=== block 1 ===
### Clock nets, block 1

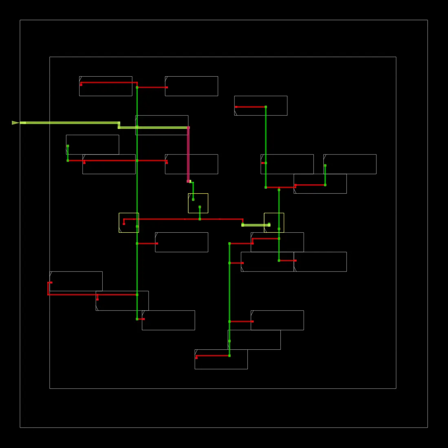

==> src/rtl/correlate_control_pkg.sv <==
// Shared correlator constants and the sequencer state encoding.
// The TRATE/COUNT/TAUTO defaults are also used by correlate and the capture logic.
package correlate_control_pkg;

    typedef enum logic [1:0] {
        S_IDLE  = 2'd0,
        S_RUN   = 2'd1,
        S_DRAIN = 2'd2,
        S_DONE  = 2'd3
    } state_t;

    localparam int DEF_TRATE     = 12;
    localparam int DEF_COUNT     = 3;
    localparam int DEF_TAUTO     = DEF_TRATE - 2;
    localparam int DEF_DRAIN_MIN = 2;

    // Counter width able to hold 0..n-1, never narrower than one bit.
    function automatic int cnt_bits(input int n);
        return (n <= 2) ? 1 : $clog2(n);
    endfunction

endpackage

==> src/rtl/correlate_control_if.sv <==
// Handshake bundle between capture/control logic and the correlator sequencer.
// master is the requester side; slave is the sequencer.
interface correlate_control_if #(
    parameter int TBITS = 4
);
    logic             start_i;
    logic             stall_i;
    logic             cor_frame_i;
    logic             busy_o;
    logic             done_o;
    logic             valid_o;
    logic             first_o;
    logic             last_o;
    logic             auto_o;
    logic [TBITS-1:0] taddr_o;

    modport master (
        output start_i, stall_i, cor_frame_i,
        input  busy_o, done_o, valid_o, first_o, last_o, auto_o, taddr_o
    );

    modport slave (
        input  start_i, stall_i, cor_frame_i,
        output busy_o, done_o, valid_o, first_o, last_o, auto_o, taddr_o
    );
endinterface

==> src/rtl/correlate_control_slot_counter.sv <==
// Two-level beat/slot counter. Holds the position of the next beat to issue;
// first/last/wrap decode that position.
module slot_counter #(
    parameter int TRATE = 12,
    parameter int TBITS = 4,
    parameter int COUNT = 3,
    parameter int CBITS = 2
) (
    input  logic             clock,
    input  logic             reset,
    input  logic             i_clr,
    input  logic             i_en,
    output logic [TBITS-1:0] o_taddr,
    output logic             o_first,
    output logic             o_last,
    output logic             o_wrap
);
    localparam logic [CBITS-1:0] BEAT_MAX = CBITS'(COUNT - 1);
    localparam logic [TBITS-1:0] SLOT_MAX = TBITS'(TRATE - 1);

    logic [CBITS-1:0] r_beat;
    logic [TBITS-1:0] r_taddr;

    always_ff @(posedge clock) begin
        if (reset || i_clr) begin
            r_beat  <= '0;
            r_taddr <= '0;
        end else if (i_en) begin
            if (o_last) begin
                r_beat  <= '0;
                r_taddr <= o_wrap ? '0 : r_taddr + 1'b1;
            end else begin
                r_beat <= r_beat + 1'b1;
            end
        end
    end

    assign o_taddr = r_taddr;
    assign o_first = (r_beat == '0);
    assign o_last  = (r_beat == BEAT_MAX);
    assign o_wrap  = o_last && (r_taddr == SLOT_MAX);
endmodule

==> src/rtl/correlate_control.sv <==
// Frame sequencer for the time-multiplexed correlator: walks every slot issuing
// COUNT framed beats per slot, then waits for the correlator pipeline to drain.
module correlate_control
    import correlate_control_pkg::*;
#(
    parameter int TRATE     = DEF_TRATE,
    parameter int TBITS     = 4,
    parameter int COUNT     = DEF_COUNT,
    parameter int CBITS     = 2,
    parameter int TAUTO     = DEF_TAUTO,
    parameter int DRAIN_MIN = DEF_DRAIN_MIN
) (
    input  logic               clock,
    input  logic               reset,
    correlate_control_if.slave bus
);
    localparam int               DW      = cnt_bits(DRAIN_MIN + 1);
    localparam logic [DW-1:0]    DMAX    = DW'(DRAIN_MIN);
    localparam logic [TBITS-1:0] TAUTO_T = TBITS'(TAUTO);

    state_t           r_state, w_next;
    logic             w_emit, w_clr, w_first, w_last, w_wrap;
    logic [TBITS-1:0] w_taddr;
    logic [DW-1:0]    r_dcnt;
    logic             r_busy, r_done, r_valid, r_first, r_last, r_auto;
    logic [TBITS-1:0] r_taddr;

    // The counter sits at zero outside RUN, so a start beat issues slot 0 / beat 0.
    assign w_clr = !w_emit && (r_state != S_RUN);

    slot_counter #(
        .TRATE(TRATE), .TBITS(TBITS), .COUNT(COUNT), .CBITS(CBITS)
    ) u_cnt (
        .clock  (clock),
        .reset  (reset),
        .i_clr  (w_clr),
        .i_en   (w_emit),
        .o_taddr(w_taddr),
        .o_first(w_first),
        .o_last (w_last),
        .o_wrap (w_wrap)
    );

    always_comb begin
        w_next = r_state;
        w_emit = 1'b0;
        case (r_state)
            S_IDLE: begin
                if (bus.start_i) begin
                    w_emit = !bus.stall_i;
                    w_next = (w_emit && w_wrap) ? S_DRAIN : S_RUN;
                end
            end
            S_RUN: begin
                w_emit = !bus.stall_i;
                if (w_emit && w_wrap) w_next = S_DRAIN;
            end
            S_DRAIN: begin
                if (r_dcnt == DMAX && !bus.cor_frame_i) w_next = S_DONE;
            end
            S_DONE:  w_next = S_IDLE;
            default: w_next = S_IDLE;
        endcase
    end

    always_ff @(posedge clock) begin
        if (reset) begin
            r_state <= S_IDLE;
            r_dcnt  <= '0;
            r_busy  <= 1'b0;
            r_done  <= 1'b0;
            r_valid <= 1'b0;
            r_first <= 1'b0;
            r_last  <= 1'b0;
            r_auto  <= 1'b0;
            r_taddr <= '0;
        end else begin
            r_state <= w_next;
            if (r_state != S_DRAIN)  r_dcnt <= '0;
            else if (r_dcnt != DMAX) r_dcnt <= r_dcnt + 1'b1;
            r_busy  <= (w_next != S_IDLE);
            r_done  <= (w_next == S_DONE);
            r_valid <= w_emit;
            r_first <= w_emit && w_first;
            r_last  <= w_emit && w_last;
            r_auto  <= w_emit && (w_taddr >= TAUTO_T);
            // A stalled cycle keeps showing the last issued slot.
            if (w_emit)                r_taddr <= w_taddr;
            else if (w_next != S_RUN)  r_taddr <= '0;
        end
    end

    assign bus.busy_o  = r_busy;
    assign bus.done_o  = r_done;
    assign bus.valid_o = r_valid;
    assign bus.first_o = r_first;
    assign bus.last_o  = r_last;
    assign bus.auto_o  = r_auto;
    assign bus.taddr_o = r_taddr;
endmodule

==> src/flat_wrapper.sv <==
// flat-port wrapper written by rule: the top's interface ports become plain ports
module correlate_control_flat import correlate_control_pkg::*;
#(
    parameter int TRATE     = DEF_TRATE,
    parameter int TBITS     = 4,
    parameter int COUNT     = DEF_COUNT,
    parameter int CBITS     = 2,
    parameter int TAUTO     = DEF_TAUTO,
    parameter int DRAIN_MIN = DEF_DRAIN_MIN
)
  (clock, reset, bus_start_i, bus_stall_i, bus_cor_frame_i, bus_busy_o, bus_done_o, bus_valid_o, bus_first_o, bus_last_o, bus_auto_o, bus_taddr_o);
  correlate_control_if #(.TBITS(TBITS)) bus_i ();
  input  logic clock;
  input  logic reset;
  input wire logic [$bits(bus_i.start_i)-1:0] bus_start_i;
  input wire logic [$bits(bus_i.stall_i)-1:0] bus_stall_i;
  input wire logic [$bits(bus_i.cor_frame_i)-1:0] bus_cor_frame_i;
  output wire logic [$bits(bus_i.busy_o)-1:0] bus_busy_o;
  output wire logic [$bits(bus_i.done_o)-1:0] bus_done_o;
  output wire logic [$bits(bus_i.valid_o)-1:0] bus_valid_o;
  output wire logic [$bits(bus_i.first_o)-1:0] bus_first_o;
  output wire logic [$bits(bus_i.last_o)-1:0] bus_last_o;
  output wire logic [$bits(bus_i.auto_o)-1:0] bus_auto_o;
  output wire logic [$bits(bus_i.taddr_o)-1:0] bus_taddr_o;
  assign bus_i.start_i = bus_start_i;
  assign bus_i.stall_i = bus_stall_i;
  assign bus_i.cor_frame_i = bus_cor_frame_i;
  assign bus_busy_o = bus_i.busy_o;
  assign bus_done_o = bus_i.done_o;
  assign bus_valid_o = bus_i.valid_o;
  assign bus_first_o = bus_i.first_o;
  assign bus_last_o = bus_i.last_o;
  assign bus_auto_o = bus_i.auto_o;
  assign bus_taddr_o = bus_i.taddr_o;
  correlate_control #(.TRATE(TRATE), .TBITS(TBITS), .COUNT(COUNT), .CBITS(CBITS), .TAUTO(TAUTO), .DRAIN_MIN(DRAIN_MIN)) u_core (.clock(clock), .reset(reset), .bus(bus_i));
endmodule
==> config.mk <==
export PLATFORM = sky130hd
export DESIGN_NAME = correlate_control_flat
export DESIGN_NICKNAME = d
export VERILOG_FILES = /design/src/rtl/correlate_control_pkg.sv /design/src/rtl/correlate_control_if.sv /design/src/rtl/correlate_control_slot_counter.sv /design/src/rtl/correlate_control.sv /design/src/flat_wrapper.sv
export SDC_FILE = /design/constraint.sdc
export NUM_CORES = 1
export LEC_CHECK = 0
export ABC_CLOCK_PERIOD_IN_PS = 2000
export CAP_MARGIN = 25
export CORE_MARGIN = 4
export CORE_UTILIZATION = 34
export CTS_BUF_LIST = sky130_fd_sc_hd__clkbuf_4 sky130_fd_sc_hd__clkbuf_8
export DETAILED_ROUTE_END_ITERATION = 10
export GPL_TIMING_DRIVEN = 0
export PLACE_DENSITY = 0.61
export REMOVE_ABC_BUFFERS = 1
export SYNTH_ARGS = -nofsm -noshare
export SYNTH_HDL_FRONTEND = slang
export SYNTH_HIERARCHICAL = 1
export SYNTH_SLANG_ARGS = --single-unit
export TNS_END_PERCENT = 20
==> constraint.sdc <==
create_clock -name clock -period 2 [get_ports clock]
set_input_delay 0.4 -clock clock [delete_from_list [all_inputs] [get_ports clock]]
set_output_delay 0.4 -clock clock [all_outputs]
set_load 0.005 [all_outputs]
=== block 2 ===
==> config.mk <==
export PLATFORM = sky130hd
export DESIGN_NAME = systolic_layer_sequencer
export DESIGN_NICKNAME = d
export VERILOG_FILES = /design/src/rtl/systolic_seq_pkg.sv /design/src/rtl/systolic_layer_sequencer_counter.sv /design/src/rtl/systolic_layer_sequencer.sv
export SDC_FILE = /design/constraint.sdc
export NUM_CORES = 1
export LEC_CHECK = 0
export CAP_MARGIN = 40
export CORE_ASPECT_RATIO = 1.25
export CORE_MARGIN = 1.5
export CORE_UTILIZATION = 40
export CTS_BUF_LIST = sky130_fd_sc_hd__clkbuf_8
export CTS_CLUSTER_DIAMETER = 120
export CTS_CLUSTER_SIZE = 30
export DETAILED_ROUTE_END_ITERATION = 8
export GPL_TIMING_DRIVEN = 0
export PLACE_DENSITY = 0.78
export SKIP_CTS_REPAIR_TIMING = 1
export SLEW_MARGIN = 20
export SYNTH_ARGS = -nofsm -noshare
export SYNTH_HDL_FRONTEND = slang
export SYNTH_HIERARCHICAL = 1
export SYNTH_SLANG_ARGS = --single-unit
export TNS_END_PERCENT = 30
==> constraint.sdc <==
create_clock -name i_clk -period 2.6 [get_ports i_clk]
set_clock_uncertainty 0.1 [all_clocks]
set_input_delay 0.65 -clock i_clk [delete_from_list [all_inputs] [get_ports i_clk]]
set_output_delay 0.65 -clock i_clk [all_outputs]
set_load 0.01 [all_outputs]
==> src/rtl/systolic_seq_pkg.sv <==
// Shared states, array opcodes and helpers for the systolic layer sequencer.
// Imported by seq_phase_counter and systolic_layer_sequencer.
package systolic_seq_pkg;

    typedef enum logic [2:0] {
        IDLE   = 3'd0,
        CLR    = 3'd1,
        LOADW  = 3'd2,
        STREAM = 3'd3,
        DRAIN  = 3'd4,
        INTRA  = 3'd5,
        DONE   = 3'd6
    } seq_state_t;

    localparam logic [2:0] OP_IDLE    = 3'd0;
    localparam logic [2:0] OP_LOADW   = 3'd1;
    localparam logic [2:0] OP_COMPUTE = 3'd2;
    localparam logic [2:0] OP_DRAIN   = 3'd3;

    // Opcode the array sees while the sequencer sits in a given state
    function automatic logic [2:0] state_opcode(input seq_state_t s);
        case (s)
            LOADW:   return OP_LOADW;
            STREAM:  return OP_COMPUTE;
            DRAIN:   return OP_DRAIN;
            default: return OP_IDLE;
        endcase
    endfunction

endpackage

==> src/rtl/systolic_layer_sequencer_counter.sv <==
// seq_phase_counter: loadable down-counter with a terminal (count==1) flag.
// Holds at zero once exhausted; the owning FSM reloads it on every state entry.
import systolic_seq_pkg::*;

module seq_phase_counter #(
    parameter int W = 6
) (
    input  logic         i_clk,
    input  logic         i_reset,
    input  logic         i_load,
    input  logic [W-1:0] i_load_val,
    output logic         o_term
);

    logic [W-1:0] r_count;

    // Load on phase entry, otherwise count down and stick at zero
    always_ff @(posedge i_clk) begin
        if (!i_reset) begin
            r_count <= '0;
        end else if (i_load) begin
            r_count <= i_load_val;
        end else if (r_count != '0) begin
            r_count <= r_count - 1'b1;
        end
    end

    assign o_term = (r_count == {{(W-1){1'b0}}, 1'b1});

endmodule

==> src/rtl/systolic_layer_sequencer.sv <==
// Per-tile controller: clear, weight preload, activation stream, drain, optional O->A copy.
// Optional Intra_net watchdog enabled by defining SEQ_INTRA_TIMEOUT_EN.
import systolic_seq_pkg::*;

module systolic_layer_sequencer #(
    parameter int ARRAY_N    = 16,
    parameter int ARRAY_M    = 16,
    parameter int ADDR_WIDTH = 10,
    parameter int DRAIN_LAT  = ARRAY_N + ARRAY_M,
    parameter int TIMEOUT    = 1024
) (
    input  logic                          i_clk,
    input  logic                          i_reset,
    input  logic                          i_start,
    input  logic [$clog2(ARRAY_N):0]      i_cfg_num_rows,
    input  logic [$clog2(ARRAY_M):0]      i_cfg_num_cols,
    input  logic [ADDR_WIDTH-1:0]         i_cfg_a_base,
    input  logic [ADDR_WIDTH-1:0]         i_cfg_w_base,
    input  logic [ADDR_WIDTH-1:0]         i_cfg_o_base,
    input  logic                          i_cfg_chain,
    input  logic [ADDR_WIDTH-1:0]         i_cfg_intra_o_base,
    input  logic [ADDR_WIDTH-1:0]         i_cfg_intra_a_base,
    input  logic                          i_Intra_sig_end,
    output logic                          o_busy,
    output logic                          o_done,
    output logic                          o_err,
    output logic                          o_sa_reset,
    output logic                          o_a_buf_on,
    output logic                          o_w_buf_on,
    output logic                          o_mode,
    output logic                          o_o_ag_o_on,
    output logic                          o_Intranet_on,
    output logic                          o_Intra_sig_start,
    output logic [2:0]                    o_operation_signal_in,
    output logic [ADDR_WIDTH-1:0]         o_a_base_addr,
    output logic [ADDR_WIDTH-1:0]         o_w_base_addr,
    output logic [ADDR_WIDTH-1:0]         o_o_base_addr,
    output logic [ADDR_WIDTH-1:0]         o_Intra_O_base_addr,
    output logic [ADDR_WIDTH-1:0]         o_Intra_A_base_addr,
    output logic [$clog2(ARRAY_N):0]      o_a_num_rows,
    output logic [$clog2(ARRAY_M):0]      o_w_num_cols
);

    localparam int ROW_W = $clog2(ARRAY_N) + 1;
    localparam int COL_W = $clog2(ARRAY_M) + 1;
    localparam int CNT_W = $clog2(DRAIN_LAT) + 1;

    if (TIMEOUT < 1) begin : g_bad_timeout
        $error("TIMEOUT must be at least 1");
    end

    seq_state_t              r_state;
    seq_state_t              w_next;
    logic                    w_accept;
    logic                    w_zero_dim;
    logic                    w_cnt_load;
    logic [CNT_W-1:0]        w_cnt_val;
    logic                    w_term;

    logic                    r_busy;
    logic                    r_done;
    logic                    r_sa_reset;
    logic                    r_a_buf_on;
    logic                    r_w_buf_on;
    logic                    r_mode;
    logic                    r_o_ag_o_on;
    logic                    r_intranet_on;
    logic                    r_intra_start;
    logic [2:0]              r_op;
    logic [ADDR_WIDTH-1:0]   r_a_base;
    logic [ADDR_WIDTH-1:0]   r_w_base;
    logic [ADDR_WIDTH-1:0]   r_o_base;
    logic [ADDR_WIDTH-1:0]   r_intra_o_base;
    logic [ADDR_WIDTH-1:0]   r_intra_a_base;
    logic [ROW_W-1:0]        r_rows;
    logic [COL_W-1:0]        r_cols;
    logic                    r_chain;

    assign w_accept   = (r_state == IDLE) && i_start;
    assign w_zero_dim = (i_cfg_num_rows == '0) || (i_cfg_num_cols == '0);

`ifdef SEQ_INTRA_TIMEOUT_EN
    localparam int WD_W = $clog2(TIMEOUT + 1);

    logic [WD_W-1:0] r_wd_cnt;
    logic            w_timeout;
    logic            r_err;

    assign w_timeout = (r_state == INTRA) && !i_Intra_sig_end
                     && (r_wd_cnt == WD_W'(TIMEOUT));

    // Count INTRA cycles; 1 on the first INTRA cycle
    always_ff @(posedge i_clk) begin
        if (!i_reset) begin
            r_wd_cnt <= '0;
        end else if (w_next == INTRA) begin
            r_wd_cnt <= (r_state == INTRA) ? r_wd_cnt + 1'b1 : WD_W'(1);
        end else begin
            r_wd_cnt <= '0;
        end
    end

    // Sticky watchdog flag; a zero-size tile leaves it alone
    always_ff @(posedge i_clk) begin
        if (!i_reset) begin
            r_err <= 1'b0;
        end else if (w_accept && !w_zero_dim) begin
            r_err <= 1'b0;
        end else if (w_timeout) begin
            r_err <= 1'b1;
        end
    end

    assign o_err = r_err;
`else
    assign o_err = 1'b0;
`endif

    // Next-state decode; phase lengths come from the shared counter
    always_comb begin
        w_next = r_state;
        unique case (r_state)
            IDLE: begin
                if (i_start) begin
                    w_next = w_zero_dim ? DONE : CLR;
                end
            end
            CLR: begin
                if (w_term) w_next = LOADW;
            end
            LOADW: begin
                if (w_term) w_next = STREAM;
            end
            STREAM: begin
                if (w_term) w_next = DRAIN;
            end
            DRAIN: begin
                if (w_term) w_next = r_chain ? INTRA : DONE;
            end
            INTRA: begin
                if (i_Intra_sig_end) w_next = DONE;
`ifdef SEQ_INTRA_TIMEOUT_EN
                if (w_timeout) w_next = DONE;
`endif
            end
            DONE: begin
                w_next = IDLE;
            end
            default: begin
                w_next = IDLE;
            end
        endcase
    end

    // Reload the phase counter with the length of the state being entered
    always_comb begin
        w_cnt_load = (w_next != r_state);
        w_cnt_val  = '0;
        unique case (w_next)
            CLR:     w_cnt_val = CNT_W'(1);
            LOADW:   w_cnt_val = CNT_W'(r_cols);
            STREAM:  w_cnt_val = CNT_W'(r_rows);
            DRAIN:   w_cnt_val = CNT_W'(DRAIN_LAT);
            default: w_cnt_val = '0;
        endcase
    end

    seq_phase_counter #(
        .W (CNT_W)
    ) u_phase_cnt (
        .i_clk      (i_clk),
        .i_reset    (i_reset),
        .i_load     (w_cnt_load),
        .i_load_val (w_cnt_val),
        .o_term     (w_term)
    );

    // State register plus outputs registered from the next state
    always_ff @(posedge i_clk) begin
        if (!i_reset) begin
            r_state        <= IDLE;
            r_busy         <= 1'b0;
            r_done         <= 1'b0;
            r_sa_reset     <= 1'b0;
            r_a_buf_on     <= 1'b0;
            r_w_buf_on     <= 1'b0;
            r_mode         <= 1'b0;
            r_o_ag_o_on    <= 1'b0;
            r_intranet_on  <= 1'b0;
            r_intra_start  <= 1'b0;
            r_op           <= OP_IDLE;
            r_a_base       <= '0;
            r_w_base       <= '0;
            r_o_base       <= '0;
            r_intra_o_base <= '0;
            r_intra_a_base <= '0;
            r_rows         <= '0;
            r_cols         <= '0;
            r_chain        <= 1'b0;
        end else begin
            r_state       <= w_next;
            r_busy        <= (w_next != IDLE) && (w_next != DONE);
            r_done        <= (w_next == DONE);
            r_sa_reset    <= (w_next == CLR);
            r_w_buf_on    <= (w_next == LOADW);
            r_mode        <= (w_next == LOADW);
            r_a_buf_on    <= (w_next == STREAM);
            r_o_ag_o_on   <= (w_next == DRAIN);
            r_intranet_on <= (w_next == INTRA);
            r_intra_start <= (w_next == INTRA) && (r_state != INTRA);
            r_op          <= state_opcode(w_next);
            if (w_accept) begin
                r_a_base       <= i_cfg_a_base;
                r_w_base       <= i_cfg_w_base;
                r_o_base       <= i_cfg_o_base;
                r_intra_o_base <= i_cfg_intra_o_base;
                r_intra_a_base <= i_cfg_intra_a_base;
                r_rows         <= i_cfg_num_rows;
                r_cols         <= i_cfg_num_cols;
                r_chain        <= i_cfg_chain;
            end
        end
    end

    assign o_busy                = r_busy;
    assign o_done                = r_done;
    assign o_sa_reset            = r_sa_reset;
    assign o_a_buf_on            = r_a_buf_on;
    assign o_w_buf_on            = r_w_buf_on;
    assign o_mode                = r_mode;
    assign o_o_ag_o_on           = r_o_ag_o_on;
    assign o_Intranet_on         = r_intranet_on;
    assign o_Intra_sig_start     = r_intra_start;
    assign o_operation_signal_in = r_op;
    assign o_a_base_addr         = r_a_base;
    assign o_w_base_addr         = r_w_base;
    assign o_o_base_addr         = r_o_base;
    assign o_Intra_O_base_addr   = r_intra_o_base;
    assign o_Intra_A_base_addr   = r_intra_a_base;
    assign o_a_num_rows          = r_rows;
    assign o_w_num_cols          = r_cols;

endmodule

=== block 3 ===
`src/rtl/adc_interleave_ctrl_if.sv`:
```
// Control/status bundle between the interleave sequencer and the x2 ADC front end.
// master = sequencer side, slave = ADC/mux/host side.
interface adc_interleave_ctrl_if #(
    parameter int CNT_W = 16
);
    logic             enable;
    logic             err_clr;
    logic             adc_done_0;
    logic             adc_done_1;
    logic             adc_start_0;
    logic             adc_start_1;
    logic             x_adc_select;
    logic             x_adc_valid;
    logic             x_adc_ch;
    logic             overrun;
    logic             timeout;
    logic [CNT_W-1:0] sample_count;

    modport master (
        input  enable, err_clr, adc_done_0, adc_done_1,
        output adc_start_0, adc_start_1, x_adc_select, x_adc_valid,
        output x_adc_ch, overrun, timeout, sample_count
    );

    modport slave (
        output enable, err_clr, adc_done_0, adc_done_1,
        input  adc_start_0, adc_start_1, x_adc_select, x_adc_valid,
        input  x_adc_ch, overrun, timeout, sample_count
    );
endinterface

```
`src/rtl/adc_interleave_ctrl.sv`:
```
// Start/done sequencer for a x2 time-interleaved ADC with registered output mux.
// Starts alternate per period slot; finished channels are served oldest-first.
module adc_interleave_ctrl #(
    parameter int SAMPLE_PERIOD = 8,
    parameter int TIMEOUT       = 16,
    parameter int CNT_W         = 16
) (
    input  logic                  clk,
    input  logic                  GlobalReset,
    adc_interleave_ctrl_if.master bus
);
    localparam int PW = (SAMPLE_PERIOD > 2) ? $clog2(SAMPLE_PERIOD) : 1;
    localparam int AW = $clog2(TIMEOUT + 1);

    typedef enum logic [1:0] {S_IDLE, S_CONV, S_PEND} ch_st_e;

    ch_st_e           st_q  [2];
    ch_st_e           st_d  [2];
    logic [AW-1:0]    age_q [2];
    logic [AW-1:0]    age_d [2];
    logic [PW-1:0]    cnt_q, cnt_d;
    logic             nxt_q, nxt_d;
    logic             last_q, last_d;
    logic             sel_q, sel_d;
    logic             srv_q, srv_d;
    logic             vld_q, vld_d;
    logic             xch_q, xch_d;
    logic             ovr_q, ovr_d;
    logic             to_q, to_d;
    logic [CNT_W-1:0] scnt_q, scnt_d;
    logic [1:0]       done, start, cand;
    logic             slot, srv_ch;

    always_comb begin
        done   = {bus.adc_done_1, bus.adc_done_0};
        slot   = bus.enable && (cnt_q == '0);
        start  = '0;
        st_d   = st_q;
        age_d  = age_q;
        nxt_d  = nxt_q;
        last_d = last_q;
        sel_d  = sel_q;
        srv_d  = 1'b0;
        vld_d  = srv_q;
        xch_d  = xch_q;
        scnt_d = scnt_q;
        ovr_d  = ovr_q & ~bus.err_clr;
        to_d   = to_q & ~bus.err_clr;
        cand   = '0;
        srv_ch = 1'b0;

        if (!bus.enable || cnt_q == PW'(SAMPLE_PERIOD - 1))
            cnt_d = '0;
        else
            cnt_d = cnt_q + 1'b1;

        if (slot) begin
            nxt_d = ~nxt_q;
            if (st_q[nxt_q] == S_IDLE) begin
                start[nxt_q] = 1'b1;
                last_d       = nxt_q;
            end else begin
                ovr_d = 1'b1;
            end
        end

        for (int k = 0; k < 2; k++) begin
            cand[k] = (st_q[k] == S_PEND) ||
                      (st_q[k] == S_CONV && done[k]);
            unique case (st_q[k])
                S_IDLE: begin
                    if (start[k]) begin
                        st_d[k]  = S_CONV;
                        age_d[k] = AW'(1);
                    end
                end
                S_CONV: begin
                    if (done[k]) begin
                        st_d[k] = S_PEND;
                    end else if (age_q[k] == AW'(TIMEOUT - 1)) begin
                        st_d[k] = S_IDLE;
                        to_d    = 1'b1;
                    end else begin
                        age_d[k] = age_q[k] + 1'b1;
                    end
                end
                S_PEND: ;
                default: st_d[k] = S_IDLE;
            endcase
        end

        // with both ready, the channel not started last is the older one
        srv_ch = (cand == 2'b11) ? ~last_q : cand[1];
        if (|cand) begin
            st_d[srv_ch] = S_IDLE;
            sel_d        = srv_ch;
            srv_d        = 1'b1;
        end

        if (srv_q) begin
            xch_d  = sel_q;
            scnt_d = scnt_q + 1'b1;
        end
    end

    always_ff @(posedge clk or posedge GlobalReset) begin
        if (GlobalReset) begin
            st_q[0]  <= S_IDLE;
            st_q[1]  <= S_IDLE;
            age_q[0] <= '0;
            age_q[1] <= '0;
            cnt_q    <= '0;
            nxt_q    <= 1'b0;
            last_q   <= 1'b0;
            sel_q    <= 1'b0;
            srv_q    <= 1'b0;
            vld_q    <= 1'b0;
            xch_q    <= 1'b0;
            ovr_q    <= 1'b0;
            to_q     <= 1'b0;
            scnt_q   <= '0;
        end else begin
            st_q   <= st_d;
            age_q  <= age_d;
            cnt_q  <= cnt_d;
            nxt_q  <= nxt_d;
            last_q <= last_d;
            sel_q  <= sel_d;
            srv_q  <= srv_d;
            vld_q  <= vld_d;
            xch_q  <= xch_d;
            ovr_q  <= ovr_d;
            to_q   <= to_d;
            scnt_q <= scnt_d;
        end
    end

    // starts are combinational so they land in the slot cycle itself
    assign bus.adc_start_0  = start[0] & ~GlobalReset;
    assign bus.adc_start_1  = start[1] & ~GlobalReset;
    assign bus.x_adc_select = sel_q;
    assign bus.x_adc_valid  = vld_q;
    assign bus.x_adc_ch     = xch_q;
    assign bus.overrun      = ovr_q;
    assign bus.timeout      = to_q;
    assign bus.sample_count = scnt_q;
endmodule

```
`src/flat_wrapper.sv`:
```
// flat-port wrapper written by rule: the top's interface ports become plain ports
module adc_interleave_ctrl_flat 
#(
    parameter int SAMPLE_PERIOD = 8,
    parameter int TIMEOUT       = 16,
    parameter int CNT_W         = 16
)
  (clk, GlobalReset, bus_enable, bus_err_clr, bus_adc_done_0, bus_adc_done_1, bus_adc_start_0, bus_adc_start_1, bus_x_adc_select, bus_x_adc_valid, bus_x_adc_ch, bus_overrun, bus_timeout, bus_sample_count);
  adc_interleave_ctrl_if #(.CNT_W(CNT_W)) bus_i ();
  input  logic clk;
  input  logic GlobalReset;
  input wire logic [$bits(bus_i.enable)-1:0] bus_enable;
  input wire logic [$bits(bus_i.err_clr)-1:0] bus_err_clr;
  input wire logic [$bits(bus_i.adc_done_0)-1:0] bus_adc_done_0;
  input wire logic [$bits(bus_i.adc_done_1)-1:0] bus_adc_done_1;
  output wire logic [$bits(bus_i.adc_start_0)-1:0] bus_adc_start_0;
  output wire logic [$bits(bus_i.adc_start_1)-1:0] bus_adc_start_1;
  output wire logic [$bits(bus_i.x_adc_select)-1:0] bus_x_adc_select;
  output wire logic [$bits(bus_i.x_adc_valid)-1:0] bus_x_adc_valid;
  output wire logic [$bits(bus_i.x_adc_ch)-1:0] bus_x_adc_ch;
  output wire logic [$bits(bus_i.overrun)-1:0] bus_overrun;
  output wire logic [$bits(bus_i.timeout)-1:0] bus_timeout;
  output wire logic [$bits(bus_i.sample_count)-1:0] bus_sample_count;
  assign bus_i.enable = bus_enable;
  assign bus_i.err_clr = bus_err_clr;
  assign bus_i.adc_done_0 = bus_adc_done_0;
  assign bus_i.adc_done_1 = bus_adc_done_1;
  assign bus_adc_start_0 = bus_i.adc_start_0;
  assign bus_adc_start_1 = bus_i.adc_start_1;
  assign bus_x_adc_select = bus_i.x_adc_select;
  assign bus_x_adc_valid = bus_i.x_adc_valid;
  assign bus_x_adc_ch = bus_i.x_adc_ch;
  assign bus_overrun = bus_i.overrun;
  assign bus_timeout = bus_i.timeout;
  assign bus_sample_count = bus_i.sample_count;
  adc_interleave_ctrl #(.SAMPLE_PERIOD(SAMPLE_PERIOD), .TIMEOUT(TIMEOUT), .CNT_W(CNT_W)) u_core (.clk(clk), .GlobalReset(GlobalReset), .bus(bus_i));
endmodule
```
`config.mk`:
```
export PLATFORM = sky130hd
export DESIGN_NAME = adc_interleave_ctrl_flat
export DESIGN_NICKNAME = d
export VERILOG_FILES = /design/src/rtl/adc_interleave_ctrl_if.sv /design/src/rtl/adc_interleave_ctrl.sv /design/src/flat_wrapper.sv
export SDC_FILE = /design/constraint.sdc
export NUM_CORES = 1
export LEC_CHECK = 0
export ABC_CLOCK_PERIOD_IN_PS = 2700
export CAP_MARGIN = 20
export CORE_ASPECT_RATIO = 2
export CORE_UTILIZATION = 35
export DETAILED_ROUTE_END_ITERATION = 7
export SYNTH_ARGS = -nofsm -noshare
export SYNTH_HDL_FRONTEND = slang
export SYNTH_SLANG_ARGS = --single-unit
```
`constraint.sdc`:
```
create_clock -name clk -period 2.7 [get_ports clk]
set_clock_uncertainty 0.15 [all_clocks]
set_input_delay 0.405 -clock clk [delete_from_list [all_inputs] [get_ports clk]]
set_output_delay 0.405 -clock clk [all_outputs]
set_load 0.01 [all_outputs]
```
=== block 4 ===
## src/rtl/bist_pkg.sv

```systemverilog
// bist_pkg: shared state type, default parameters and MISR step for BIST response analysis
package bist_pkg;
   typedef enum logic [1:0] {IDLE, COLLECT, REPORT} state_t;
   localparam int          DEF_DATA_WIDTH = 32;
   localparam int          DEF_FRAME_LEN  = 16;
   localparam logic [31:0] DEF_MISR_POLY  = 32'h04C11DB7;
   localparam logic [31:0] DEF_MISR_SEED  = 32'hFFFFFFFF;
   localparam int          DEF_TIMEOUT    = 64;
   localparam int          MAX_W          = 64;
   typedef logic [MAX_W-1:0] wide_t;
   // Galois left-shift step of width w, computed in a wide container and masked back to w bits
   function automatic wide_t misr_step(input wide_t m, input wide_t d, input wide_t poly, input int w);
      wide_t mask;
      mask = (w >= MAX_W) ? '1 : (wide_t'(1) << w) - wide_t'(1);
      return (((m << 1) ^ (m[w-1] ? poly : '0)) ^ d) & mask;
   endfunction
endpackage

```

## src/rtl/bist_misr.sv

```systemverilog
// bist_misr: MISR register with seed-load and shift controls
// clk/rst: clock, sync active-high reset (clears to 0)
// load_seed: m <= step(MISR_SEED, d); shift: m <= step(m, d)
// m: current register; nxt: value the register would take this cycle
module bist_misr import bist_pkg::*; #(
   parameter int                    DATA_WIDTH = DEF_DATA_WIDTH,
   parameter logic [DATA_WIDTH-1:0] MISR_POLY  = DATA_WIDTH'(DEF_MISR_POLY),
   parameter logic [DATA_WIDTH-1:0] MISR_SEED  = DATA_WIDTH'(DEF_MISR_SEED)
) (
   input  logic                  clk,
   input  logic                  rst,
   input  logic                  load_seed,
   input  logic                  shift,
   input  logic [DATA_WIDTH-1:0] d,
   output logic [DATA_WIDTH-1:0] m,
   output logic [DATA_WIDTH-1:0] nxt
);
   assign nxt = DATA_WIDTH'(misr_step(wide_t'(load_seed ? MISR_SEED : m), wide_t'(d),
                                      wide_t'(MISR_POLY), DATA_WIDTH));
   always_ff @(posedge clk)
      if (rst) m <= '0;
      else if (load_seed | shift) m <= nxt;
endmodule

```

## config.mk

```make
export PLATFORM = sky130hd
export DESIGN_NAME = bist_misr
export DESIGN_NICKNAME = d
export VERILOG_FILES = /design/src/rtl/bist_pkg.sv /design/src/rtl/bist_misr.sv
export SDC_FILE = /design/constraint.sdc
export NUM_CORES = 1
export LEC_CHECK = 0
export ABC_CLOCK_PERIOD_IN_PS = 3600
export CORE_MARGIN = 2
export CORE_UTILIZATION = 45
export DETAILED_ROUTE_END_ITERATION = 8
export GPL_TIMING_DRIVEN = 1
export PLACE_DENSITY_LB_ADDON = 0.3
export SYNTH_ARGS = -nofsm -noshare
export SYNTH_HDL_FRONTEND = slang
export SYNTH_SLANG_ARGS = --single-unit
```

## constraint.sdc

```tcl
create_clock -name clk -period 3.6 [get_ports clk]
set_input_delay 0.54 -clock clk [delete_from_list [all_inputs] [get_ports clk]]
set_output_delay 0.54 -clock clk [all_outputs]
set_load 0.02 [all_outputs]
```

### Clock wires, drivers and flops, block 2

Bar = 20 um.
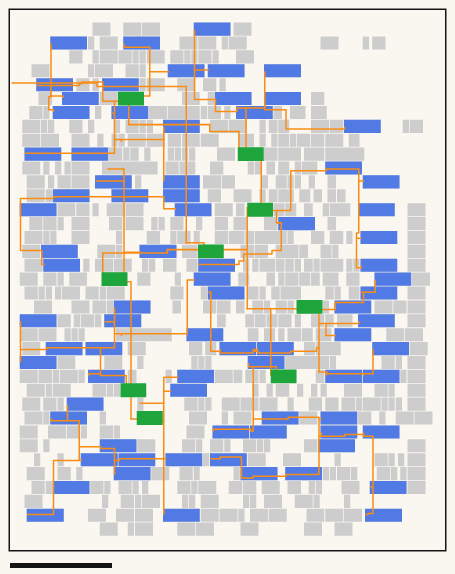
legend:
  orange:
    item: clock wires
    length: 970 um
  green:
    item: clock drivers
    count: 9
  blue:
    item: flip-flops
    count: 80
routed clock nets: 10
flops lie: widely spread
Clock net power: 1.01 mW
clk ins delay skew pair: 350 ps
clock network power share: 0.263

==> impl_metrics.csv, block 2 <==
group,metric,value,unit
run_status,outcome,"finished with violations",
run_status,violations,"DRC",
synth,yosys.area_share.aoi,0.224,
grt,grt_pass1_vias,3248,
synth,async_flop_share,0,
job,warnings,27,
worst_setup_path,arrival,2690,ps
worst_setup_path,endpoint,"u_phase_cnt/r_count[1]",
route,drc,5,
final_layout,fin_nets,626,
placement,place.gp.congestion,0.812,
min_path,hp-start,"o_o_base_addr[2]",
final_timing,setup_violations,0,
clock_network,cts_tree,"yes",
final_layout,drive_above_1_share,0.0674,
placement,io_buffer_count,135,
block 2: per-layer routing:
metal	share of wire	GRT usage
met5	0	0
met2	0.49	0.351
met1	0.40	0.243
met3	0.076	0.0603
met4	0.028	0.0913
block 2: synth_stat cells, types with 2 or more instances:
cell,n
o21a_1,3
a21oi_1,8
a21boi_0,65
inv_1,8
o21ai_0,9
nor2_1,11
o22ai_1,2
or4_1,2
buf_4,3
buf_2,7
nor2b_1,8
nand2b_1,2
dfxtp_1,80
nand2_1,132
clkbuf_1,19
nor3b_1,2
ha_1,2
a22oi_1,5
xnor2_1,2
and2_1,5
nand3_1,4
nand4_1,4
block 2: report_power, final:
part | leakage, nW | switching [mW] | internal [mW]
Clock | 0.119 | 0.445 | 0.564
Sequential | 0.656 | 0.123 | 1.39
Combinational | 1.14 | 0.650 | 0.664
block 2: logic make-up after synthesis:
logic type | after synthesis
compound gates | 105
xor+xnor | 2
buf+inv | 38
fa+ha+maj | 2
mux | 2
simple gates | 178
other cells | 1
flops | 80
block 2: worst min-delay path, cell delays in order (launching register included):
cell and delay [ps]:
dfxtp_1 310, nand2_1 50, a21boi_0 60
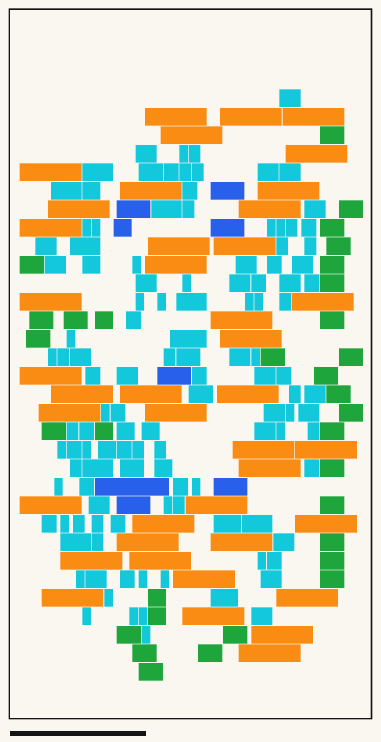
*Placed cells, one color a class, block 3*
Bar = 20 um.
legend:
  cyan:
    class: combinational and other logic
    cells: 119
    share_of_their_area: 35%
  orange:
    class: flops
    cells: 41
    share_of_their_area: 46%
  green:
    class: other buffers and delay cells
    cells: 32
    share_of_their_area: 14%
  blue:
    class: clock drivers and dummy loads
    cells: 8
    share_of_their_area: 5.3%

### PDN straps and rails, block 3

Pins as bars on the die edge.
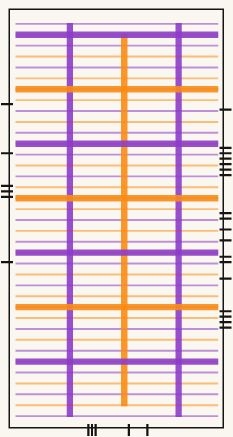
legend:
  purple:
    net: VSS
  orange:
    net: VDD
met4 straps: 3
met5 straps: 7
signal pins: 29
rows: 36

==> impl_metrics.csv, block 3 <==
group,metric,value,unit
clock_network,cts-resized-gates,0,
route,dr.pass1.iters,2,
grt,met1_usage,0.146,
route,met2_length,1710,um
route,ant_nets,0,
final_layout,final_cell_mix,"dfrtp_1 (41), clkdlybuf4s50_1 (28), nand2_1 (14), inv_1 (12), xnor2_1 (10)",
worst_setup_path,worstPathCellList,"clkdlybuf4s50_1 > nand3b_1 > nand2b_1 > nor2_1 > clkdlybuf4s50_1",
power_and_ir_drop,powerDensity,821,mW/mm2
synth,ys_seq_frac,0.562,
synth,synth_flops,41,
final_layout,drive_above_1_share,0.0750,
final_layout,fin_nets,213,
worst_setup_path,r2r-end,"u_core.age_q[3]",
clock_network,cts_hold_buf,0,
clock_network,root_buffer,"clkbuf_8",
synth,yosys.area_share.aoi,0.0535,
run_status,outcome,"finished, final reports clean",
route,highest_layer,"met4",
min_path,hold_path_class,"reg -> reg",
synth,synth_cell_types,33,
worst_setup_path,path_buffers,2,
synth,netlist_logic_family_top,"simple AND/OR/NAND/NOR gates",
clock_network,cts_tree,"yes",
final_timing,fin_crit_sh,0.942,
floorplanning,fp_util,0.368,
final_layout,n_all_buffers,32,
worst_setup_path,path_class,"in -> out",
final_layout,fill_cells,482,
final_layout,area_delta_synth_final,27.2,%
==> block 3: power by group through the flow <==
stage	sequential, mW	clock (mW)	combinational (mW)
4_1_cts	0.895	0.529	0.515
5_1_grt	0.911	0.548	0.574
3_3_place_gp	0.898	0	0.495
2_1_floorplan	0.907	0	0.267
6_report	0.890	0.511	0.504
3_5_place_dp	0.908	0	0.512
==> block 3: synthesized netlist by cell type <==
master,n,area (um2)
a22o_1,2,17.5
inv_1,12,45.0
xor2_1,8,70.1
nand2b_1,2,12.5
ha_1,8,100
dfrtp_1,41,1030
nor2_1,6,22.5
o21ai_1,2,10.0
nand3b_1,1,7.51
o21ai_0,5,25.0
nor4b_2,1,15.0
and3_1,6,37.5
nor2b_1,5,31.3
buf_2,1,5.00
xnor2_1,10,87.6
nand2_1,14,52.6
or3_1,1,6.26
and3b_1,2,17.5
or4b_1,1,10.0
o22ai_1,2,12.5
o32ai_1,1,8.76
nor3b_1,3,22.5
a21oi_1,2,10.0
nor4bb_1,1,10.0
a31oi_1,1,6.26
nor3_1,3,15.0
nand3_1,8,40.0
nand4_1,4,25.0
o211ai_1,1,7.51
mux2_2,2,22.5
and4_1,2,17.5
and2b_1,1,7.51
mux2i_1,2,20.0
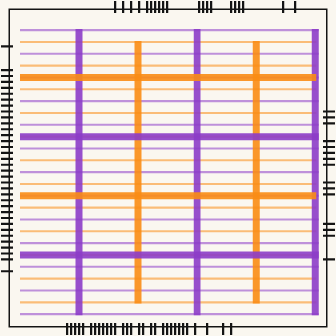
*PDN straps and rails, block 4*
Pins as bars on the die edge.
legend:
  orange:
    net: VDD
  purple:
    net: VSS
met4 straps: 5
met5 straps: 4
signal pins: 100
met1 rails: 25

==> impl_metrics.csv, block 4 <==
group,metric,value,unit
run_status,outcome,"finished, final reports clean",
synth,ys_sh_mux,0,
synth,ys_chip_area,0.00212,mm2
grt,grt_max_degree,57,
grt,grt-ovfl-total,0,
final_timing,worstMarginPinSlew,963,ps
synth,syn_area_per_cell,8.38,um2
final_timing,timing.hold.ws,668,ps
worst_setup_path,arrival,2350,ps
final_timing,fin_crit_sh,0.802,
synth,netlist_logic_family_top,"simple AND/OR/NAND/NOR gates",
clock_network,cts_sinks,32,
grt,grtUsageMet2,0.334,
route,viasPerCell,5.40,
synth,ys_seq_frac,0.302,
synth,synth_cell_types,22,
placement,io_buffer_count,99,
clock_network,clock_latency,280,ps
power_and_ir_drop,total_power,1.29,mW
synth,netlist_area,0.00212,mm2
power_and_ir_drop,ir_drop,0.283,mV
synth,synth-main-ff-cell,"dfxtp_1",
clock_network,root_buffer,"clkbuf_8",
route,met1Wirelength,2460,um
placement,dp_hpwl,4050,um
route,highest_layer,"met4",
worst_setup_path,cp_top_family,"buffers and inverters",
final_timing,period_needed,2890,ps
clock_network,cts_setup_buffers,0,
clock_network,cts_buffers,5,
grt,grtUsageTotal,0.219,
placement,place.gp.congestion,0.722,
grt,top_usage_layer,"met2",
worst_setup_path,startpoint,"load_seed",
clock_network,cts-resized-gates,0,
synth,common_cells,"dfxtp_1 (32), nor2_1 (32), xnor2_1 (32), a31o_2 (19), nor3b_1 (19)",
final_layout,fin_area,0.00316,mm2
final_layout,drive_above_1_share,0.0994,
worst_setup_path,critPathLaunchType,"primary input",
floorplanning,fp_util,0.477,
worst_setup_path,cp.required,3060,ps
synth,netlist_instances,253,
-- block 4: worst paths after layout --
path / endpoint / slack, ps / cells past startpoint
setup / recovery: nxt[23] / 710 / 5
hold / removal: m[29] / 670 / 2
setup reg to reg: m[12] / 1880 / 4
hold reg to reg: m[29] / 670 / 2
-- block 4: layout make-up --
cell class / count / area share
inverters: 14 / 0.0166
well taps: 52 / 0.0206
clock buffers: 8 / 0.0285
multi-input cells: 183 / 0.406
repair buffers: 105 / 0.326
flip-flops and latches: 32 / 0.203
-- block 4: cell usage in the layout, fill, tap and decap left out --
master,instances
inv_1,14
clkbuf_8,6
clkdlybuf4s50_1,98
o32ai_1,13
xor2_1,13
nand2b_1,1
or2_2,1
or3_1,13
or2_1,1
and4_4,1
nor3b_1,19
clkbuf_1,2
xnor2_1,32
and4_1,12
buf_4,6
nand2_1,13
dfxtp_1,32
nor2_1,32
a31o_2,19
buf_2,1
nor4_1,13
-- block 4: worst min-delay path: stages, from the launching register on --
cell     delay, ps
dfxtp_1        340
nor3b_1        180
a31o_2         120
-- block 4: kinds of logic after synthesis --
group           Yosys count
compound gates           32
simple gates            106
buf+inv                  38
flops                    32
xor+xnor                 45
### PDN straps and rails, block 1

Pins as bars on the die edge.
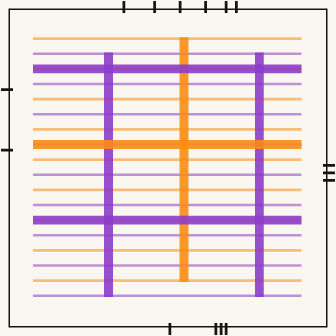
legend:
  orange:
    net: VDD
  purple:
    net: VSS
rows: 17
met1 rails: 18
met5 straps: 3

About 'Clock nets' of block 1:
Inserted Clock Buffers: 3
CTS sink count: 20
Clock Skews: 1.86 ps
Clock net power: 0.179 mW
clk ins delay skew pair: 290 ps

==> impl_metrics.csv, block 1 <==
group,metric,value,unit
final_timing,slew_viol_final,0,
synth,yosys.area_share.aoi,0.111,
final_layout,lay_top_count,"dfxtp_1",
run_status,outcome,"finished, final reports clean",
route,drt_iter0_drc,17,
clock_network,htree_levels,1,
route,viasPerCell,4.94,
worst_setup_path,cp_top_family,"simple AND/OR/NAND/NOR gates",
synth,synth_flops,20,
route,met3_length,75,um
final_timing,finalHoldViolations,0,
final_layout,area_delta_synth_final,24.7,%
grt,grt_pass1_wl,2490,um
power_and_ir_drop,total_power,0.634,mW
placement,dp_hpwl,1030,um
-- block 1: area by class of cell --
cell class | instances | area, um2
clock buffers | 3 | 22.5
fillers | 228 | 1220
inverters | 3 | 11.3
multi-input cells | 56 | 399
flip-flops and latches | 20 | 400
well taps | 28 | 35.0
repair buffers | 14 | 143
-- block 1: layer usage --
metal | global-route usage | vias up
met1 | 0.115 | 285
met2 | 0.165 | 15
li1 | - | 311
met5 | 0 | -
met3 | 0.0437 | 2
met4 | 0.0199 | 0
-- block 1: final timing paths --
| path | startpoint | end |
|---|---|---|
| setup / recovery | bus_start_i | u_core/u_cnt/o_taddr[3] |
| hold / removal | u_core/bus.taddr_o[0] | u_core/bus.taddr_o[0] |
| setup reg to reg | u_core/r_state[0] | u_core/u_cnt/o_taddr[3] |
| hold reg to reg | u_core/bus.taddr_o[0] | u_core/bus.taddr_o[0] |
-- block 1: sequential cells by signal (all words and copies together), names as in the netlist --
register,flops
u_core/r_state,2
u_core/bus.done_o,1
u_core/bus.taddr_o,4
u_core/u_cnt/r_beat,2
u_core/bus.last_o,1
u_core/r_dcnt,2
u_core/bus.first_o,1
u_core/bus.auto_o,1
u_core/u_cnt/o_taddr,4
u_core/bus.busy_o,1
u_core/bus.valid_o,1

=== block 5 ===
### PDN straps and rails, block 5

Pins as bars on the die edge.
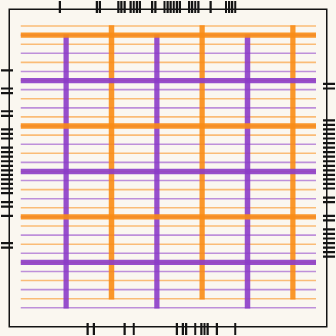

$ cat src/rtl/alu_decoder.sv
// alu_decoder: single-entry registered RV32I ALU decode stage with a
// valid/ready handshake on both sides. Each accepted instruction word is
// decoded combinationally and captured into the output register, giving a
// latency of one cycle and one instruction per cycle sustained throughput.
// Optional feature macro: ALU_DECODER_ILLEGAL_EN -- when defined, undecodable
// instructions raise the illegal output; otherwise illegal is tied low and
// such instructions decode as a NOP.
module alu_decoder #(
  parameter int DATA_WIDTH = 32,
  parameter int SEL_WIDTH  = 4
) (
  input  logic                  clk,
  input  logic                  rst,
  input  logic                  in_valid,
  output logic                  in_ready,
  input  logic [31:0]           instr,
  output logic                  out_valid,
  input  logic                  out_ready,
  output logic [SEL_WIDTH-1:0]  alu_sel,
  output logic [DATA_WIDTH-1:0] imm,
  output logic                  src_a_pc,
  output logic                  src_b_imm,
  output logic                  reg_write,
  output logic [4:0]            rs1,
  output logic [4:0]            rs2,
  output logic [4:0]            rd,
  output logic                  illegal
);

  localparam logic [SEL_WIDTH-1:0] SEL_ADD   = SEL_WIDTH'(4'b0000);
  localparam logic [SEL_WIDTH-1:0] SEL_SUB   = SEL_WIDTH'(4'b0001);
  localparam logic [SEL_WIDTH-1:0] SEL_SLL   = SEL_WIDTH'(4'b0010);
  localparam logic [SEL_WIDTH-1:0] SEL_SLT   = SEL_WIDTH'(4'b0011);
  localparam logic [SEL_WIDTH-1:0] SEL_SLTU  = SEL_WIDTH'(4'b0100);
  localparam logic [SEL_WIDTH-1:0] SEL_XOR   = SEL_WIDTH'(4'b0101);
  localparam logic [SEL_WIDTH-1:0] SEL_SRL   = SEL_WIDTH'(4'b0110);
  localparam logic [SEL_WIDTH-1:0] SEL_SRA   = SEL_WIDTH'(4'b0111);
  localparam logic [SEL_WIDTH-1:0] SEL_OR    = SEL_WIDTH'(4'b1000);
  localparam logic [SEL_WIDTH-1:0] SEL_AND   = SEL_WIDTH'(4'b1001);
  localparam logic [SEL_WIDTH-1:0] SEL_B_OUT = SEL_WIDTH'(4'b1111);

  localparam logic [6:0] OPC_OP     = 7'b0110011;
  localparam logic [6:0] OPC_OP_IMM = 7'b0010011;
  localparam logic [6:0] OPC_LUI    = 7'b0110111;
  localparam logic [6:0] OPC_AUIPC  = 7'b0010111;
  localparam logic [6:0] OPC_LOAD   = 7'b0000011;
  localparam logic [6:0] OPC_STORE  = 7'b0100011;

  localparam logic [6:0] F7_BASE = 7'b0000000;
  localparam logic [6:0] F7_ALT  = 7'b0100000;

  // Sign-extend a 12-bit immediate field to the data width.
  function automatic logic [DATA_WIDTH-1:0] sext12(input logic signed [11:0] v);
    return DATA_WIDTH'(v);
  endfunction

  // Sign-extend a 32-bit U-type value to the data width.
  function automatic logic [DATA_WIDTH-1:0] sext32(input logic signed [31:0] v);
    return DATA_WIDTH'(v);
  endfunction

  // Map funct3 to an ALU op; alt selects SUB/SRA on the two shared slots.
  function automatic logic [SEL_WIDTH-1:0] sel_from_f3(input logic [2:0] f3, input logic alt);
    logic [SEL_WIDTH-1:0] s;
    case (f3)
      3'b000:  s = alt ? SEL_SUB : SEL_ADD;
      3'b001:  s = SEL_SLL;
      3'b010:  s = SEL_SLT;
      3'b011:  s = SEL_SLTU;
      3'b100:  s = SEL_XOR;
      3'b101:  s = alt ? SEL_SRA : SEL_SRL;
      3'b110:  s = SEL_OR;
      default: s = SEL_AND;
    endcase
    return s;
  endfunction

  logic [6:0]            w_opcode;
  logic [2:0]            w_f3;
  logic [6:0]            w_f7;
  logic                  w_accept;
  logic [SEL_WIDTH-1:0]  w_sel_p0;
  logic [DATA_WIDTH-1:0] w_imm_p0;
  logic                  w_apc_p0;
  logic                  w_bimm_p0;
  logic                  w_rw_p0;
  logic                  w_ill_p0;
  logic                  w_ill_out_p0;

  logic                  r_vld_p1;
  logic [SEL_WIDTH-1:0]  r_sel_p1;
  logic [DATA_WIDTH-1:0] r_imm_p1;
  logic                  r_apc_p1;
  logic                  r_bimm_p1;
  logic                  r_rw_p1;
  logic [4:0]            r_rs1_p1;
  logic [4:0]            r_rs2_p1;
  logic [4:0]            r_rd_p1;
  logic                  r_ill_p1;

  assign w_opcode = instr[6:0];
  assign w_f3     = instr[14:12];
  assign w_f7     = instr[31:25];

  // The stage can take a new word whenever it is empty or being drained.
  assign in_ready = !r_vld_p1 || out_ready;
  assign w_accept = in_valid && in_ready;

  // Decode the presented instruction word into the control bundle.
  always_comb begin
    w_sel_p0  = SEL_ADD;
    w_imm_p0  = '0;
    w_apc_p0  = 1'b0;
    w_bimm_p0 = 1'b0;
    w_rw_p0   = 1'b0;
    w_ill_p0  = 1'b0;
    case (w_opcode)
      OPC_OP: begin
        w_rw_p0 = 1'b1;
        if (w_f7 == F7_BASE)
          w_sel_p0 = sel_from_f3(w_f3, 1'b0);
        else if (w_f7 == F7_ALT && (w_f3 == 3'b000 || w_f3 == 3'b101))
          w_sel_p0 = sel_from_f3(w_f3, 1'b1);
        else
          w_ill_p0 = 1'b1;
      end
      OPC_OP_IMM: begin
        w_rw_p0   = 1'b1;
        w_bimm_p0 = 1'b1;
        if (w_f3 == 3'b001 || w_f3 == 3'b101) begin
          // Shift-immediates carry a shamt, not a signed immediate.
          w_imm_p0 = DATA_WIDTH'(instr[24:20]);
          if (w_f7 == F7_BASE)
            w_sel_p0 = sel_from_f3(w_f3, 1'b0);
          else if (w_f7 == F7_ALT && w_f3 == 3'b101)
            w_sel_p0 = SEL_SRA;
          else
            w_ill_p0 = 1'b1;
        end else begin
          w_imm_p0 = sext12(instr[31:20]);
          w_sel_p0 = sel_from_f3(w_f3, 1'b0);
        end
      end
      OPC_LUI: begin
        w_sel_p0  = SEL_B_OUT;
        w_imm_p0  = sext32({instr[31:12], 12'b0});
        w_bimm_p0 = 1'b1;
        w_rw_p0   = 1'b1;
      end
      OPC_AUIPC: begin
        w_imm_p0  = sext32({instr[31:12], 12'b0});
        w_apc_p0  = 1'b1;
        w_bimm_p0 = 1'b1;
        w_rw_p0   = 1'b1;
      end
      OPC_LOAD: begin
        w_imm_p0  = sext12(instr[31:20]);
        w_bimm_p0 = 1'b1;
        w_rw_p0   = 1'b1;
      end
      OPC_STORE: begin
        w_imm_p0  = sext12({instr[31:25], instr[11:7]});
        w_bimm_p0 = 1'b1;
      end
      default: w_ill_p0 = 1'b1;
    endcase
    // Undecodable words collapse to a harmless ADD with no writeback.
    if (w_ill_p0) begin
      w_sel_p0  = SEL_ADD;
      w_imm_p0  = '0;
      w_apc_p0  = 1'b0;
      w_bimm_p0 = 1'b0;
      w_rw_p0   = 1'b0;
    end
  end

`ifdef ALU_DECODER_ILLEGAL_EN
  assign w_ill_out_p0 = w_ill_p0;
`else
  assign w_ill_out_p0 = 1'b0;
`endif

  // ---- stage p0 -> p1: capture decoded bundle on accept ----
  always_ff @(posedge clk) begin
    if (rst) begin
      r_vld_p1  <= 1'b0;
      r_sel_p1  <= '0;
      r_imm_p1  <= '0;
      r_apc_p1  <= 1'b0;
      r_bimm_p1 <= 1'b0;
      r_rw_p1   <= 1'b0;
      r_rs1_p1  <= '0;
      r_rs2_p1  <= '0;
      r_rd_p1   <= '0;
      r_ill_p1  <= 1'b0;
    end else if (w_accept) begin
      r_vld_p1  <= 1'b1;
      r_sel_p1  <= w_sel_p0;
      r_imm_p1  <= w_imm_p0;
      r_apc_p1  <= w_apc_p0;
      r_bimm_p1 <= w_bimm_p0;
      r_rw_p1   <= w_rw_p0;
      r_rs1_p1  <= instr[19:15];
      r_rs2_p1  <= instr[24:20];
      r_rd_p1   <= instr[11:7];
      r_ill_p1  <= w_ill_out_p0;
    end else if (out_ready) begin
      r_vld_p1  <= 1'b0;
    end
  end

  assign out_valid = r_vld_p1;
  assign alu_sel   = r_sel_p1;
  assign imm       = r_imm_p1;
  assign src_a_pc  = r_apc_p1;
  assign src_b_imm = r_bimm_p1;
  assign reg_write = r_rw_p1;
  assign rs1       = r_rs1_p1;
  assign rs2       = r_rs2_p1;
  assign rd        = r_rd_p1;
  assign illegal   = r_ill_p1;

endmodule

$ cat config.mk
export PLATFORM = sky130hd
export DESIGN_NAME = alu_decoder
export DESIGN_NICKNAME = d
export VERILOG_FILES = /design/src/rtl/alu_decoder.sv
export SDC_FILE = /design/constraint.sdc
export NUM_CORES = 1
export LEC_CHECK = 0
export ABC_CLOCK_PERIOD_IN_PS = 2400
export CAP_MARGIN = 25
export CELL_PAD_IN_SITES_DETAIL_PLACEMENT = 1
export CELL_PAD_IN_SITES_GLOBAL_PLACEMENT = 1
export CORE_MARGIN = 3
export CORE_UTILIZATION = 30
export DETAILED_ROUTE_END_ITERATION = 8
export GPL_TIMING_DRIVEN = 0
export PLACE_DENSITY = 0.86
export SETUP_SLACK_MARGIN = 0.4
export SLEW_MARGIN = 30
export SYNTH_ARGS = -nofsm -noshare
export SYNTH_HDL_FRONTEND = slang
export SYNTH_SLANG_ARGS = --single-unit
$ cat constraint.sdc
create_clock -name clk -period 2.4 [get_ports clk]
set_input_delay 0.48 -clock clk [delete_from_list [all_inputs] [get_ports clk]]
set_output_delay 0.48 -clock clk [all_outputs]
set_load 0.01 [all_outputs]
=== block 6 ===
## config.mk

```make
export PLATFORM = sky130hd
export DESIGN_NAME = vga_native_regfile
export DESIGN_NICKNAME = d
export VERILOG_FILES = /design/src/rtl/vga_axil_pkg.sv /design/src/rtl/vga_edge_detect.sv /design/src/rtl/vga_native_regfile.sv
export SDC_FILE = /design/constraint.sdc
export NUM_CORES = 1
export LEC_CHECK = 0
export ABC_AREA = 1
export CAP_MARGIN = 40
export CORE_UTILIZATION = 52
export DETAILED_ROUTE_END_ITERATION = 6
export PLACE_DENSITY_LB_ADDON = 0.05
export SYNTH_ARGS = -nofsm -noshare
export SYNTH_HDL_FRONTEND = slang
export SYNTH_HIERARCHICAL = 1
export SYNTH_SLANG_ARGS = --single-unit
```

## constraint.sdc

```tcl
create_clock -name clk -period 1.7 [get_ports clk]
set_input_delay 0.34 -clock clk [delete_from_list [all_inputs] [get_ports clk]]
set_output_delay 0.34 -clock clk [all_outputs]
set_load 0.02 [all_outputs]
```

## src/rtl/vga_axil_pkg.sv

```systemverilog
// Shared definitions for the VGA AXI-Lite native side.
// Register map, CTRL bit indices and colour type.
package vga_axil_pkg;

  localparam int NATIVE_AW = 8;
  typedef logic [NATIVE_AW-1:0] native_addr_t;

  localparam native_addr_t REG_CTRL      = 8'd0;
  localparam native_addr_t REG_BG_COLOR  = 8'd1;
  localparam native_addr_t REG_STATUS    = 8'd2;
  localparam native_addr_t REG_FRAME_CNT = 8'd3;
  localparam native_addr_t REG_SCRATCH   = 8'd4;
  localparam native_addr_t REG_ID        = 8'd5;

  localparam int CTRL_ENABLE_BIT   = 0;
  localparam int CTRL_TEST_PAT_BIT = 1;
  localparam int CTRL_IRQ_EN_BIT   = 2;

  typedef logic [11:0] rgb444_t;

endpackage

```

## src/rtl/vga_edge_detect.sv

```systemverilog
// One-bit rising-edge detector with synchronous reset.
module vga_edge_detect (
  input  logic clk,
  input  logic rst,
  input  logic d_i,
  output logic rise_o
);

  logic d_q;

  always_ff @(posedge clk) begin
    if (rst) d_q <= 1'b0;
    else     d_q <= d_i;
  end

  assign rise_o = d_i & ~d_q;

endmodule

```

## src/rtl/vga_native_regfile.sv

```systemverilog
// VGA control/status register file on the AXI-Lite native port.
// Define VGA_REGFILE_IRQ_EN to implement CTRL[2] and the irq output.
module vga_native_regfile
  import vga_axil_pkg::*;
#(
  parameter logic [31:0] ID_VALUE = 32'h5647_4101
) (
  input  logic         clk,
  input  logic         rst,
  input  native_addr_t addr_write,
  input  logic         write_en,
  input  logic [31:0]  data2native,
  input  native_addr_t addr_read,
  input  logic         read_en_sync,
  output logic [31:0]  data2axil,
  input  logic         vsync,
  output logic         ctrl_enable,
  output logic         ctrl_test_pattern,
  output rgb444_t      bg_color,
  output logic         irq
);

  logic        en_q;
  logic        tp_q;
  logic        irq_en_q;
  rgb444_t     bg_q;
  logic        flag_q;
  logic [31:0] frame_cnt_q;
  logic [31:0] scratch_q;
  logic [31:0] rdata_q;
  logic [31:0] rdata_d;
  logic        rise;

  logic wr_ctrl, wr_bg, wr_status, wr_scratch;

  assign wr_ctrl    = write_en && (addr_write == REG_CTRL);
  assign wr_bg      = write_en && (addr_write == REG_BG_COLOR);
  assign wr_status  = write_en && (addr_write == REG_STATUS);
  assign wr_scratch = write_en && (addr_write == REG_SCRATCH);

  vga_edge_detect u_vsync_edge (
    .clk    (clk),
    .rst    (rst),
    .d_i    (vsync),
    .rise_o (rise)
  );

  always_ff @(posedge clk) begin
    if (rst) begin
      en_q        <= 1'b0;
      tp_q        <= 1'b0;
      bg_q        <= '0;
      flag_q      <= 1'b0;
      frame_cnt_q <= '0;
      scratch_q   <= '0;
    end else begin
      if (wr_ctrl) begin
        en_q <= data2native[CTRL_ENABLE_BIT];
        tp_q <= data2native[CTRL_TEST_PAT_BIT];
      end
      if (wr_bg) bg_q <= data2native[11:0];
      if (wr_scratch) scratch_q <= data2native;
      // a rise in the same cycle as a W1C keeps the flag set
      if (rise) flag_q <= 1'b1;
      else if (wr_status && data2native[0]) flag_q <= 1'b0;
      if (rise && en_q) frame_cnt_q <= frame_cnt_q + 32'd1;
    end
  end

`ifdef VGA_REGFILE_IRQ_EN
  logic irq_q;

  always_ff @(posedge clk) begin
    if (rst) begin
      irq_en_q <= 1'b0;
      irq_q    <= 1'b0;
    end else begin
      if (wr_ctrl) irq_en_q <= data2native[CTRL_IRQ_EN_BIT];
      irq_q <= flag_q & irq_en_q;
    end
  end

  assign irq = irq_q;
`else
  assign irq_en_q = 1'b0;
  assign irq      = 1'b0;
`endif

  always_comb begin
    rdata_d = '0;
    case (addr_read)
      REG_CTRL:      rdata_d = {29'd0, irq_en_q, tp_q, en_q};
      REG_BG_COLOR:  rdata_d = {20'd0, bg_q};
      REG_STATUS:    rdata_d = {30'd0, vsync, flag_q};
      REG_FRAME_CNT: rdata_d = frame_cnt_q;
      REG_SCRATCH:   rdata_d = scratch_q;
      REG_ID:        rdata_d = ID_VALUE;
      default:       rdata_d = '0;
    endcase
  end

  always_ff @(posedge clk) begin
    if (rst)               rdata_q <= '0;
    else if (read_en_sync) rdata_q <= rdata_d;
  end

  assign data2axil         = rdata_q;
  assign ctrl_enable       = en_q;
  assign ctrl_test_pattern = tp_q;
  assign bg_color          = bg_q;

endmodule

```

=== block 7 ===
===== config.mk =====
export PLATFORM = sky130hd
export DESIGN_NAME = page_scan_scheduler
export DESIGN_NICKNAME = d
export VERILOG_FILES = /design/src/rtl/page_scan_scheduler_pkg.sv /design/src/rtl/page_scan_scheduler_get_edge.sv /design/src/rtl/page_scan_scheduler.sv
export SDC_FILE = /design/constraint.sdc
export NUM_CORES = 1
export LEC_CHECK = 0
export ABC_AREA = 1
export CORE_MARGIN = 3
export CORE_UTILIZATION = 50
export DETAILED_ROUTE_END_ITERATION = 10
export PLACE_DENSITY = 0.79
export RECOVER_POWER = 50
export SYNTH_ARGS = -nofsm -noshare
export SYNTH_HDL_FRONTEND = slang
export SYNTH_SLANG_ARGS = --single-unit

===== constraint.sdc =====
create_clock -name ClkRs_ix -period 2 [get_ports ClkRs_ix]
set_input_delay 0.3 -clock ClkRs_ix [delete_from_list [all_inputs] [get_ports ClkRs_ix]]
set_output_delay 0.3 -clock ClkRs_ix [all_outputs]
set_load 0.005 [all_outputs]

===== src/rtl/page_scan_scheduler_pkg.sv =====
// Shared types and constants for the GEFE status page scan scheduler.
// Holds the clock/reset bundle, FSM state enum and default scan range.
package page_scan_scheduler_pkg;

  typedef struct packed {
    logic clk;
    logic reset;
  } ckrs_t;

  typedef enum logic [2:0] {
    PSS_IDLE,
    PSS_SELECT,
    PSS_LOAD,
    PSS_WAIT_TX,
    PSS_HOLDOFF
  } t_pss_state;

  typedef enum logic {
    SRC_SCAN,
    SRC_HOST
  } t_pss_src;

  localparam logic [7:0] PSS_FIRST_PAGE = 8'd16;
  localparam logic [7:0] PSS_LAST_PAGE  = 8'd31;

  function automatic logic [7:0] pss_next_page(
    input logic [7:0] ptr,
    input logic [7:0] first,
    input logic [7:0] last
  );
    return (ptr >= last) ? first : ptr + 8'd1;
  endfunction

endpackage


===== src/rtl/page_scan_scheduler_get_edge.sv =====
// Rising/falling edge detector for a signal already in the clk domain.
// Ports: clk, rst, sig in; rise, fall are one-clock combinational flags.
module page_scan_scheduler_get_edge (
  input  logic clk,
  input  logic rst,
  input  logic sig,
  output logic rise,
  output logic fall
);

  logic sig_q;

  always_ff @(posedge clk or posedge rst) begin
    if (rst) sig_q <= 1'b0;
    else     sig_q <= sig;
  end

  assign rise = sig & ~sig_q;
  assign fall = ~sig & sig_q;

endmodule


===== src/rtl/page_scan_scheduler.sv =====
// Page selector sequencer: scans a page range, arbitrates host requests,
// paces loads on tx_busy_i and publishes a snapshot of each loaded word.
// Ports: ClkRs_ix (clk/reset), clken_i, enable_i, host_req_i,
// host_page_ib8, tx_busy_i, data_ib32 in; page_ob8, load_o,
// host_grant_o, sample_valid_o, sample_page_ob8, sample_ob32,
// timeout_o, busy_o out (all registered).
module page_scan_scheduler
  import page_scan_scheduler_pkg::*;
#(
  parameter logic [7:0] g_first_page  = PSS_FIRST_PAGE,
  parameter logic [7:0] g_last_page   = PSS_LAST_PAGE,
  parameter int         g_mux_latency = 2,
  parameter int         g_holdoff     = 64,
  parameter int         g_timeout     = 4096
) (
  input  ckrs_t        ClkRs_ix,
  input  logic         clken_i,
  input  logic         enable_i,
  input  logic         host_req_i,
  input  logic [7:0]   host_page_ib8,
  input  logic         tx_busy_i,
  input  logic [31:0]  data_ib32,
  output logic [7:0]   page_ob8,
  output logic         load_o,
  output logic         host_grant_o,
  output logic         sample_valid_o,
  output logic [7:0]   sample_page_ob8,
  output logic [31:0]  sample_ob32,
  output logic         timeout_o,
  output logic         busy_o
);

  localparam int MW = $clog2(g_mux_latency + 1);
  localparam int HW = $clog2(g_holdoff + 1);
  localparam int TW = $clog2(g_timeout + 1);

  localparam logic [MW-1:0] M_LAST = MW'(g_mux_latency - 1);
  localparam logic [HW-1:0] H_LAST = HW'(g_holdoff - 1);
  localparam logic [TW-1:0] T_LAST = TW'(g_timeout - 1);

  if (g_first_page > g_last_page) begin : g_bad_range
    $error("page_scan_scheduler: g_first_page > g_last_page");
  end

  if (g_mux_latency < 1 || g_holdoff < 1 || g_timeout < 1)
  begin : g_bad_count
    $error("page_scan_scheduler: counts must be >= 1");
  end

  logic clk;
  logic rst;

  assign clk = ClkRs_ix.clk;
  assign rst = ClkRs_ix.reset;

  t_pss_state    state;
  t_pss_src      src;
  logic [7:0]    scan_ptr;
  logic          pending;
  logic [7:0]    host_page;
  logic [MW-1:0] mcnt;
  logic [HW-1:0] hcnt;
  logic [TW-1:0] tcnt;
  logic          risen;
  logic          busy_rise;
  logic          busy_fall;

  page_scan_scheduler_get_edge u_busy_edge (
    .clk  (clk),
    .rst  (rst),
    .sig  (tx_busy_i),
    .rise (busy_rise),
    .fall (busy_fall)
  );

  always_ff @(posedge clk or posedge rst) begin
    if (rst) begin
      state           <= PSS_IDLE;
      src             <= SRC_SCAN;
      page_ob8        <= 8'd0;
      scan_ptr        <= g_first_page;
      pending         <= 1'b0;
      host_page       <= 8'd0;
      mcnt            <= '0;
      hcnt            <= '0;
      tcnt            <= '0;
      risen           <= 1'b0;
      load_o          <= 1'b0;
      host_grant_o    <= 1'b0;
      sample_valid_o  <= 1'b0;
      sample_page_ob8 <= 8'd0;
      sample_ob32     <= 32'd0;
      timeout_o       <= 1'b0;
      busy_o          <= 1'b0;
    end else begin
      load_o         <= 1'b0;
      host_grant_o   <= 1'b0;
      sample_valid_o <= 1'b0;
      timeout_o      <= 1'b0;

      // Last request wins; IDLE below clears it when consumed.
      if (host_req_i) begin
        pending   <= 1'b1;
        host_page <= host_page_ib8;
      end

      unique case (state)
        PSS_IDLE: begin
          mcnt <= '0;
          // A request on this very edge is served without delay.
          if (pending || host_req_i) begin
            page_ob8 <= host_req_i ? host_page_ib8 : host_page;
            pending  <= 1'b0;
            src      <= SRC_HOST;
            busy_o   <= 1'b1;
            state    <= PSS_SELECT;
          end else if (enable_i) begin
            page_ob8 <= scan_ptr;
            src      <= SRC_SCAN;
            busy_o   <= 1'b1;
            state    <= PSS_SELECT;
          end
        end

        PSS_SELECT: begin
          if (clken_i) begin
            if (mcnt == M_LAST) state <= PSS_LOAD;
            else                mcnt  <= mcnt + 1'b1;
          end
        end

        PSS_LOAD: begin
          load_o          <= 1'b1;
          sample_valid_o  <= 1'b1;
          sample_ob32     <= data_ib32;
          sample_page_ob8 <= page_ob8;
          host_grant_o    <= (src == SRC_HOST);
          tcnt            <= '0;
          risen           <= 1'b0;
          state           <= PSS_WAIT_TX;
        end

        PSS_WAIT_TX: begin
          if (!risen) begin
            if (busy_rise) begin
              risen <= 1'b1;
            end else if (tcnt == T_LAST) begin
              timeout_o <= 1'b1;
              hcnt      <= '0;
              state     <= PSS_HOLDOFF;
            end else begin
              tcnt <= tcnt + 1'b1;
            end
          end else if (busy_fall) begin
            hcnt  <= '0;
            state <= PSS_HOLDOFF;
          end
        end

        PSS_HOLDOFF: begin
          if (hcnt == H_LAST) begin
            busy_o <= 1'b0;
            state  <= PSS_IDLE;
            if (src == SRC_SCAN)
              scan_ptr <= pss_next_page(
                scan_ptr, g_first_page, g_last_page);
          end else begin
            hcnt <= hcnt + 1'b1;
          end
        end

        default: state <= PSS_IDLE;
      endcase
    end
  end

endmodule


=== block 8 ===
[src/rtl/serial_bit_feeder.sv]
// Parallel-to-serial stage that feeds a bit-serial detector with one continuous stream.
// Accepts WIDTH-bit words on valid/ready and emits them one bit per clock on x/x_valid.
module serial_bit_feeder #(
    parameter int WIDTH     = 8,
    parameter bit MSB_FIRST = 1'b1,
    parameter bit IDLE_BIT  = 1'b0
) (
    input  logic             clk,
    input  logic             rst,
    input  logic [WIDTH-1:0] in_data,
    input  logic             in_valid,
    output logic             in_ready,
    input  logic             flush,
    output logic             x,
    output logic             x_valid,
    output logic             last,
    output logic             busy
);

    localparam int            CW       = $clog2(WIDTH);
    localparam logic [CW-1:0] CNT_LAST = CW'(WIDTH - 1);
    localparam logic [CW-1:0] CNT_PEN  = CW'(WIDTH - 2);

    typedef enum logic {
        IDLE,
        SHIFT
    } state_t;

    state_t           state;
    logic [CW-1:0]    cnt;
    logic [WIDTH-1:0] sreg;
    logic             accept;

    // The bit that goes out next, and what remains once it has gone.
    function automatic logic head(input logic [WIDTH-1:0] v);
        return MSB_FIRST ? v[WIDTH-1] : v[0];
    endfunction

    function automatic logic [WIDTH-1:0] advance(input logic [WIDTH-1:0] v);
        return MSB_FIRST ? (v << 1) : (v >> 1);
    endfunction

    // Ready on the last-bit cycle lets the next word follow with no bubble.
    assign in_ready = rst && !flush && ((state == IDLE) || (cnt == CNT_LAST));
    assign accept   = in_valid && in_ready;

    // NOTE: every register here is written with <= so all of them see pre-edge values.
    always_ff @(posedge clk) begin
        if (!rst) begin
            // NOTE: the shift register is datapath, but it is cleared too so no stale word survives reset.
            state   <= IDLE;
            cnt     <= '0;
            sreg    <= '0;
            x       <= IDLE_BIT;
            x_valid <= 1'b0;
            last    <= 1'b0;
            busy    <= 1'b0;
        end else if (flush) begin
            state   <= IDLE;
            cnt     <= '0;
            sreg    <= '0;
            x       <= IDLE_BIT;
            x_valid <= 1'b0;
            last    <= 1'b0;
            busy    <= 1'b0;
        end else if (accept) begin
            state   <= SHIFT;
            cnt     <= '0;
            sreg    <= advance(in_data);
            x       <= head(in_data);
            x_valid <= 1'b1;
            last    <= 1'b0;
            busy    <= 1'b1;
        end else if (state == SHIFT) begin
            if (cnt == CNT_LAST) begin
                state   <= IDLE;
                cnt     <= '0;
                x       <= IDLE_BIT;
                x_valid <= 1'b0;
                last    <= 1'b0;
                busy    <= 1'b0;
            end else begin
                cnt  <= cnt + 1'b1;
                sreg <= advance(sreg);
                x    <= head(sreg);
                last <= (cnt == CNT_PEN);
            end
        end
    end

endmodule

[config.mk]
export PLATFORM = sky130hd
export DESIGN_NAME = serial_bit_feeder
export DESIGN_NICKNAME = d
export VERILOG_FILES = /design/src/rtl/serial_bit_feeder.sv
export SDC_FILE = /design/constraint.sdc
export NUM_CORES = 1
export LEC_CHECK = 0
export CAP_MARGIN = 20
export CORE_MARGIN = 2
export CORE_UTILIZATION = 49
export CTS_BUF_LIST = sky130_fd_sc_hd__clkbuf_4 sky130_fd_sc_hd__clkbuf_8
export DETAILED_ROUTE_END_ITERATION = 12
export HOLD_SLACK_MARGIN = 0.08
export PLACE_DENSITY = 0.85
export SYNTH_ARGS = -nofsm -noshare
export SYNTH_HDL_FRONTEND = slang
export SYNTH_SLANG_ARGS = --single-unit
[constraint.sdc]
create_clock -name clk -period 1.67 [get_ports clk]
set_input_delay 0.2505 -clock clk [delete_from_list [all_inputs] [get_ports clk]]
set_output_delay 0.2505 -clock clk [all_outputs]
set_load 0.01 [all_outputs]
### Placed cells, one color a class, block 5

Bar = 20 um.
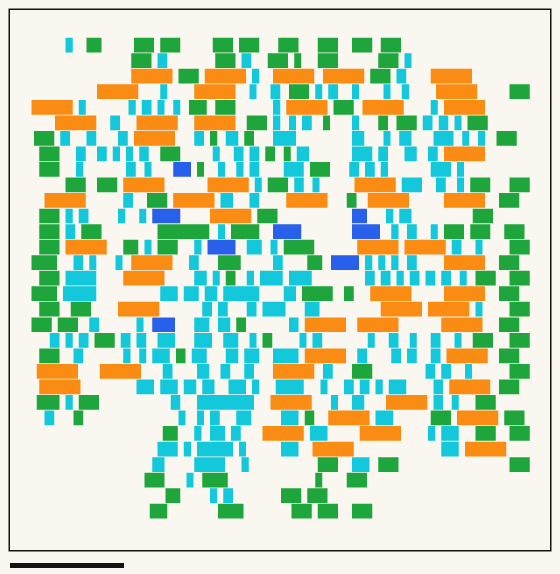
legend:
  cyan:
    class: combinational and other logic
    cells: 213
    share_of_their_area: 35%
  orange:
    class: flops
    cells: 55
    share_of_their_area: 31%
  green:
    class: other buffers and delay cells
    cells: 115
    share_of_their_area: 31%
  blue:
    class: clock drivers and dummy loads
    cells: 8
    share_of_their_area: 2.8%
flop share of the area: 0.304
Core Region: 0.00745 mm2
Core Util, Final: 0.486

### Clock nets, block 5

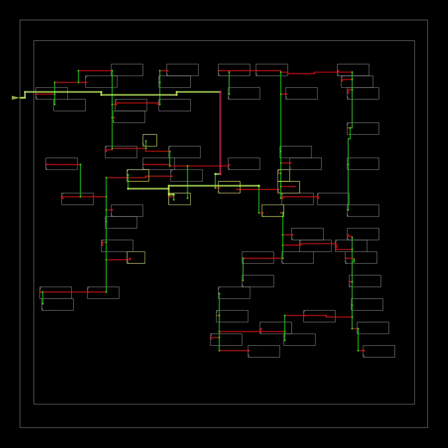
Inserted Clock Buffers: 5
Clock Buffer Count: 5
Seq cells: 55

About 'PDN straps and rails' of block 5:
legend:
  orange:
    net: VDD
  purple:
    net: VSS
met1 rails: 32
met5 straps: 6
signal pins: 93
met4 straps: 6
Die H: 94.6 um
maximum vdd ir drop: 0.224 mV
DIE WIDTH: 94.6 um

==> impl_metrics.csv, block 5 <==
group,metric,value,unit
run_status,outcome,"finished, final reports clean",
final_timing,fin_crit_sh,0.808,
worst_setup_path,r2r_start,"out_valid",
power_and_ir_drop,p_sw,0.460,mW
final_layout,inverters,4,
power_and_ir_drop,power.internal,1.27,mW
grt,antenna_found_initial,0,
job,maxCapViolCount,0,
route,met2_length,3910,um
synth,netlist_instances,293,
final_layout,instances_no_fill,490,
power_and_ir_drop,pg_clk,0.530,mW
grt,grt_pass1_vias,2466,
final_layout,nMultiInputCombCells,209,
synth,synth-main-ff-cell,"dfxtp_1",
min_path,hold_path_class,"reg -> reg",
final_timing,timing.hold.ws,459,ps
synth,ys_seq_frac,0.468,
synth,syn_area_per_cell,8.03,um2
min_path,hold_end,"imm[21]",
clock_network,cts_hold_buf,0,
-- block 5: registers in the layout, indices dropped and copies added (netlist names) --
name,cells
src_a_pc,1
imm,32
rs1,5
out_valid,1
alu_sel,4
rd,5
reg_write,1
rs2,5
src_b_imm,1
-- block 5: logic make-up (layout without fill, tap and decap cells) --
family | after synthesis | in the layout | synth area share
xor gates and xnor gates | 2 | 2 | 0.00745
DFF | 55 | 55 | 0.468
muxes | 5 | 5 | 0.0213
buffers and inverters | 29 | 127 | 0.0569
other | 1 | 1 | 0.00159
AOI/OAI and AO/OA | 95 | 95 | 0.236
and+or+nand+nor | 106 | 106 | 0.209
-- block 5: layout by cell type (no fill, tap or decap), types with 3 or more instances in the layout --
cell	synthesis	routed
clkdlybuf4s50_1	0	81
buf_4	1	3
a32oi_1	3	3
nor2b_1	8	6
o31ai_1	3	3
and3_1	5	4
inv_1	4	4
clkbuf_2	1	10
a21oi_1	40	40
o21ai_1	1	8
nand2_1	63	62
o21ai_0	31	24
dlymetal6s2s_1	0	4
dfxtp_1	55	55
clkbuf_8	0	6
nor2_1	15	13
mux2i_1	5	5
clkbuf_1	17	6
a22o_1	8	8
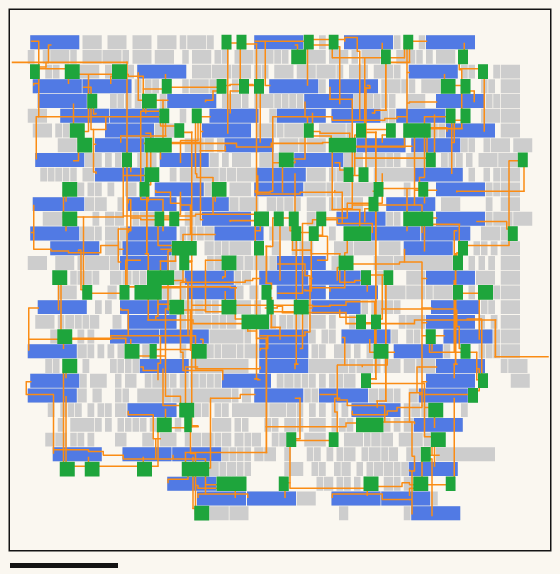
*Clock wires, drivers and flops, block 7*
Bar = 20 um.
legend:
  green:
    item: clock drivers
    count: 115
  orange:
    item: clock wires
    length: 3050 um
  blue:
    item: flip-flops
    count: 97
flops lie: widely spread
clock network power share: 0.445
Clock net power: 4.65 mW
Clock Skews: 10.1 ps
clk ins delay skew pair: 380 ps

==> impl_metrics.csv, block 7 <==
group,metric,value,unit
grt,met3_usage,0.155,
synth,ys_sh_mux,0.0205,
min_path,hold_depth,3,
synth,synthSimpleGateAreaFrac,0.294,
run_status,violations,"capacitance limit, slew limit",
grt,top_usage_layer,"met2",
final_timing,rsz0062_at_grt,"no",
run_status,outcome,"finished with violations",
worst_setup_path,r2r_start,"state[2]",
clock_network,cts_hold_buf,0,
grt,grt_pass1_vias,5066,
route,wl,13300,um
clock_network,cts.clk_slew.worst_paths,110,ps
worst_setup_path,critical_path.max_fanout,41,
final_layout,finish.utilization,0.769,
synth,top_cell_area_share,0.546,
synth,syn_area_per_cell,8.41,um2
worst_setup_path,reg2reg_slack,150,ps
synth,synth-edff-count,0,
final_timing,max_freq,0.539,GHz
placement,place.gp.congestion,0.805,
floorplanning,fp-row-count,33,
worst_setup_path,arrival,2130,ps
route,drt_iter0_drc,253,
grt,grt_pass1_wl,21900,um
final_timing,period_needed,1850,ps
job,maxCapViolCount,1,
synth,yosys_warnings,0,
grt,grt-ovfl-total,0,
worst_setup_path,cp.required,2270,ps
final_layout,fin_nets,778,
final_timing,fin_crit_sh,0.927,
final_timing,slew_viol_final,11,
synth,netlist_instances,523,
synth,synth_flops,97,
power_and_ir_drop,ir_drop,0.952,mV
synth,synth_cell_types,32,
worst_setup_path,endpoint,"sample_page_ob8[7]",
block 7: sequential cells by signal, summed over array words and instances, names as in the netlist:
signal             count
host_page              8
host_grant_o           1
risen                  1
u_busy_edge.sig_q      1
hcnt                   7
mcnt                   2
timeout_o              1
tcnt                  13
sample_ob32           32
state                  3
page_ob8               8
sample_valid_o         1
src                    1
pending                1
sample_page_ob8        8
scan_ptr               8
busy_o                 1
block 7: where the power goes:
part	leakage [nW]	internal (mW)	switching, mW
clock	0.203	1.42	3.24
sequential	1.23	2.34	0.426
combinational	1.41	1.46	1.60
block 7: per-layer routing:
layer  share of wire  up-vias
met5               0        -
met4           0.044        0
met3           0.072       58
met2            0.50      213
met1            0.38     2106
li1                -     2053
block 7: cell type report:
cell class                      instances  area (um2)  area share
Sequential cell                        97        2430       0.377
Inverter                               35         131      0.0204
Timing Repair Buffer                  104        1030       0.160
Tap cell                              105         131      0.0204
Clock buffer                           19         179      0.0278
Multi-Input combinational cell        375        1740       0.271
Antenna cell                            1        2.50    0.000388
Clock inverter                        109         800       0.124
block 7: critical path, cell delays in order (launching register included):
cell      delay, ps
dfrtp_1         440
inv_2           110
nand2_1          90
nor2_1          190
inv_2            60
clkbuf_2        490
nand2_1         270
nand2_1          80
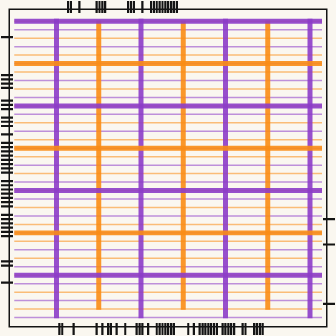
*PDN straps and rails, block 6*
Pins as bars on the die edge.
legend:
  purple:
    net: VSS
  orange:
    net: VDD
rows: 35
met4 straps: 7
Core Region: 0.00942 mm2
maximum vdd ir drop: 0.708 mV

==> impl_metrics.csv, block 6 <==
group,metric,value,unit
power_and_ir_drop,seq_power_share,0.563,
worst_setup_path,startpoint,"data2axil[31]",
min_path,hp-start,"vsync",
power_and_ir_drop,seq_power,2.63,mW
job,warnings,26,
route,dr.pass1.iters,7,
placement,io_buffer_count,98,
min_path,hold_depth,3,
final_layout,drive_above_1_share,0.121,
final_layout,finish.utilization,0.723,
grt,grtUsageMet2,0.454,
worst_setup_path,cp.required,1360,ps
floorplanning,fp-row-count,35,
synth,synth-main-ff-cell,"dfxtp_1",
grt,grt_pass1_wl,23600,um
worst_setup_path,r2r-end,"frame_cnt_q[28]",
run_status,outcome,"finished with violations",
min_path,hold_path_class,"in -> reg",
power_and_ir_drop,p_comb_frac,0.074,
power_and_ir_drop,power_frac_clock,0.363,
run_status,violations,"DRC",
synth,yosys.area.top_type,"dfxtp_1",
synth,async_flop_share,0,
final_timing,max_freq,0.600,GHz
final_timing,finClkSkew,13.8,ps
route,met1Wirelength,6330,um
worst_setup_path,worstPathCellList,"clkdlybuf4s50_1",
route,drc,1,
## block 6: cell families after synthesis
| kind of cell | after synthesis | synth area share |
|---|---|---|
| simple gates | 302 | 0.266 |
| fa+ha+maj | 1 | 0.00243 |
| buf+inv | 126 | 0.0991 |
| other cells | 1 | 0.000728 |
| compound gates | 193 | 0.197 |
| flops | 112 | 0.435 |
## block 6: area by class of cell
| type | instances | share of cell area |
|---|---|---|
| clock inverters | 6 | 0.0107 |
| clock buffers | 10 | 0.0202 |
| multi-input cells | 497 | 0.356 |
| flip-flops and latches | 112 | 0.330 |
| inverters | 89 | 0.0492 |
| well taps | 129 | 0.0237 |
| repair buffers | 145 | 0.211 |
## block 6: state kept, by name (all words and copies together) (netlist names)
signal,count
data2axil,32
frame_cnt_q,32
scratch_q,32
bg_color,12
ctrl_enable,1
ctrl_test_pattern,1
flag_q,1
u_vsync_edge/d_q,1
## block 6: stage by stage
| stage | setup WS, ps | hold slack, ps |
|---|---|---|
| final | 32.7 | 259 |
| after global routing | -3.77 | 266 |
| after CTS | 0.462 | 456 |
| after detailed placement | -445 | 440 |
| after global placement | -370 | 432 |
| after floorplan | 281 | 412 |
### Clock nets, block 8

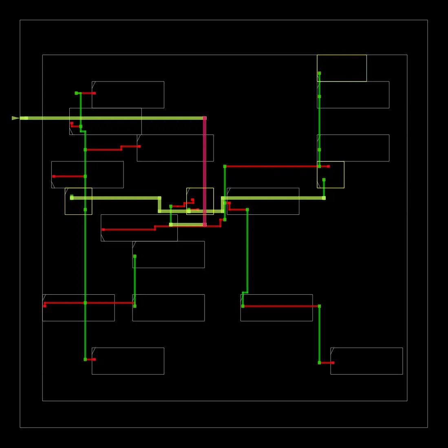
Clock Buffer Count: 4
Inserted Clock Buffers: 3

### Clock wires, drivers and flops, block 8

Bar = 10 um.
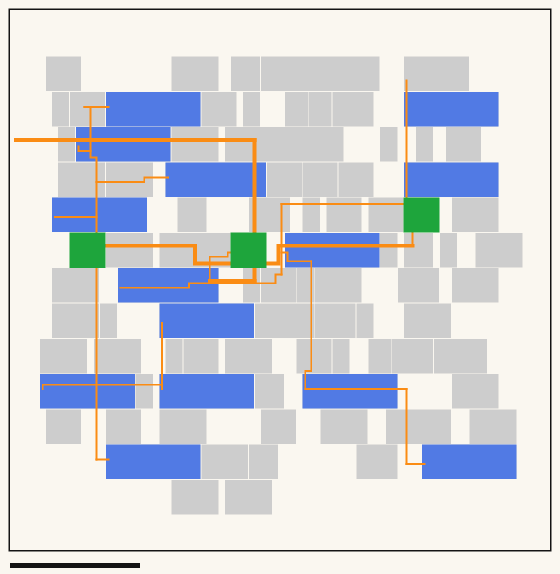
legend:
  orange:
    item: clock wires
    length: 193 um
  green:
    item: clock drivers
    count: 3
  blue:
    item: flip-flops
    count: 14
routed clock nets: 4
clock network power share: 0.352
clk ins delay skew pair: 280 ps
Clock Skews: 7.34 ps
Clock net power: 0.247 mW

==> impl_metrics.csv, block 8 <==
group,metric,value,unit
final_layout,area_delta_synth_final,33.7,%
placement,placed_cell_area,867,um2
clock_network,cts_hold_buf,0,
synth,fp_nets,83,
run_status,outcome,"finished, final reports clean",
worst_setup_path,cpPeakStageDelay,370,ps
placement,dp_cells,101,
final_layout,finish.utilization,0.705,
worst_setup_path,cp_common_cell,"ha_4",
synth,netlist_logic_family_top,"simple AND/OR/NAND/NOR gates",
final_layout,fin_nets,106,
final_timing,fin_crit_sh,0.955,
power_and_ir_drop,leakagePower,0.374,nW
grt,grtUsageTotal,0.187,
route,met2_length,746,um
floorplanning,fp-row-count,13,
final_timing,finalHoldViolations,0,
route,drc,0,
min_path,hp-start,"sreg[7]",
route,dr.pass1.iters,4,
route,drt_iter0_drc,13,
route,vias,571,
route,met3_length,80,um
synth,yosys_warnings,0,
grt,grtUsageMet2,0.300,
worst_setup_path,worst_setup_path_end_kind,"output pin",
route,met1Wirelength,685,um
final_timing,setup_tns,0,ps
floorplanning,die_w,41.6,um
block 8: sequential cells by signal (all words and copies together), names as in the netlist:
register / count
state: 1
x: 1
cnt: 3
last: 1
busy: 1
sreg: 7
block 8: cell type report:
class                      count  area [um2]  share of cell area
clock buffer                   4        36.3              0.0391
inverter                       1        3.75             0.00404
multi-input combinational     47         372               0.400
sequential                    14         283               0.305
tap                           15        18.8              0.0202
timing repair buffer          24         215               0.232
block 8: cells in the mapped netlist:
cell	instances	area (um2)
inv_1	1	3.75
nor2_1	14	52.6
or3b_4	1	11.3
nand2_1	1	3.75
ha_1	3	37.5
a2bb2oi_1	1	8.76
a221oi_2	1	15.0
nor3_1	2	10.0
buf_4	1	7.51
buf_6	3	33.8
a211oi_1	6	45.0
nor3b_1	1	7.51
and2b_2	1	8.76
nand2b_1	3	18.8
a31oi_1	1	6.26
buf_12	1	20.0
mux2i_1	7	70.1
a311oi_1	1	8.76
a21oi_2	1	8.76
a221oi_1	1	8.76
buf_2	1	5.00
nand2b_4	1	13.8
dfxtp_1	14	280
nand4b_1	1	8.76

## Gallery

Wiring by layer.
Two of the layers only.
image #1
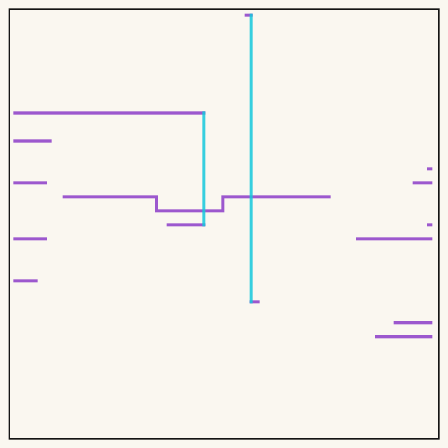
image #2
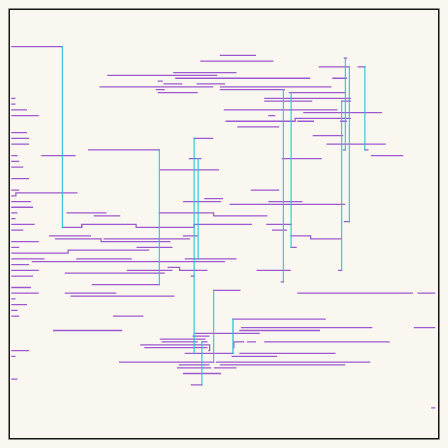
image #3
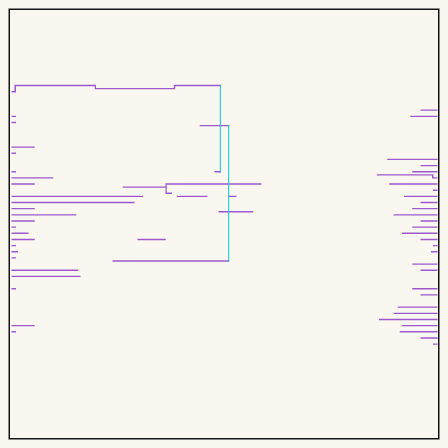
image #4
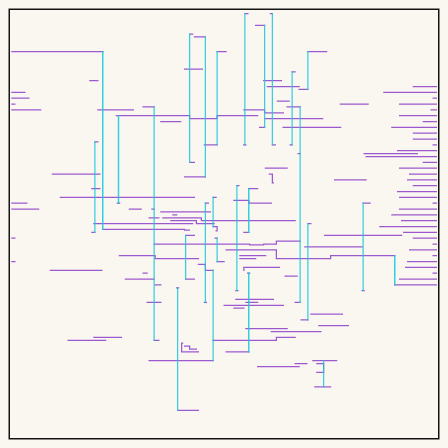
image #1 -> block 8
image #2 -> block 6
image #3 -> block 5
image #4 -> block 7

Key to image #2:
legend:
  cyan:
    layer: metal 4
    wire_length: 386 um
  purple:
    layer: metal 3
    wire_length: 1410 um


=== block 9 ===
### Clock wires, drivers and flops, block 9

Bar = 20 um.
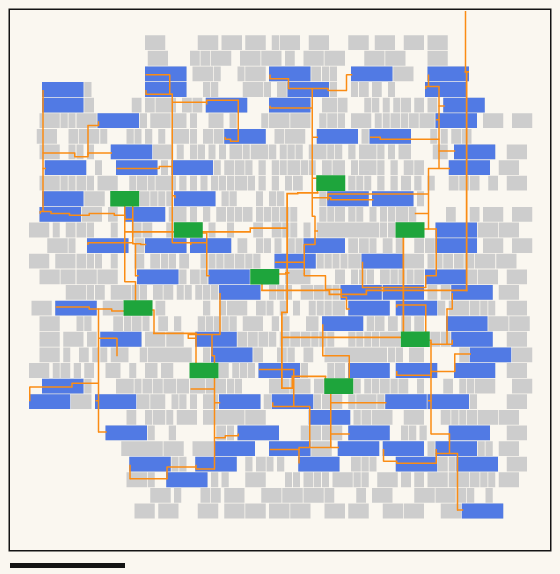

==> src/rtl/pc_fetch_seq_pkg.sv <==
`default_nettype none
// ============================================================================
// Module  : pc_fetch_seq_pkg
// Brief   : Shared types and constants for the PC / fetch sequencer.
// Revision: 1.0 - initial release
// ============================================================================
package pc_fetch_seq_pkg;

  localparam int PC_W = 16;

  typedef enum logic [1:0] {
    ST_IDLE   = 2'd0,
    ST_FETCH  = 2'd1,
    ST_ISSUE  = 2'd2,
    ST_HALTED = 2'd3
  } state_e;

  // PC arithmetic is modulo 2^PC_W; the truncation is intentional.
  function automatic logic [PC_W-1:0] pc_add(input logic [PC_W-1:0] a,
                                             input logic [PC_W-1:0] b);
    return a + b;
  endfunction

endpackage
`default_nettype wire

==> src/rtl/pc_next_sel.sv <==
`default_nettype none
// ============================================================================
// Module  : pc_next_sel
// Brief   : Combinational next-PC priority select (redirect > branch > seq).
// Revision: 1.0 - initial release
// ============================================================================
module pc_next_sel
  import pc_fetch_seq_pkg::*;
#(
  parameter int PC_INC = 2
) (
  input  logic            redir_sel,
  input  logic [PC_W-1:0] redir_pc,
  input  logic            branch_sel,
  input  logic [PC_W-1:0] branch_target,
  input  logic [PC_W-1:0] pc,
  output logic [PC_W-1:0] next_pc,
  output logic [PC_W-1:0] seq_pc
);

  localparam logic [PC_W-1:0] c_inc = PC_W'(PC_INC);

  logic [PC_W-1:0] w_seq;

  assign w_seq  = pc_add(pc, c_inc);
  assign seq_pc = w_seq;

  always_comb begin
    next_pc = w_seq;
    if (redir_sel) begin
      next_pc = redir_pc;
    end else if (branch_sel) begin
      next_pc = branch_target;
    end
  end

endmodule
`default_nettype wire

==> src/rtl/pc_fetch_seq.sv <==
`default_nettype none
// ============================================================================
// Module  : pc_fetch_seq
// Brief   : Program counter and single-outstanding fetch sequencer with
//           stall, branch, halt and flush redirect handling.
// Revision: 1.0 - initial release
// ============================================================================
module pc_fetch_seq
  import pc_fetch_seq_pkg::*;
#(
  parameter logic [PC_W-1:0] RESET_PC = 16'h0000,
  parameter int              PC_INC   = 2
) (
  input  logic            clk,
  input  logic            rst_n,
  input  logic            stall,
  input  logic            branch_taken,
  input  logic [PC_W-1:0] branch_target,
  input  logic            halt,
  input  logic            flush,
  input  logic [PC_W-1:0] flush_target,
  output logic            imem_req,
  output logic [PC_W-1:0] imem_addr,
  input  logic            imem_ack,
  input  logic [PC_W-1:0] imem_rdata,
  output logic [PC_W-1:0] instr,
  output logic            instr_valid,
  output logic [PC_W-1:0] instr_pc,
  output logic [PC_W-1:0] pc_plus,
  output logic            halted
);

  localparam logic [PC_W-1:0] c_reset_plus = PC_W'(PC_INC);

  state_e          r_state;
  logic [PC_W-1:0] r_pc;
  logic [PC_W-1:0] r_instr;
  logic [PC_W-1:0] r_instr_pc;
  logic [PC_W-1:0] r_pc_plus;
  logic            r_redir_pending;
  logic [PC_W-1:0] r_redir_pc;

  logic            w_in_fetch;
  logic            w_redir_sel;
  logic [PC_W-1:0] w_redir_pc;
  logic [PC_W-1:0] w_next_pc;
  logic [PC_W-1:0] w_seq_pc;

  assign w_in_fetch  = (r_state == ST_FETCH);
  // A same-cycle flush target always beats a previously parked redirect.
  assign w_redir_sel = flush || (w_in_fetch && r_redir_pending);
  assign w_redir_pc  = flush ? flush_target : r_redir_pc;

  pc_next_sel #(
    .PC_INC        (PC_INC)
  ) u_pc_next_sel (
    .redir_sel     (w_redir_sel),
    .redir_pc      (w_redir_pc),
    .branch_sel    (branch_taken),
    .branch_target (branch_target),
    .pc            (r_pc),
    .next_pc       (w_next_pc),
    .seq_pc        (w_seq_pc)
  );

  always_ff @(posedge clk) begin
    if (!rst_n) begin
      r_state         <= ST_IDLE;
      r_pc            <= RESET_PC;
      r_instr         <= '0;
      r_instr_pc      <= '0;
      r_pc_plus       <= c_reset_plus;
      r_redir_pending <= 1'b0;
      r_redir_pc      <= '0;
    end else begin
      case (r_state)
        ST_IDLE: begin
          r_state <= ST_FETCH;
        end
        ST_FETCH: begin
          if (imem_ack) begin
            if (flush || r_redir_pending) begin
              // Returned word belongs to the abandoned stream; refetch.
              r_pc            <= w_next_pc;
              r_redir_pending <= 1'b0;
            end else begin
              r_instr    <= imem_rdata;
              r_instr_pc <= r_pc;
              r_pc_plus  <= w_seq_pc;
              r_state    <= ST_ISSUE;
            end
          end else if (flush) begin
            // The request cannot be withdrawn, so park the redirect.
            r_redir_pending <= 1'b1;
            r_redir_pc      <= flush_target;
          end
        end
        ST_ISSUE: begin
          if (flush) begin
            r_pc    <= w_next_pc;
            r_state <= ST_FETCH;
          end else if (!stall) begin
            if (halt) begin
              r_state <= ST_HALTED;
            end else begin
              r_pc    <= w_next_pc;
              r_state <= ST_FETCH;
            end
          end
        end
        ST_HALTED: begin
          r_state <= ST_HALTED;
        end
        default: begin
          r_state <= ST_IDLE;
        end
      endcase
    end
  end

  assign imem_req    = (r_state == ST_FETCH);
  assign imem_addr   = r_pc;
  assign instr_valid = (r_state == ST_ISSUE);
  assign halted      = (r_state == ST_HALTED);
  assign instr       = r_instr;
  assign instr_pc    = r_instr_pc;
  assign pc_plus     = r_pc_plus;

endmodule
`default_nettype wire

==> config.mk <==
export PLATFORM = sky130hd
export DESIGN_NAME = pc_fetch_seq
export DESIGN_NICKNAME = d
export VERILOG_FILES = /design/src/rtl/pc_fetch_seq_pkg.sv /design/src/rtl/pc_next_sel.sv /design/src/rtl/pc_fetch_seq.sv
export SDC_FILE = /design/constraint.sdc
export NUM_CORES = 1
export LEC_CHECK = 0
export ABC_AREA = 1
export CORE_MARGIN = 3
export CORE_UTILIZATION = 50
export DETAILED_ROUTE_END_ITERATION = 8
export PLACE_DENSITY = 0.85
export SYNTH_ARGS = -nofsm -noshare
export SYNTH_HDL_FRONTEND = slang
export SYNTH_SLANG_ARGS = --single-unit
==> constraint.sdc <==
create_clock -name clk -period 3.8 [get_ports clk]
set_clock_uncertainty 0.15 [all_clocks]
set_input_delay 0.95 -clock clk [delete_from_list [all_inputs] [get_ports clk]]
set_output_delay 0.95 -clock clk [all_outputs]
set_load 0.01 [all_outputs]
=== block 10 ===
--- src/rtl/laser_pkg.sv ---
// Shared constants for the laser blocks: controller state encoding and
// default shot timing.
package laser_pkg;

    localparam logic [2:0] ST_IDLE  = 3'd0;
    localparam logic [2:0] ST_FIRE  = 3'd1;
    localparam logic [2:0] ST_WAIT  = 3'd2;
    localparam logic [2:0] ST_ACCUM = 3'd3;
    localparam logic [2:0] ST_DONE  = 3'd4;

    localparam int LASER_TIMEOUT_DEF   = 60000;
    localparam int LASER_PULSE_LEN_DEF = 1;

endpackage

--- src/rtl/laser_rangefinder_avg_if.sv ---
// Front-end / display side signals of the rangefinder: request and echo in,
// laser drive, distance and status out.
interface laser_rangefinder_avg_if #(
    parameter int W = 16
);
    logic         B;
    logic         S;
    logic         L;
    logic [W-1:0] D;
    logic         Valid;
    logic         Err;
    logic         Busy;

    modport master (output B, output S, input L, input D, input Valid, input Err, input Busy);
    modport slave  (input B, input S, output L, output D, output Valid, output Err, output Busy);
endinterface

--- src/rtl/laser_rangefinder_avg_tof_counter.sv ---
// Per-shot time-of-flight counter with synchronous clear, count enable and a
// timeout flag.
module tof_counter #(
    parameter int W       = 16,
    parameter int TIMEOUT = 60000
) (
    input  logic         clk,
    input  logic         rst,
    input  logic         clr,
    input  logic         en,
    output logic [W-1:0] cnt,
    output logic         at_timeout
);

    always_ff @(posedge clk) begin
        if (rst || clr)
            cnt <= '0;
        else if (en)
            cnt <= cnt + 1'b1;
    end

    // >= rather than == so an out-of-range pulse length cannot wrap past the limit
    assign at_timeout = (cnt >= W'(TIMEOUT));

endmodule

--- src/rtl/laser_rangefinder_avg.sv ---
// Multi-shot laser time-of-flight rangefinder: fires 2^SHOTS pulses per request,
// sums the round-trip counts and reports the averaged one-way distance.
module laser_rangefinder_avg
    import laser_pkg::*;
#(
    parameter int W         = 16,
    parameter int SHOTS     = 2,
    parameter int PULSE_LEN = LASER_PULSE_LEN_DEF,
    parameter int TIMEOUT   = LASER_TIMEOUT_DEF
) (
    input logic                    Clk,
    input logic                    Rst,
    laser_rangefinder_avg_if.slave bus
);

    localparam int SCW = (SHOTS > 0) ? SHOTS : 1;
    localparam int PCW = $clog2(PULSE_LEN + 1);
    localparam logic [SCW-1:0] SHOT_LAST  = SCW'((1 << SHOTS) - 1);
    localparam logic [PCW-1:0] PULSE_LAST = PCW'(PULSE_LEN - 1);

    logic [2:0]         state, state_nxt;
    logic [W+SHOTS-1:0] acc;
    logic [SCW-1:0]     shot_ctr;
    logic [PCW-1:0]     pulse_ctr;
    logic [W-1:0]       cnt;
    logic               at_timeout;
    logic               cnt_clr;
    logic               cnt_en;

    tof_counter #(.W(W), .TIMEOUT(TIMEOUT)) u_tof (
        .clk        (Clk),
        .rst        (Rst),
        .clr        (cnt_clr),
        .en         (cnt_en),
        .cnt        (cnt),
        .at_timeout (at_timeout)
    );

    always_comb begin
        state_nxt = state;
        cnt_clr   = 1'b0;
        cnt_en    = 1'b0;
        case (state)
            ST_IDLE: if (bus.B) begin
                state_nxt = ST_FIRE;
                cnt_clr   = 1'b1;
            end
            ST_FIRE: begin
                cnt_en = 1'b1;
                if (pulse_ctr == PULSE_LAST)
                    state_nxt = ST_WAIT;
            end
            // echo has priority over timeout on the same cycle
            ST_WAIT: begin
                if (bus.S)
                    state_nxt = ST_ACCUM;
                else if (at_timeout)
                    state_nxt = ST_IDLE;
                else
                    cnt_en = 1'b1;
            end
            ST_ACCUM: begin
                if (shot_ctr == SHOT_LAST) begin
                    state_nxt = ST_DONE;
                end else begin
                    state_nxt = ST_FIRE;
                    cnt_clr   = 1'b1;
                end
            end
            ST_DONE: state_nxt = ST_IDLE;
            default: state_nxt = ST_IDLE;
        endcase
    end

    always_ff @(posedge Clk) begin
        if (Rst) begin
            state     <= ST_IDLE;
            acc       <= '0;
            shot_ctr  <= '0;
            pulse_ctr <= '0;
            bus.L     <= 1'b0;
            bus.D     <= '0;
            bus.Valid <= 1'b0;
            bus.Err   <= 1'b0;
            bus.Busy  <= 1'b0;
        end else begin
            state     <= state_nxt;
            // outputs follow the next state so they line up with the state register
            bus.L     <= (state_nxt == ST_FIRE);
            bus.Busy  <= (state_nxt != ST_IDLE);
            bus.Valid <= (state == ST_DONE);
            bus.Err   <= (state == ST_WAIT) && !bus.S && at_timeout;
            case (state)
                ST_IDLE: if (bus.B) begin
                    acc       <= '0;
                    shot_ctr  <= '0;
                    pulse_ctr <= '0;
                end
                ST_FIRE: pulse_ctr <= pulse_ctr + 1'b1;
                ST_WAIT: if (bus.S) acc <= acc + (W+SHOTS)'(cnt);
                ST_ACCUM: if (shot_ctr != SHOT_LAST) begin
                    shot_ctr  <= shot_ctr + 1'b1;
                    pulse_ctr <= '0;
                end
                ST_DONE: bus.D <= W'(acc >> (SHOTS + 1));
                default: ;
            endcase
        end
    end

endmodule

--- src/flat_wrapper.sv ---
// flat-port wrapper written by rule: the top's interface ports become plain ports
module laser_rangefinder_avg_flat import laser_pkg::*;
#(
    parameter int W         = 16,
    parameter int SHOTS     = 2,
    parameter int PULSE_LEN = LASER_PULSE_LEN_DEF,
    parameter int TIMEOUT   = LASER_TIMEOUT_DEF
)
  (Clk, Rst, bus_B, bus_S, bus_L, bus_D, bus_Valid, bus_Err, bus_Busy);
  laser_rangefinder_avg_if #(.W(W)) bus_i ();
  input logic Clk;
  input logic Rst;
  input wire logic [$bits(bus_i.B)-1:0] bus_B;
  input wire logic [$bits(bus_i.S)-1:0] bus_S;
  output wire logic [$bits(bus_i.L)-1:0] bus_L;
  output wire logic [$bits(bus_i.D)-1:0] bus_D;
  output wire logic [$bits(bus_i.Valid)-1:0] bus_Valid;
  output wire logic [$bits(bus_i.Err)-1:0] bus_Err;
  output wire logic [$bits(bus_i.Busy)-1:0] bus_Busy;
  assign bus_i.B = bus_B;
  assign bus_i.S = bus_S;
  assign bus_L = bus_i.L;
  assign bus_D = bus_i.D;
  assign bus_Valid = bus_i.Valid;
  assign bus_Err = bus_i.Err;
  assign bus_Busy = bus_i.Busy;
  laser_rangefinder_avg #(.W(W), .SHOTS(SHOTS), .PULSE_LEN(PULSE_LEN), .TIMEOUT(TIMEOUT)) u_core (.Clk(Clk), .Rst(Rst), .bus(bus_i));
endmodule
--- config.mk ---
export PLATFORM = sky130hd
export DESIGN_NAME = laser_rangefinder_avg_flat
export DESIGN_NICKNAME = d
export VERILOG_FILES = /design/src/rtl/laser_pkg.sv /design/src/rtl/laser_rangefinder_avg_if.sv /design/src/rtl/laser_rangefinder_avg_tof_counter.sv /design/src/rtl/laser_rangefinder_avg.sv /design/src/flat_wrapper.sv
export SDC_FILE = /design/constraint.sdc
export NUM_CORES = 1
export LEC_CHECK = 0
export ABC_AREA = 1
export CAP_MARGIN = 20
export CORE_MARGIN = 2
export CORE_UTILIZATION = 40
export DETAILED_ROUTE_END_ITERATION = 16
export PLACE_DENSITY = 0.65
export SLEW_MARGIN = 20
export SYNTH_ARGS = -nofsm -noshare
export SYNTH_HDL_FRONTEND = slang
export SYNTH_SLANG_ARGS = --single-unit
export TNS_END_PERCENT = 20
--- constraint.sdc ---
create_clock -name Clk -period 3.6 [get_ports Clk]
set_input_delay 1.08 -clock Clk [delete_from_list [all_inputs] [get_ports Clk]]
set_output_delay 1.08 -clock Clk [all_outputs]
set_load 0.05 [all_outputs]
### PDN straps and rails, block 9

Pins as bars on the die edge.
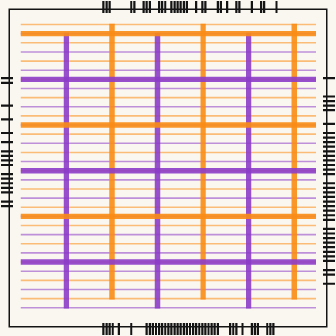
legend:
  orange:
    net: VDD
  purple:
    net: VSS
met4 straps: 6
met5 straps: 6
rows: 31
signal pins: 122

About 'Clock wires, drivers and flops' of block 9:
legend:
  blue:
    item: flip-flops
    count: 82
  orange:
    item: clock wires
    length: 946 um
  green:
    item: clock drivers
    count: 9
flops lie: widely spread

==> impl_metrics.csv, block 9 <==
group,metric,value,unit
run_status,outcome,"finished, final reports clean",
grt,grt_pass1_wl,17400,um
synth,top_cell,"nor2_1",
final_layout,fin_area,0.00530,mm2
final_timing,max_freq,0.358,GHz
floorplanning,dieArea,0.00885,mm2
synth,top_cell_area_share,0.423,
route,wl_per_cell,13.8,um
grt,top_usage_layer,"met2",
min_path,hp-start,"r_redir_pc[4]",
route,dr.pass1.iters,5,
worst_setup_path,worst_setup_path_end_kind,"flip-flop",
worst_setup_path,r2r-end,"imem_addr[6]",
final_layout,largestClassByArea,"logic gates",
min_path,hold_depth,2,
power_and_ir_drop,leakagePower,2.20,nW
worst_setup_path,cpMaxStageDelayCell,"clkdlybuf4s50_1",
synth,yosys.area.top_type,"dfxtp_1",
final_layout,clockBufferCount,10,
synth,synth-edff-count,0,
synth,ys_seq_frac,0.423,
final_layout,finish.utilization,0.716,
block 9: flip-flops by register name (all words and copies together) (netlist names):
signal	count
r_redir_pending	1
pc_plus	15
instr_pc	16
instr	16
imem_addr	16
r_state	2
r_redir_pc	16
block 9: critical path, delay by kind of cell:
kind,cells,cell delay [ps]
buf+inv,3,810
simple gates,6,1060
compound gates,1,80
block 9: placed cells by master, fill, tap and decap left out, types with 3 or more instances in the layout:
cell and count:
o21ai_1 24, inv_2 5, o21ai_0 43, nand2_2 3
dfxtp_1 82, nand2_1 93, mux2i_1 12, nand3_1 19
o211ai_1 4, clkbuf_8 9, inv_1 38, buf_4 4
a21oi_2 6, a21oi_1 41, nor2_1 136, clkdlybuf4s50_1 120
nand4_1 7
block 9: through the flow:
step,instances,hold WS (ps),setup slack [ps],total power [mW]
6_report,769,307,1010,2.12
5_1_grt,769,323,830,2.22
4_1_cts,769,302,1040,2.12
3_5_place_dp,753,292,677,1.44
3_3_place_gp,753,284,780,1.43
2_1_floorplan,561,275,1750,1.23
block 9: cell families after synthesis:
group,synth area share
mux,0.0310
flops,0.423
buf+inv,0.0867
fa+ha+maj,0.00322
simple gates,0.288
compound gates,0.168
### PDN straps and rails, block 10

Pins as bars on the die edge.
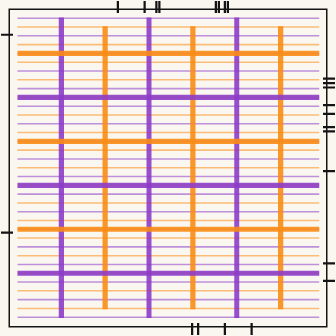
legend:
  orange:
    net: VDD
  purple:
    net: VSS
rows: 34
met4 straps: 6
signal pins: 24
met1 rails: 35
Die H: 97.8 um
Core Region: 0.00864 mm2

==> impl_metrics.csv, block 10 <==
group,metric,value,unit
final_layout,final_cell_mix,"nand2_1 (142), nor2_1 (67), dfxtp_1 (59), inv_1 (57)",
final_timing,worst_slack,1030,ps
worst_setup_path,cpMaxStageDelayCell,"clkdlybuf4s50_1",
power_and_ir_drop,seq_power_share,0.433,
clock_network,clk_path_buf_depth,2,
grt,grt_pass1_vias,3245,
final_timing,relSlewSlack,0.591,
synth,synth_xor_xnor_area_share,0.0374,
synth,yosys.area_share.aoi,0.113,
final_layout,fill_cells,903,
synth,netlist_logic_family_top,"simple AND/OR/NAND/NOR gates",
synth,fp_nets,561,
worst_setup_path,r2r-end,"u_core.acc[16]",
synth,top_cell_area_share,0.336,
synth,yosys.area.top_type,"dfxtp_1",
power_and_ir_drop,p_sw,0.481,mW
synth,synth-main-ff-cell,"dfxtp_1",
run_status,outcome,"finished, final reports clean",
grt,grt_pass1_wl,14700,um
worst_setup_path,cp.depth,1,
synth,syn_area_per_cell,6.55,um2
synth,ys_sh_mux,0,
final_layout,finish.utilization,0.468,
clock_network,cts.clk_slew.worst_paths,70,ps
placement,dp_hpwl,6220,um
block 10: cell families after synthesis:
logic type               after synthesis
AND/OR/NAND/NOR                      284
buffers and inverters                 82
AND-OR/OR-AND                         76
flip-flops                            59
adder cells (fa/ha/maj)               20
XOR/XNOR                              15
other                                  1
block 10: routing by layer:
metal	wire length [um]	up-vias	global-route usage
met5	0	-	0
li1	-	1771	-
met3	318	17	0.0480
met1	4060	1558	0.239
met4	177	0	0.0684
met2	3960	56	0.317
block 10: registers in the layout, summed over array words and instances, names as in the netlist:
| signal | cells |
|---|---|
| u_core.acc | 18 |
| u_core.u_tof.cnt | 16 |
| u_core.bus.D | 15 |
| u_core.state | 3 |
| u_core.shot_ctr | 2 |
| u_core.bus.Busy | 1 |
| u_core.bus.Err | 1 |
| u_core.bus.L | 1 |
| u_core.bus.Valid | 1 |
| u_core.pulse_ctr | 1 |
block 10: cell type report:
cell class,instances,area (um2),share of cell area
clock inverters,7,92.6,0.0229
clock buffers,9,124,0.0307
flip-flops and latches,59,1180,0.292
inverters,70,263,0.0651
well taps,108,135,0.0335
multi-input cells,396,2010,0.497
repair buffers,24,235,0.0582

=== block 11 ===
### PDN straps and rails, block 11

Pins as bars on the die edge.
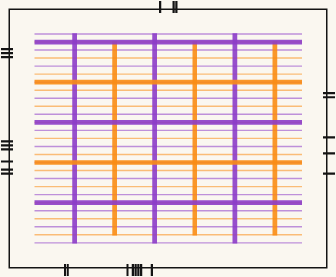
### Placed cells, one color a class, block 11

Bar = 20 um.
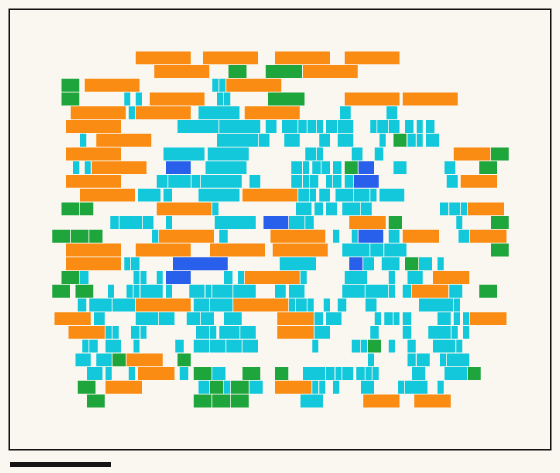
### Clock wires, drivers and flops, block 11

Bar = 20 um.
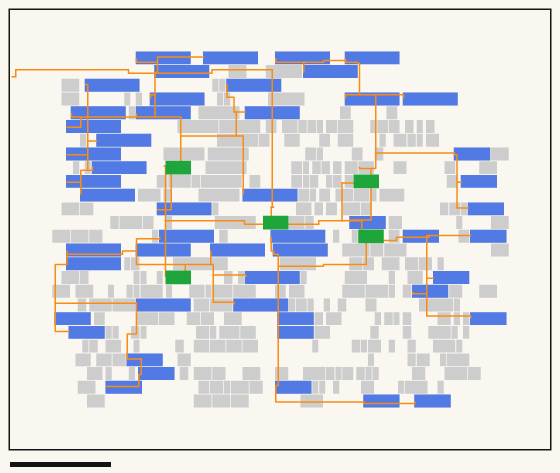
`src/rtl/simon_seq_player.sv`:
```
// -----------------------------------------------------------------------------
// SimonSeqPlayer (simon_seq_player)
//
// Stores the colours drawn from the Simon LFSR into a sequence memory and
// replays them to the LED driver. Each colour is lit for ON_CYCLES clocks and
// is then followed by OFF_CYCLES blank clocks. A combinational read port gives
// the input-checker stage access to any stored entry.
//
// Ports:
//   clk         system clock; all state changes happen on the rising edge
//   reset       synchronous, active-high reset
//   i_rand_in   colour from the LFSR
//   i_append    store i_rand_in at index o_len, then increment o_len
//   i_start     begin playback of entries 0..o_len-1
//   i_clear     set o_len to 0 (new game)
//   i_rd_idx    checker read index
//   o_rd_color  mem[i_rd_idx], or 00 when i_rd_idx >= o_len
//   o_len       number of stored colours
//   o_full      o_len == MAX_LEN
//   o_busy      high whenever the player is not idle
//   o_led_valid registered; high while a colour is shown
//   o_led_color registered; colour being shown, 00 while blank
//   o_done      registered one-cycle pulse at the end of playback
// -----------------------------------------------------------------------------
module simon_seq_player #(
  parameter int MAX_LEN    = 16,
  parameter int LEN_W      = 5,
  parameter int ON_CYCLES  = 4,
  parameter int OFF_CYCLES = 2
) (
  input  logic             clk,
  input  logic             reset,
  input  logic [1:0]       i_rand_in,
  input  logic             i_append,
  input  logic             i_start,
  input  logic             i_clear,
  input  logic [LEN_W-1:0] i_rd_idx,
  output logic [1:0]       o_rd_color,
  output logic [LEN_W-1:0] o_len,
  output logic             o_full,
  output logic             o_busy,
  output logic             o_led_valid,
  output logic [1:0]       o_led_color,
  output logic             o_done
);

  // Memory address width; MAX_LEN == 1 still needs a one-bit address.
  localparam int IDX_W   = (MAX_LEN > 1) ? $clog2(MAX_LEN) : 1;
  // The phase counter must hold the longer of the two phase lengths.
  localparam int CNT_MAX = (ON_CYCLES > OFF_CYCLES) ? ON_CYCLES : OFF_CYCLES;
  localparam int CNT_W   = $clog2(CNT_MAX + 1);

  localparam logic [CNT_W-1:0] ON_LOAD  = CNT_W'(ON_CYCLES - 1);
  localparam logic [CNT_W-1:0] OFF_LOAD = CNT_W'(OFF_CYCLES - 1);
  localparam logic [LEN_W-1:0] MAX_LEN_V = LEN_W'(MAX_LEN);

  typedef enum logic [1:0] {IDLE, ON, OFF, DONE} state_t;

  state_t           r_state;
  state_t           w_nextState;
  logic [CNT_W-1:0] r_cnt;
  logic [CNT_W-1:0] w_nextCnt;
  logic [LEN_W-1:0] r_playIdx;
  logic [LEN_W-1:0] w_nextPlayIdx;
  logic [LEN_W-1:0] r_len;
  logic             r_ledValid;
  logic [1:0]       r_ledColor;
  logic             r_done;
  logic             w_full;
  logic             w_doAppend;
  logic             w_doClear;
  logic             w_lastEntry;

  logic [1:0]       r_mem [0:MAX_LEN-1];

  assign w_full      = (r_len == MAX_LEN_V);
  // Only meaningful while playing, where len is at least 1.
  assign w_lastEntry = (r_playIdx == r_len - LEN_W'(1));

  // Next-state logic. Commands are accepted only in IDLE, one per cycle,
  // with clear beating append beating start.
  always_comb begin
    w_nextState   = r_state;
    w_nextCnt     = r_cnt;
    w_nextPlayIdx = r_playIdx;
    w_doAppend    = 1'b0;
    w_doClear     = 1'b0;
    unique case (r_state)
      IDLE: begin
        if (i_clear) begin
          w_doClear = 1'b1;
        end else if (i_append) begin
          w_doAppend = !w_full;
        end else if (i_start) begin
          if (r_len != '0) begin
            w_nextState   = ON;
            w_nextPlayIdx = '0;
            w_nextCnt     = ON_LOAD;
          end else begin
            w_nextState = DONE;
          end
        end
      end
      ON: begin
        if (r_cnt == '0) begin
          w_nextState = OFF;
          w_nextCnt   = OFF_LOAD;
        end else begin
          w_nextCnt = r_cnt - CNT_W'(1);
        end
      end
      OFF: begin
        if (r_cnt == '0) begin
          if (w_lastEntry) begin
            w_nextState = DONE;
          end else begin
            w_nextState   = ON;
            w_nextPlayIdx = r_playIdx + LEN_W'(1);
            w_nextCnt     = ON_LOAD;
          end
        end else begin
          w_nextCnt = r_cnt - CNT_W'(1);
        end
      end
      DONE: begin
        w_nextState = IDLE;
      end
      default: begin
        w_nextState = IDLE;
      end
    endcase
  end

  // State, length and the LED/done outputs. The LED outputs are registered
  // from the next state so they line up with the cycle the state is entered.
  always_ff @(posedge clk) begin
    if (reset) begin
      r_state    <= IDLE;
      r_cnt      <= '0;
      r_playIdx  <= '0;
      r_len      <= '0;
      r_ledValid <= 1'b0;
      r_ledColor <= 2'b00;
      r_done     <= 1'b0;
    end else begin
      r_state   <= w_nextState;
      r_cnt     <= w_nextCnt;
      r_playIdx <= w_nextPlayIdx;
      if (w_doClear) begin
        r_len <= '0;
      end else if (w_doAppend) begin
        r_len <= r_len + LEN_W'(1);
      end
      r_ledValid <= (w_nextState == ON);
      r_ledColor <= (w_nextState == ON) ? r_mem[w_nextPlayIdx[IDX_W-1:0]] : 2'b00;
      r_done     <= (w_nextState == DONE);
    end
  end

  // Sequence memory; deliberately not cleared by reset. Appends only happen
  // while len < MAX_LEN, so the truncated index is always in range.
  always_ff @(posedge clk) begin
    if (!reset && w_doAppend) begin
      r_mem[r_len[IDX_W-1:0]] <= i_rand_in;
    end
  end

  assign o_rd_color  = (i_rd_idx < r_len) ? r_mem[i_rd_idx[IDX_W-1:0]] : 2'b00;
  assign o_len       = r_len;
  assign o_full      = w_full;
  assign o_busy      = (r_state != IDLE);
  assign o_led_valid = r_ledValid;
  assign o_led_color = r_ledColor;
  assign o_done      = r_done;

endmodule
```
`config.mk`:
```
export PLATFORM = sky130hd
export DESIGN_NAME = simon_seq_player
export DESIGN_NICKNAME = d
export VERILOG_FILES = /design/src/rtl/simon_seq_player.sv
export SDC_FILE = /design/constraint.sdc
export NUM_CORES = 1
export LEC_CHECK = 0
export ABC_CLOCK_PERIOD_IN_PS = 3400
export CORE_AREA = 8 8 99 79
export CTS_BUF_LIST = sky130_fd_sc_hd__clkbuf_4 sky130_fd_sc_hd__clkbuf_8
export CTS_CLUSTER_SIZE = 10
export DETAILED_ROUTE_END_ITERATION = 10
export DIE_AREA = 0 0 107 87
export PLACE_DENSITY_LB_ADDON = 0.05
export SLEW_MARGIN = 10
export SYNTH_ARGS = -nofsm -noshare
export SYNTH_HDL_FRONTEND = slang
export SYNTH_SLANG_ARGS = --single-unit
```
`constraint.sdc`:
```
create_clock -name clk -period 3.4 [get_ports clk]
set_clock_uncertainty 0.05 [all_clocks]
set_input_delay 0.68 -clock clk [delete_from_list [all_inputs] [get_ports clk]]
set_output_delay 0.68 -clock clk [all_outputs]
set_load 0.05 [all_outputs]
```
==> impl_metrics.csv <==
group,metric,value,unit
synth,top_cell,"edfxtp_1",
final_timing,timing.hold.ws,428,ps
final_layout,drive_above_1_share,0.148,
floorplanning,fp_util,0.471,
placement,place.gp.congestion,0.861,
placement,dp_cells,393,
grt,top_usage_layer,"met1",
final_timing,worstMarginPinSlew,694,ps
final_timing,setup_tns,0,ps
clock_network,cts_tree,"yes",
synth,syn_area_per_cell,10.6,um2
grt,grtUsageMet2,0.233,
final_timing,fin_crit_sh,0.975,
placement,io_buffer_count,24,
job,warnings,35,
power_and_ir_drop,seq_power_share,0.353,
clock_network,cts_hold_buf,0,
route,vias,2272,
run_status,outcome,"finished, final reports clean",
synth,yosys.area.top_type,"edfxtp_1",
## Picture notes: 'PDN straps and rails' of block 11
legend:
  orange:
    net: VDD
  purple:
    net: VSS
met4 straps: 6
met1 rails: 27

## Picture notes: 'Placed cells, one color a class' of block 11
legend:
  blue:
    class: clock drivers and dummy loads
    cells: 8
    share_of_their_area: 3.4%
  cyan:
    class: combinational and other logic
    cells: 222
    share_of_their_area: 47%
  green:
    class: other buffers and delay cells
    cells: 36
    share_of_their_area: 10%
  orange:
    class: flops
    cells: 51
    share_of_their_area: 40%

## Picture notes: 'Clock wires, drivers and flops' of block 11
legend:
  orange:
    item: clock wires
    length: 684 um
  green:
    item: clock drivers
    count: 5
  blue:
    item: flip-flops
    count: 51
flops lie: widely spread

[placed cells by master, fill, tap and decap left out, types with 3 or more instances in the layout]
master / n
nand3_1: 13
nor2b_1: 5
xnor2_1: 7
xor2_1: 3
nand4_1: 13
buf_4: 12
nor3_1: 6
ha_1: 16
clkbuf_8: 5
dfxtp_1: 19
clkdlybuf4s50_1: 22
nand3b_1: 3
a21oi_1: 13
o21ai_0: 7
a211oi_1: 3
mux4_2: 10
nand2_1: 30
inv_1: 14
nor2_1: 31
edfxtp_1: 32
and4_1: 6
[cell type report]
cell class | count | area, um2
Clock buffer | 5 | 68.8
Clock inverter | 3 | 46.3
Fill cell | 558 | 2910
Inverter | 14 | 52.6
Multi-Input combinational cell | 208 | 1530
Sequential cell | 51 | 1340
Tap cell | 84 | 105
Timing Repair Buffer | 36 | 350
[registers in the layout, summed over array words and instances (netlist names)]
register / cells
r_cnt: 3
o_done: 1
r_state: 2
r_playIdx: 5
o_led_color: 2
o_led_valid: 1
o_len: 5
r_mem: 32
[per-layer routing]
metal / up-vias / routed length (um)
met4: 0 / 56
met5: - / 0
met1: 1058 / 3580
met2: 89 / 2910
met3: 7 / 758
li1: 1118 / -


==> screenshots <==
Clock wires, drivers and flops.
Bar = 20 um.
picture 1
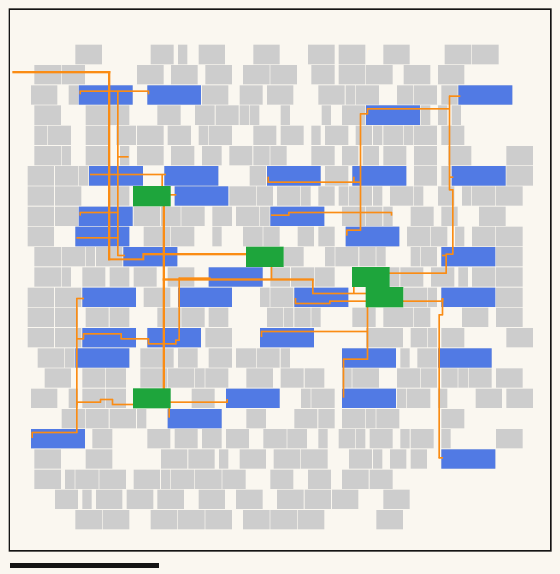
picture 2
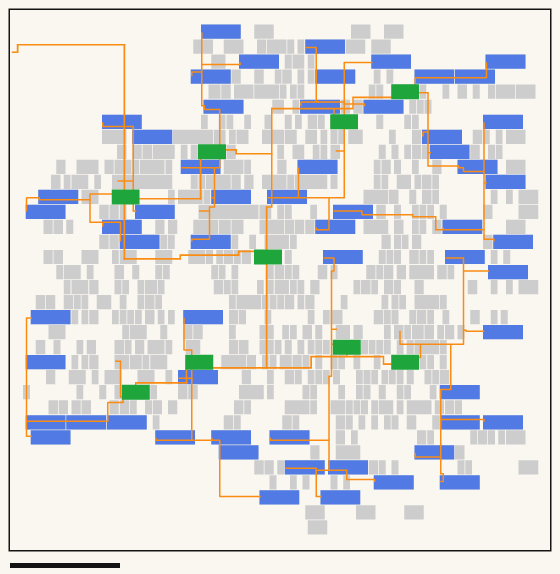
picture 3
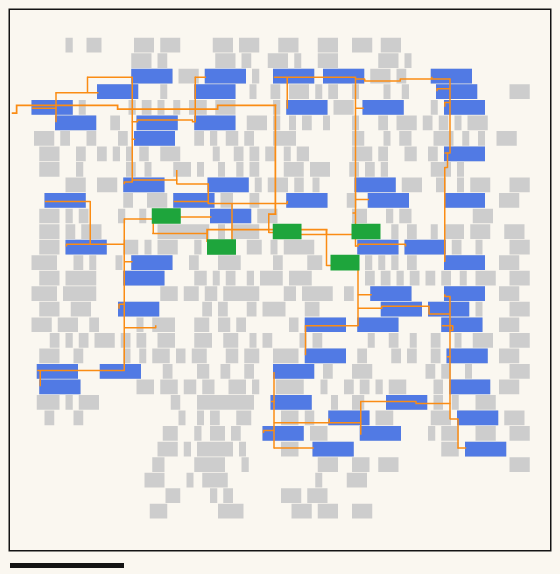
picture 4
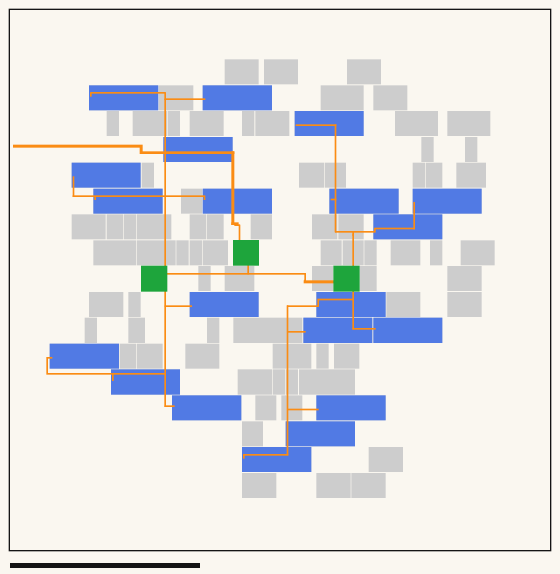
picture 5
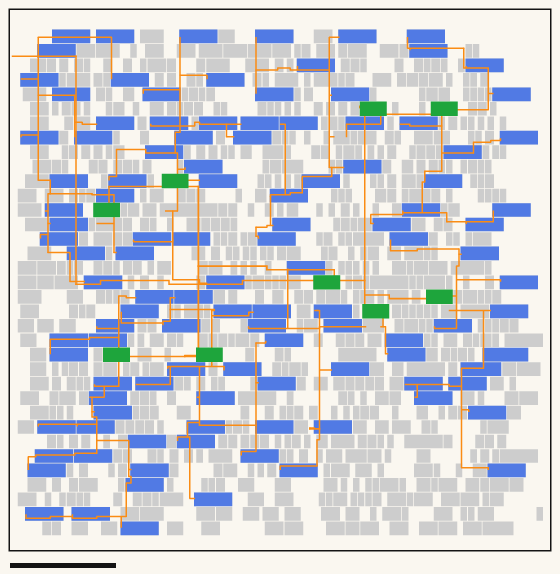
picture 6
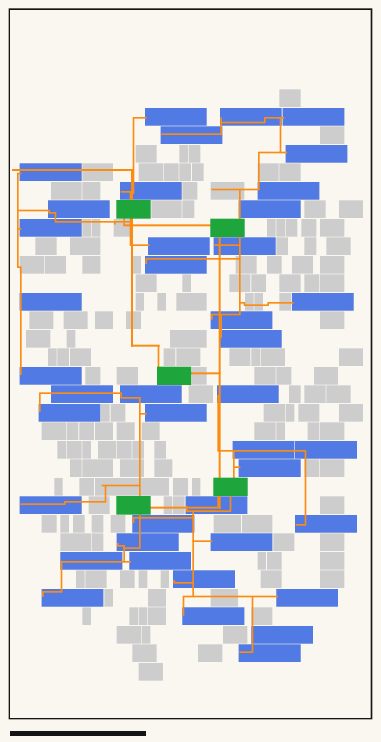
- block 1 = picture 4
- block 4 = picture 1
- block 10 = picture 2
- block 3 = picture 6
- block 5 = picture 3
- block 6 = picture 5

Key to picture 4:
legend:
  orange:
    item: clock wires
    length: 212 um
  green:
    item: clock drivers
    count: 3
  blue:
    item: flip-flops
    count: 20
routed clock nets: 4


## Gallery

Wiring by layer.
Two of the layers only.
panel A
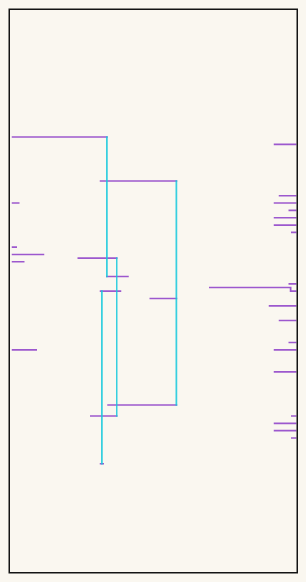
panel B
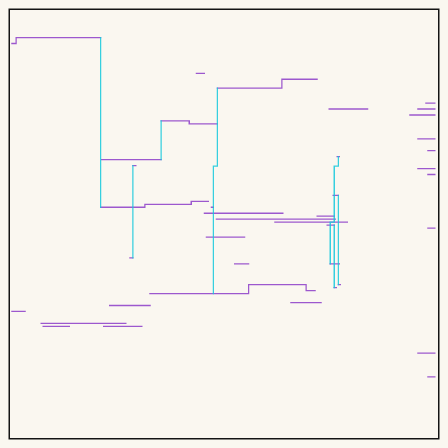
panel C
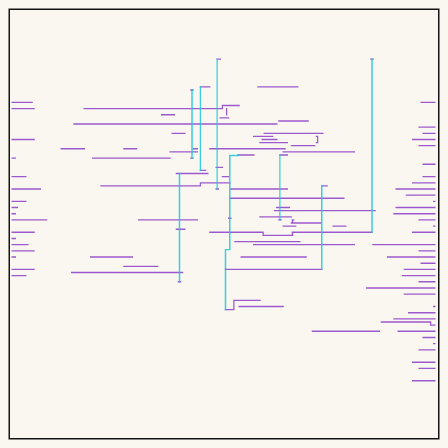
panel D
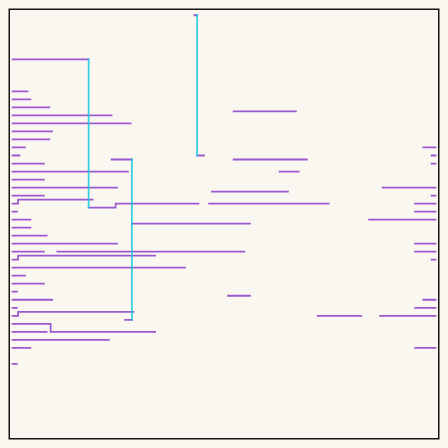
panel E
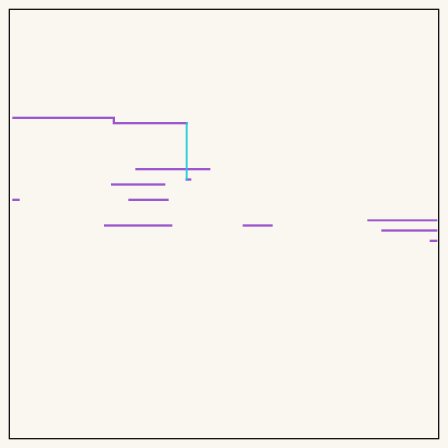
panel F
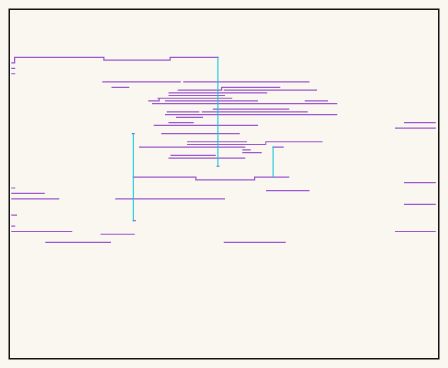
panel A -> block 3
panel F -> block 11
panel E -> block 1
panel C -> block 9
panel B -> block 10
panel D -> block 4
The one with the least wire is panel E.
The one with the most wire is panel C.

No activity file was given, so power comes from the tool's default toggle rates.
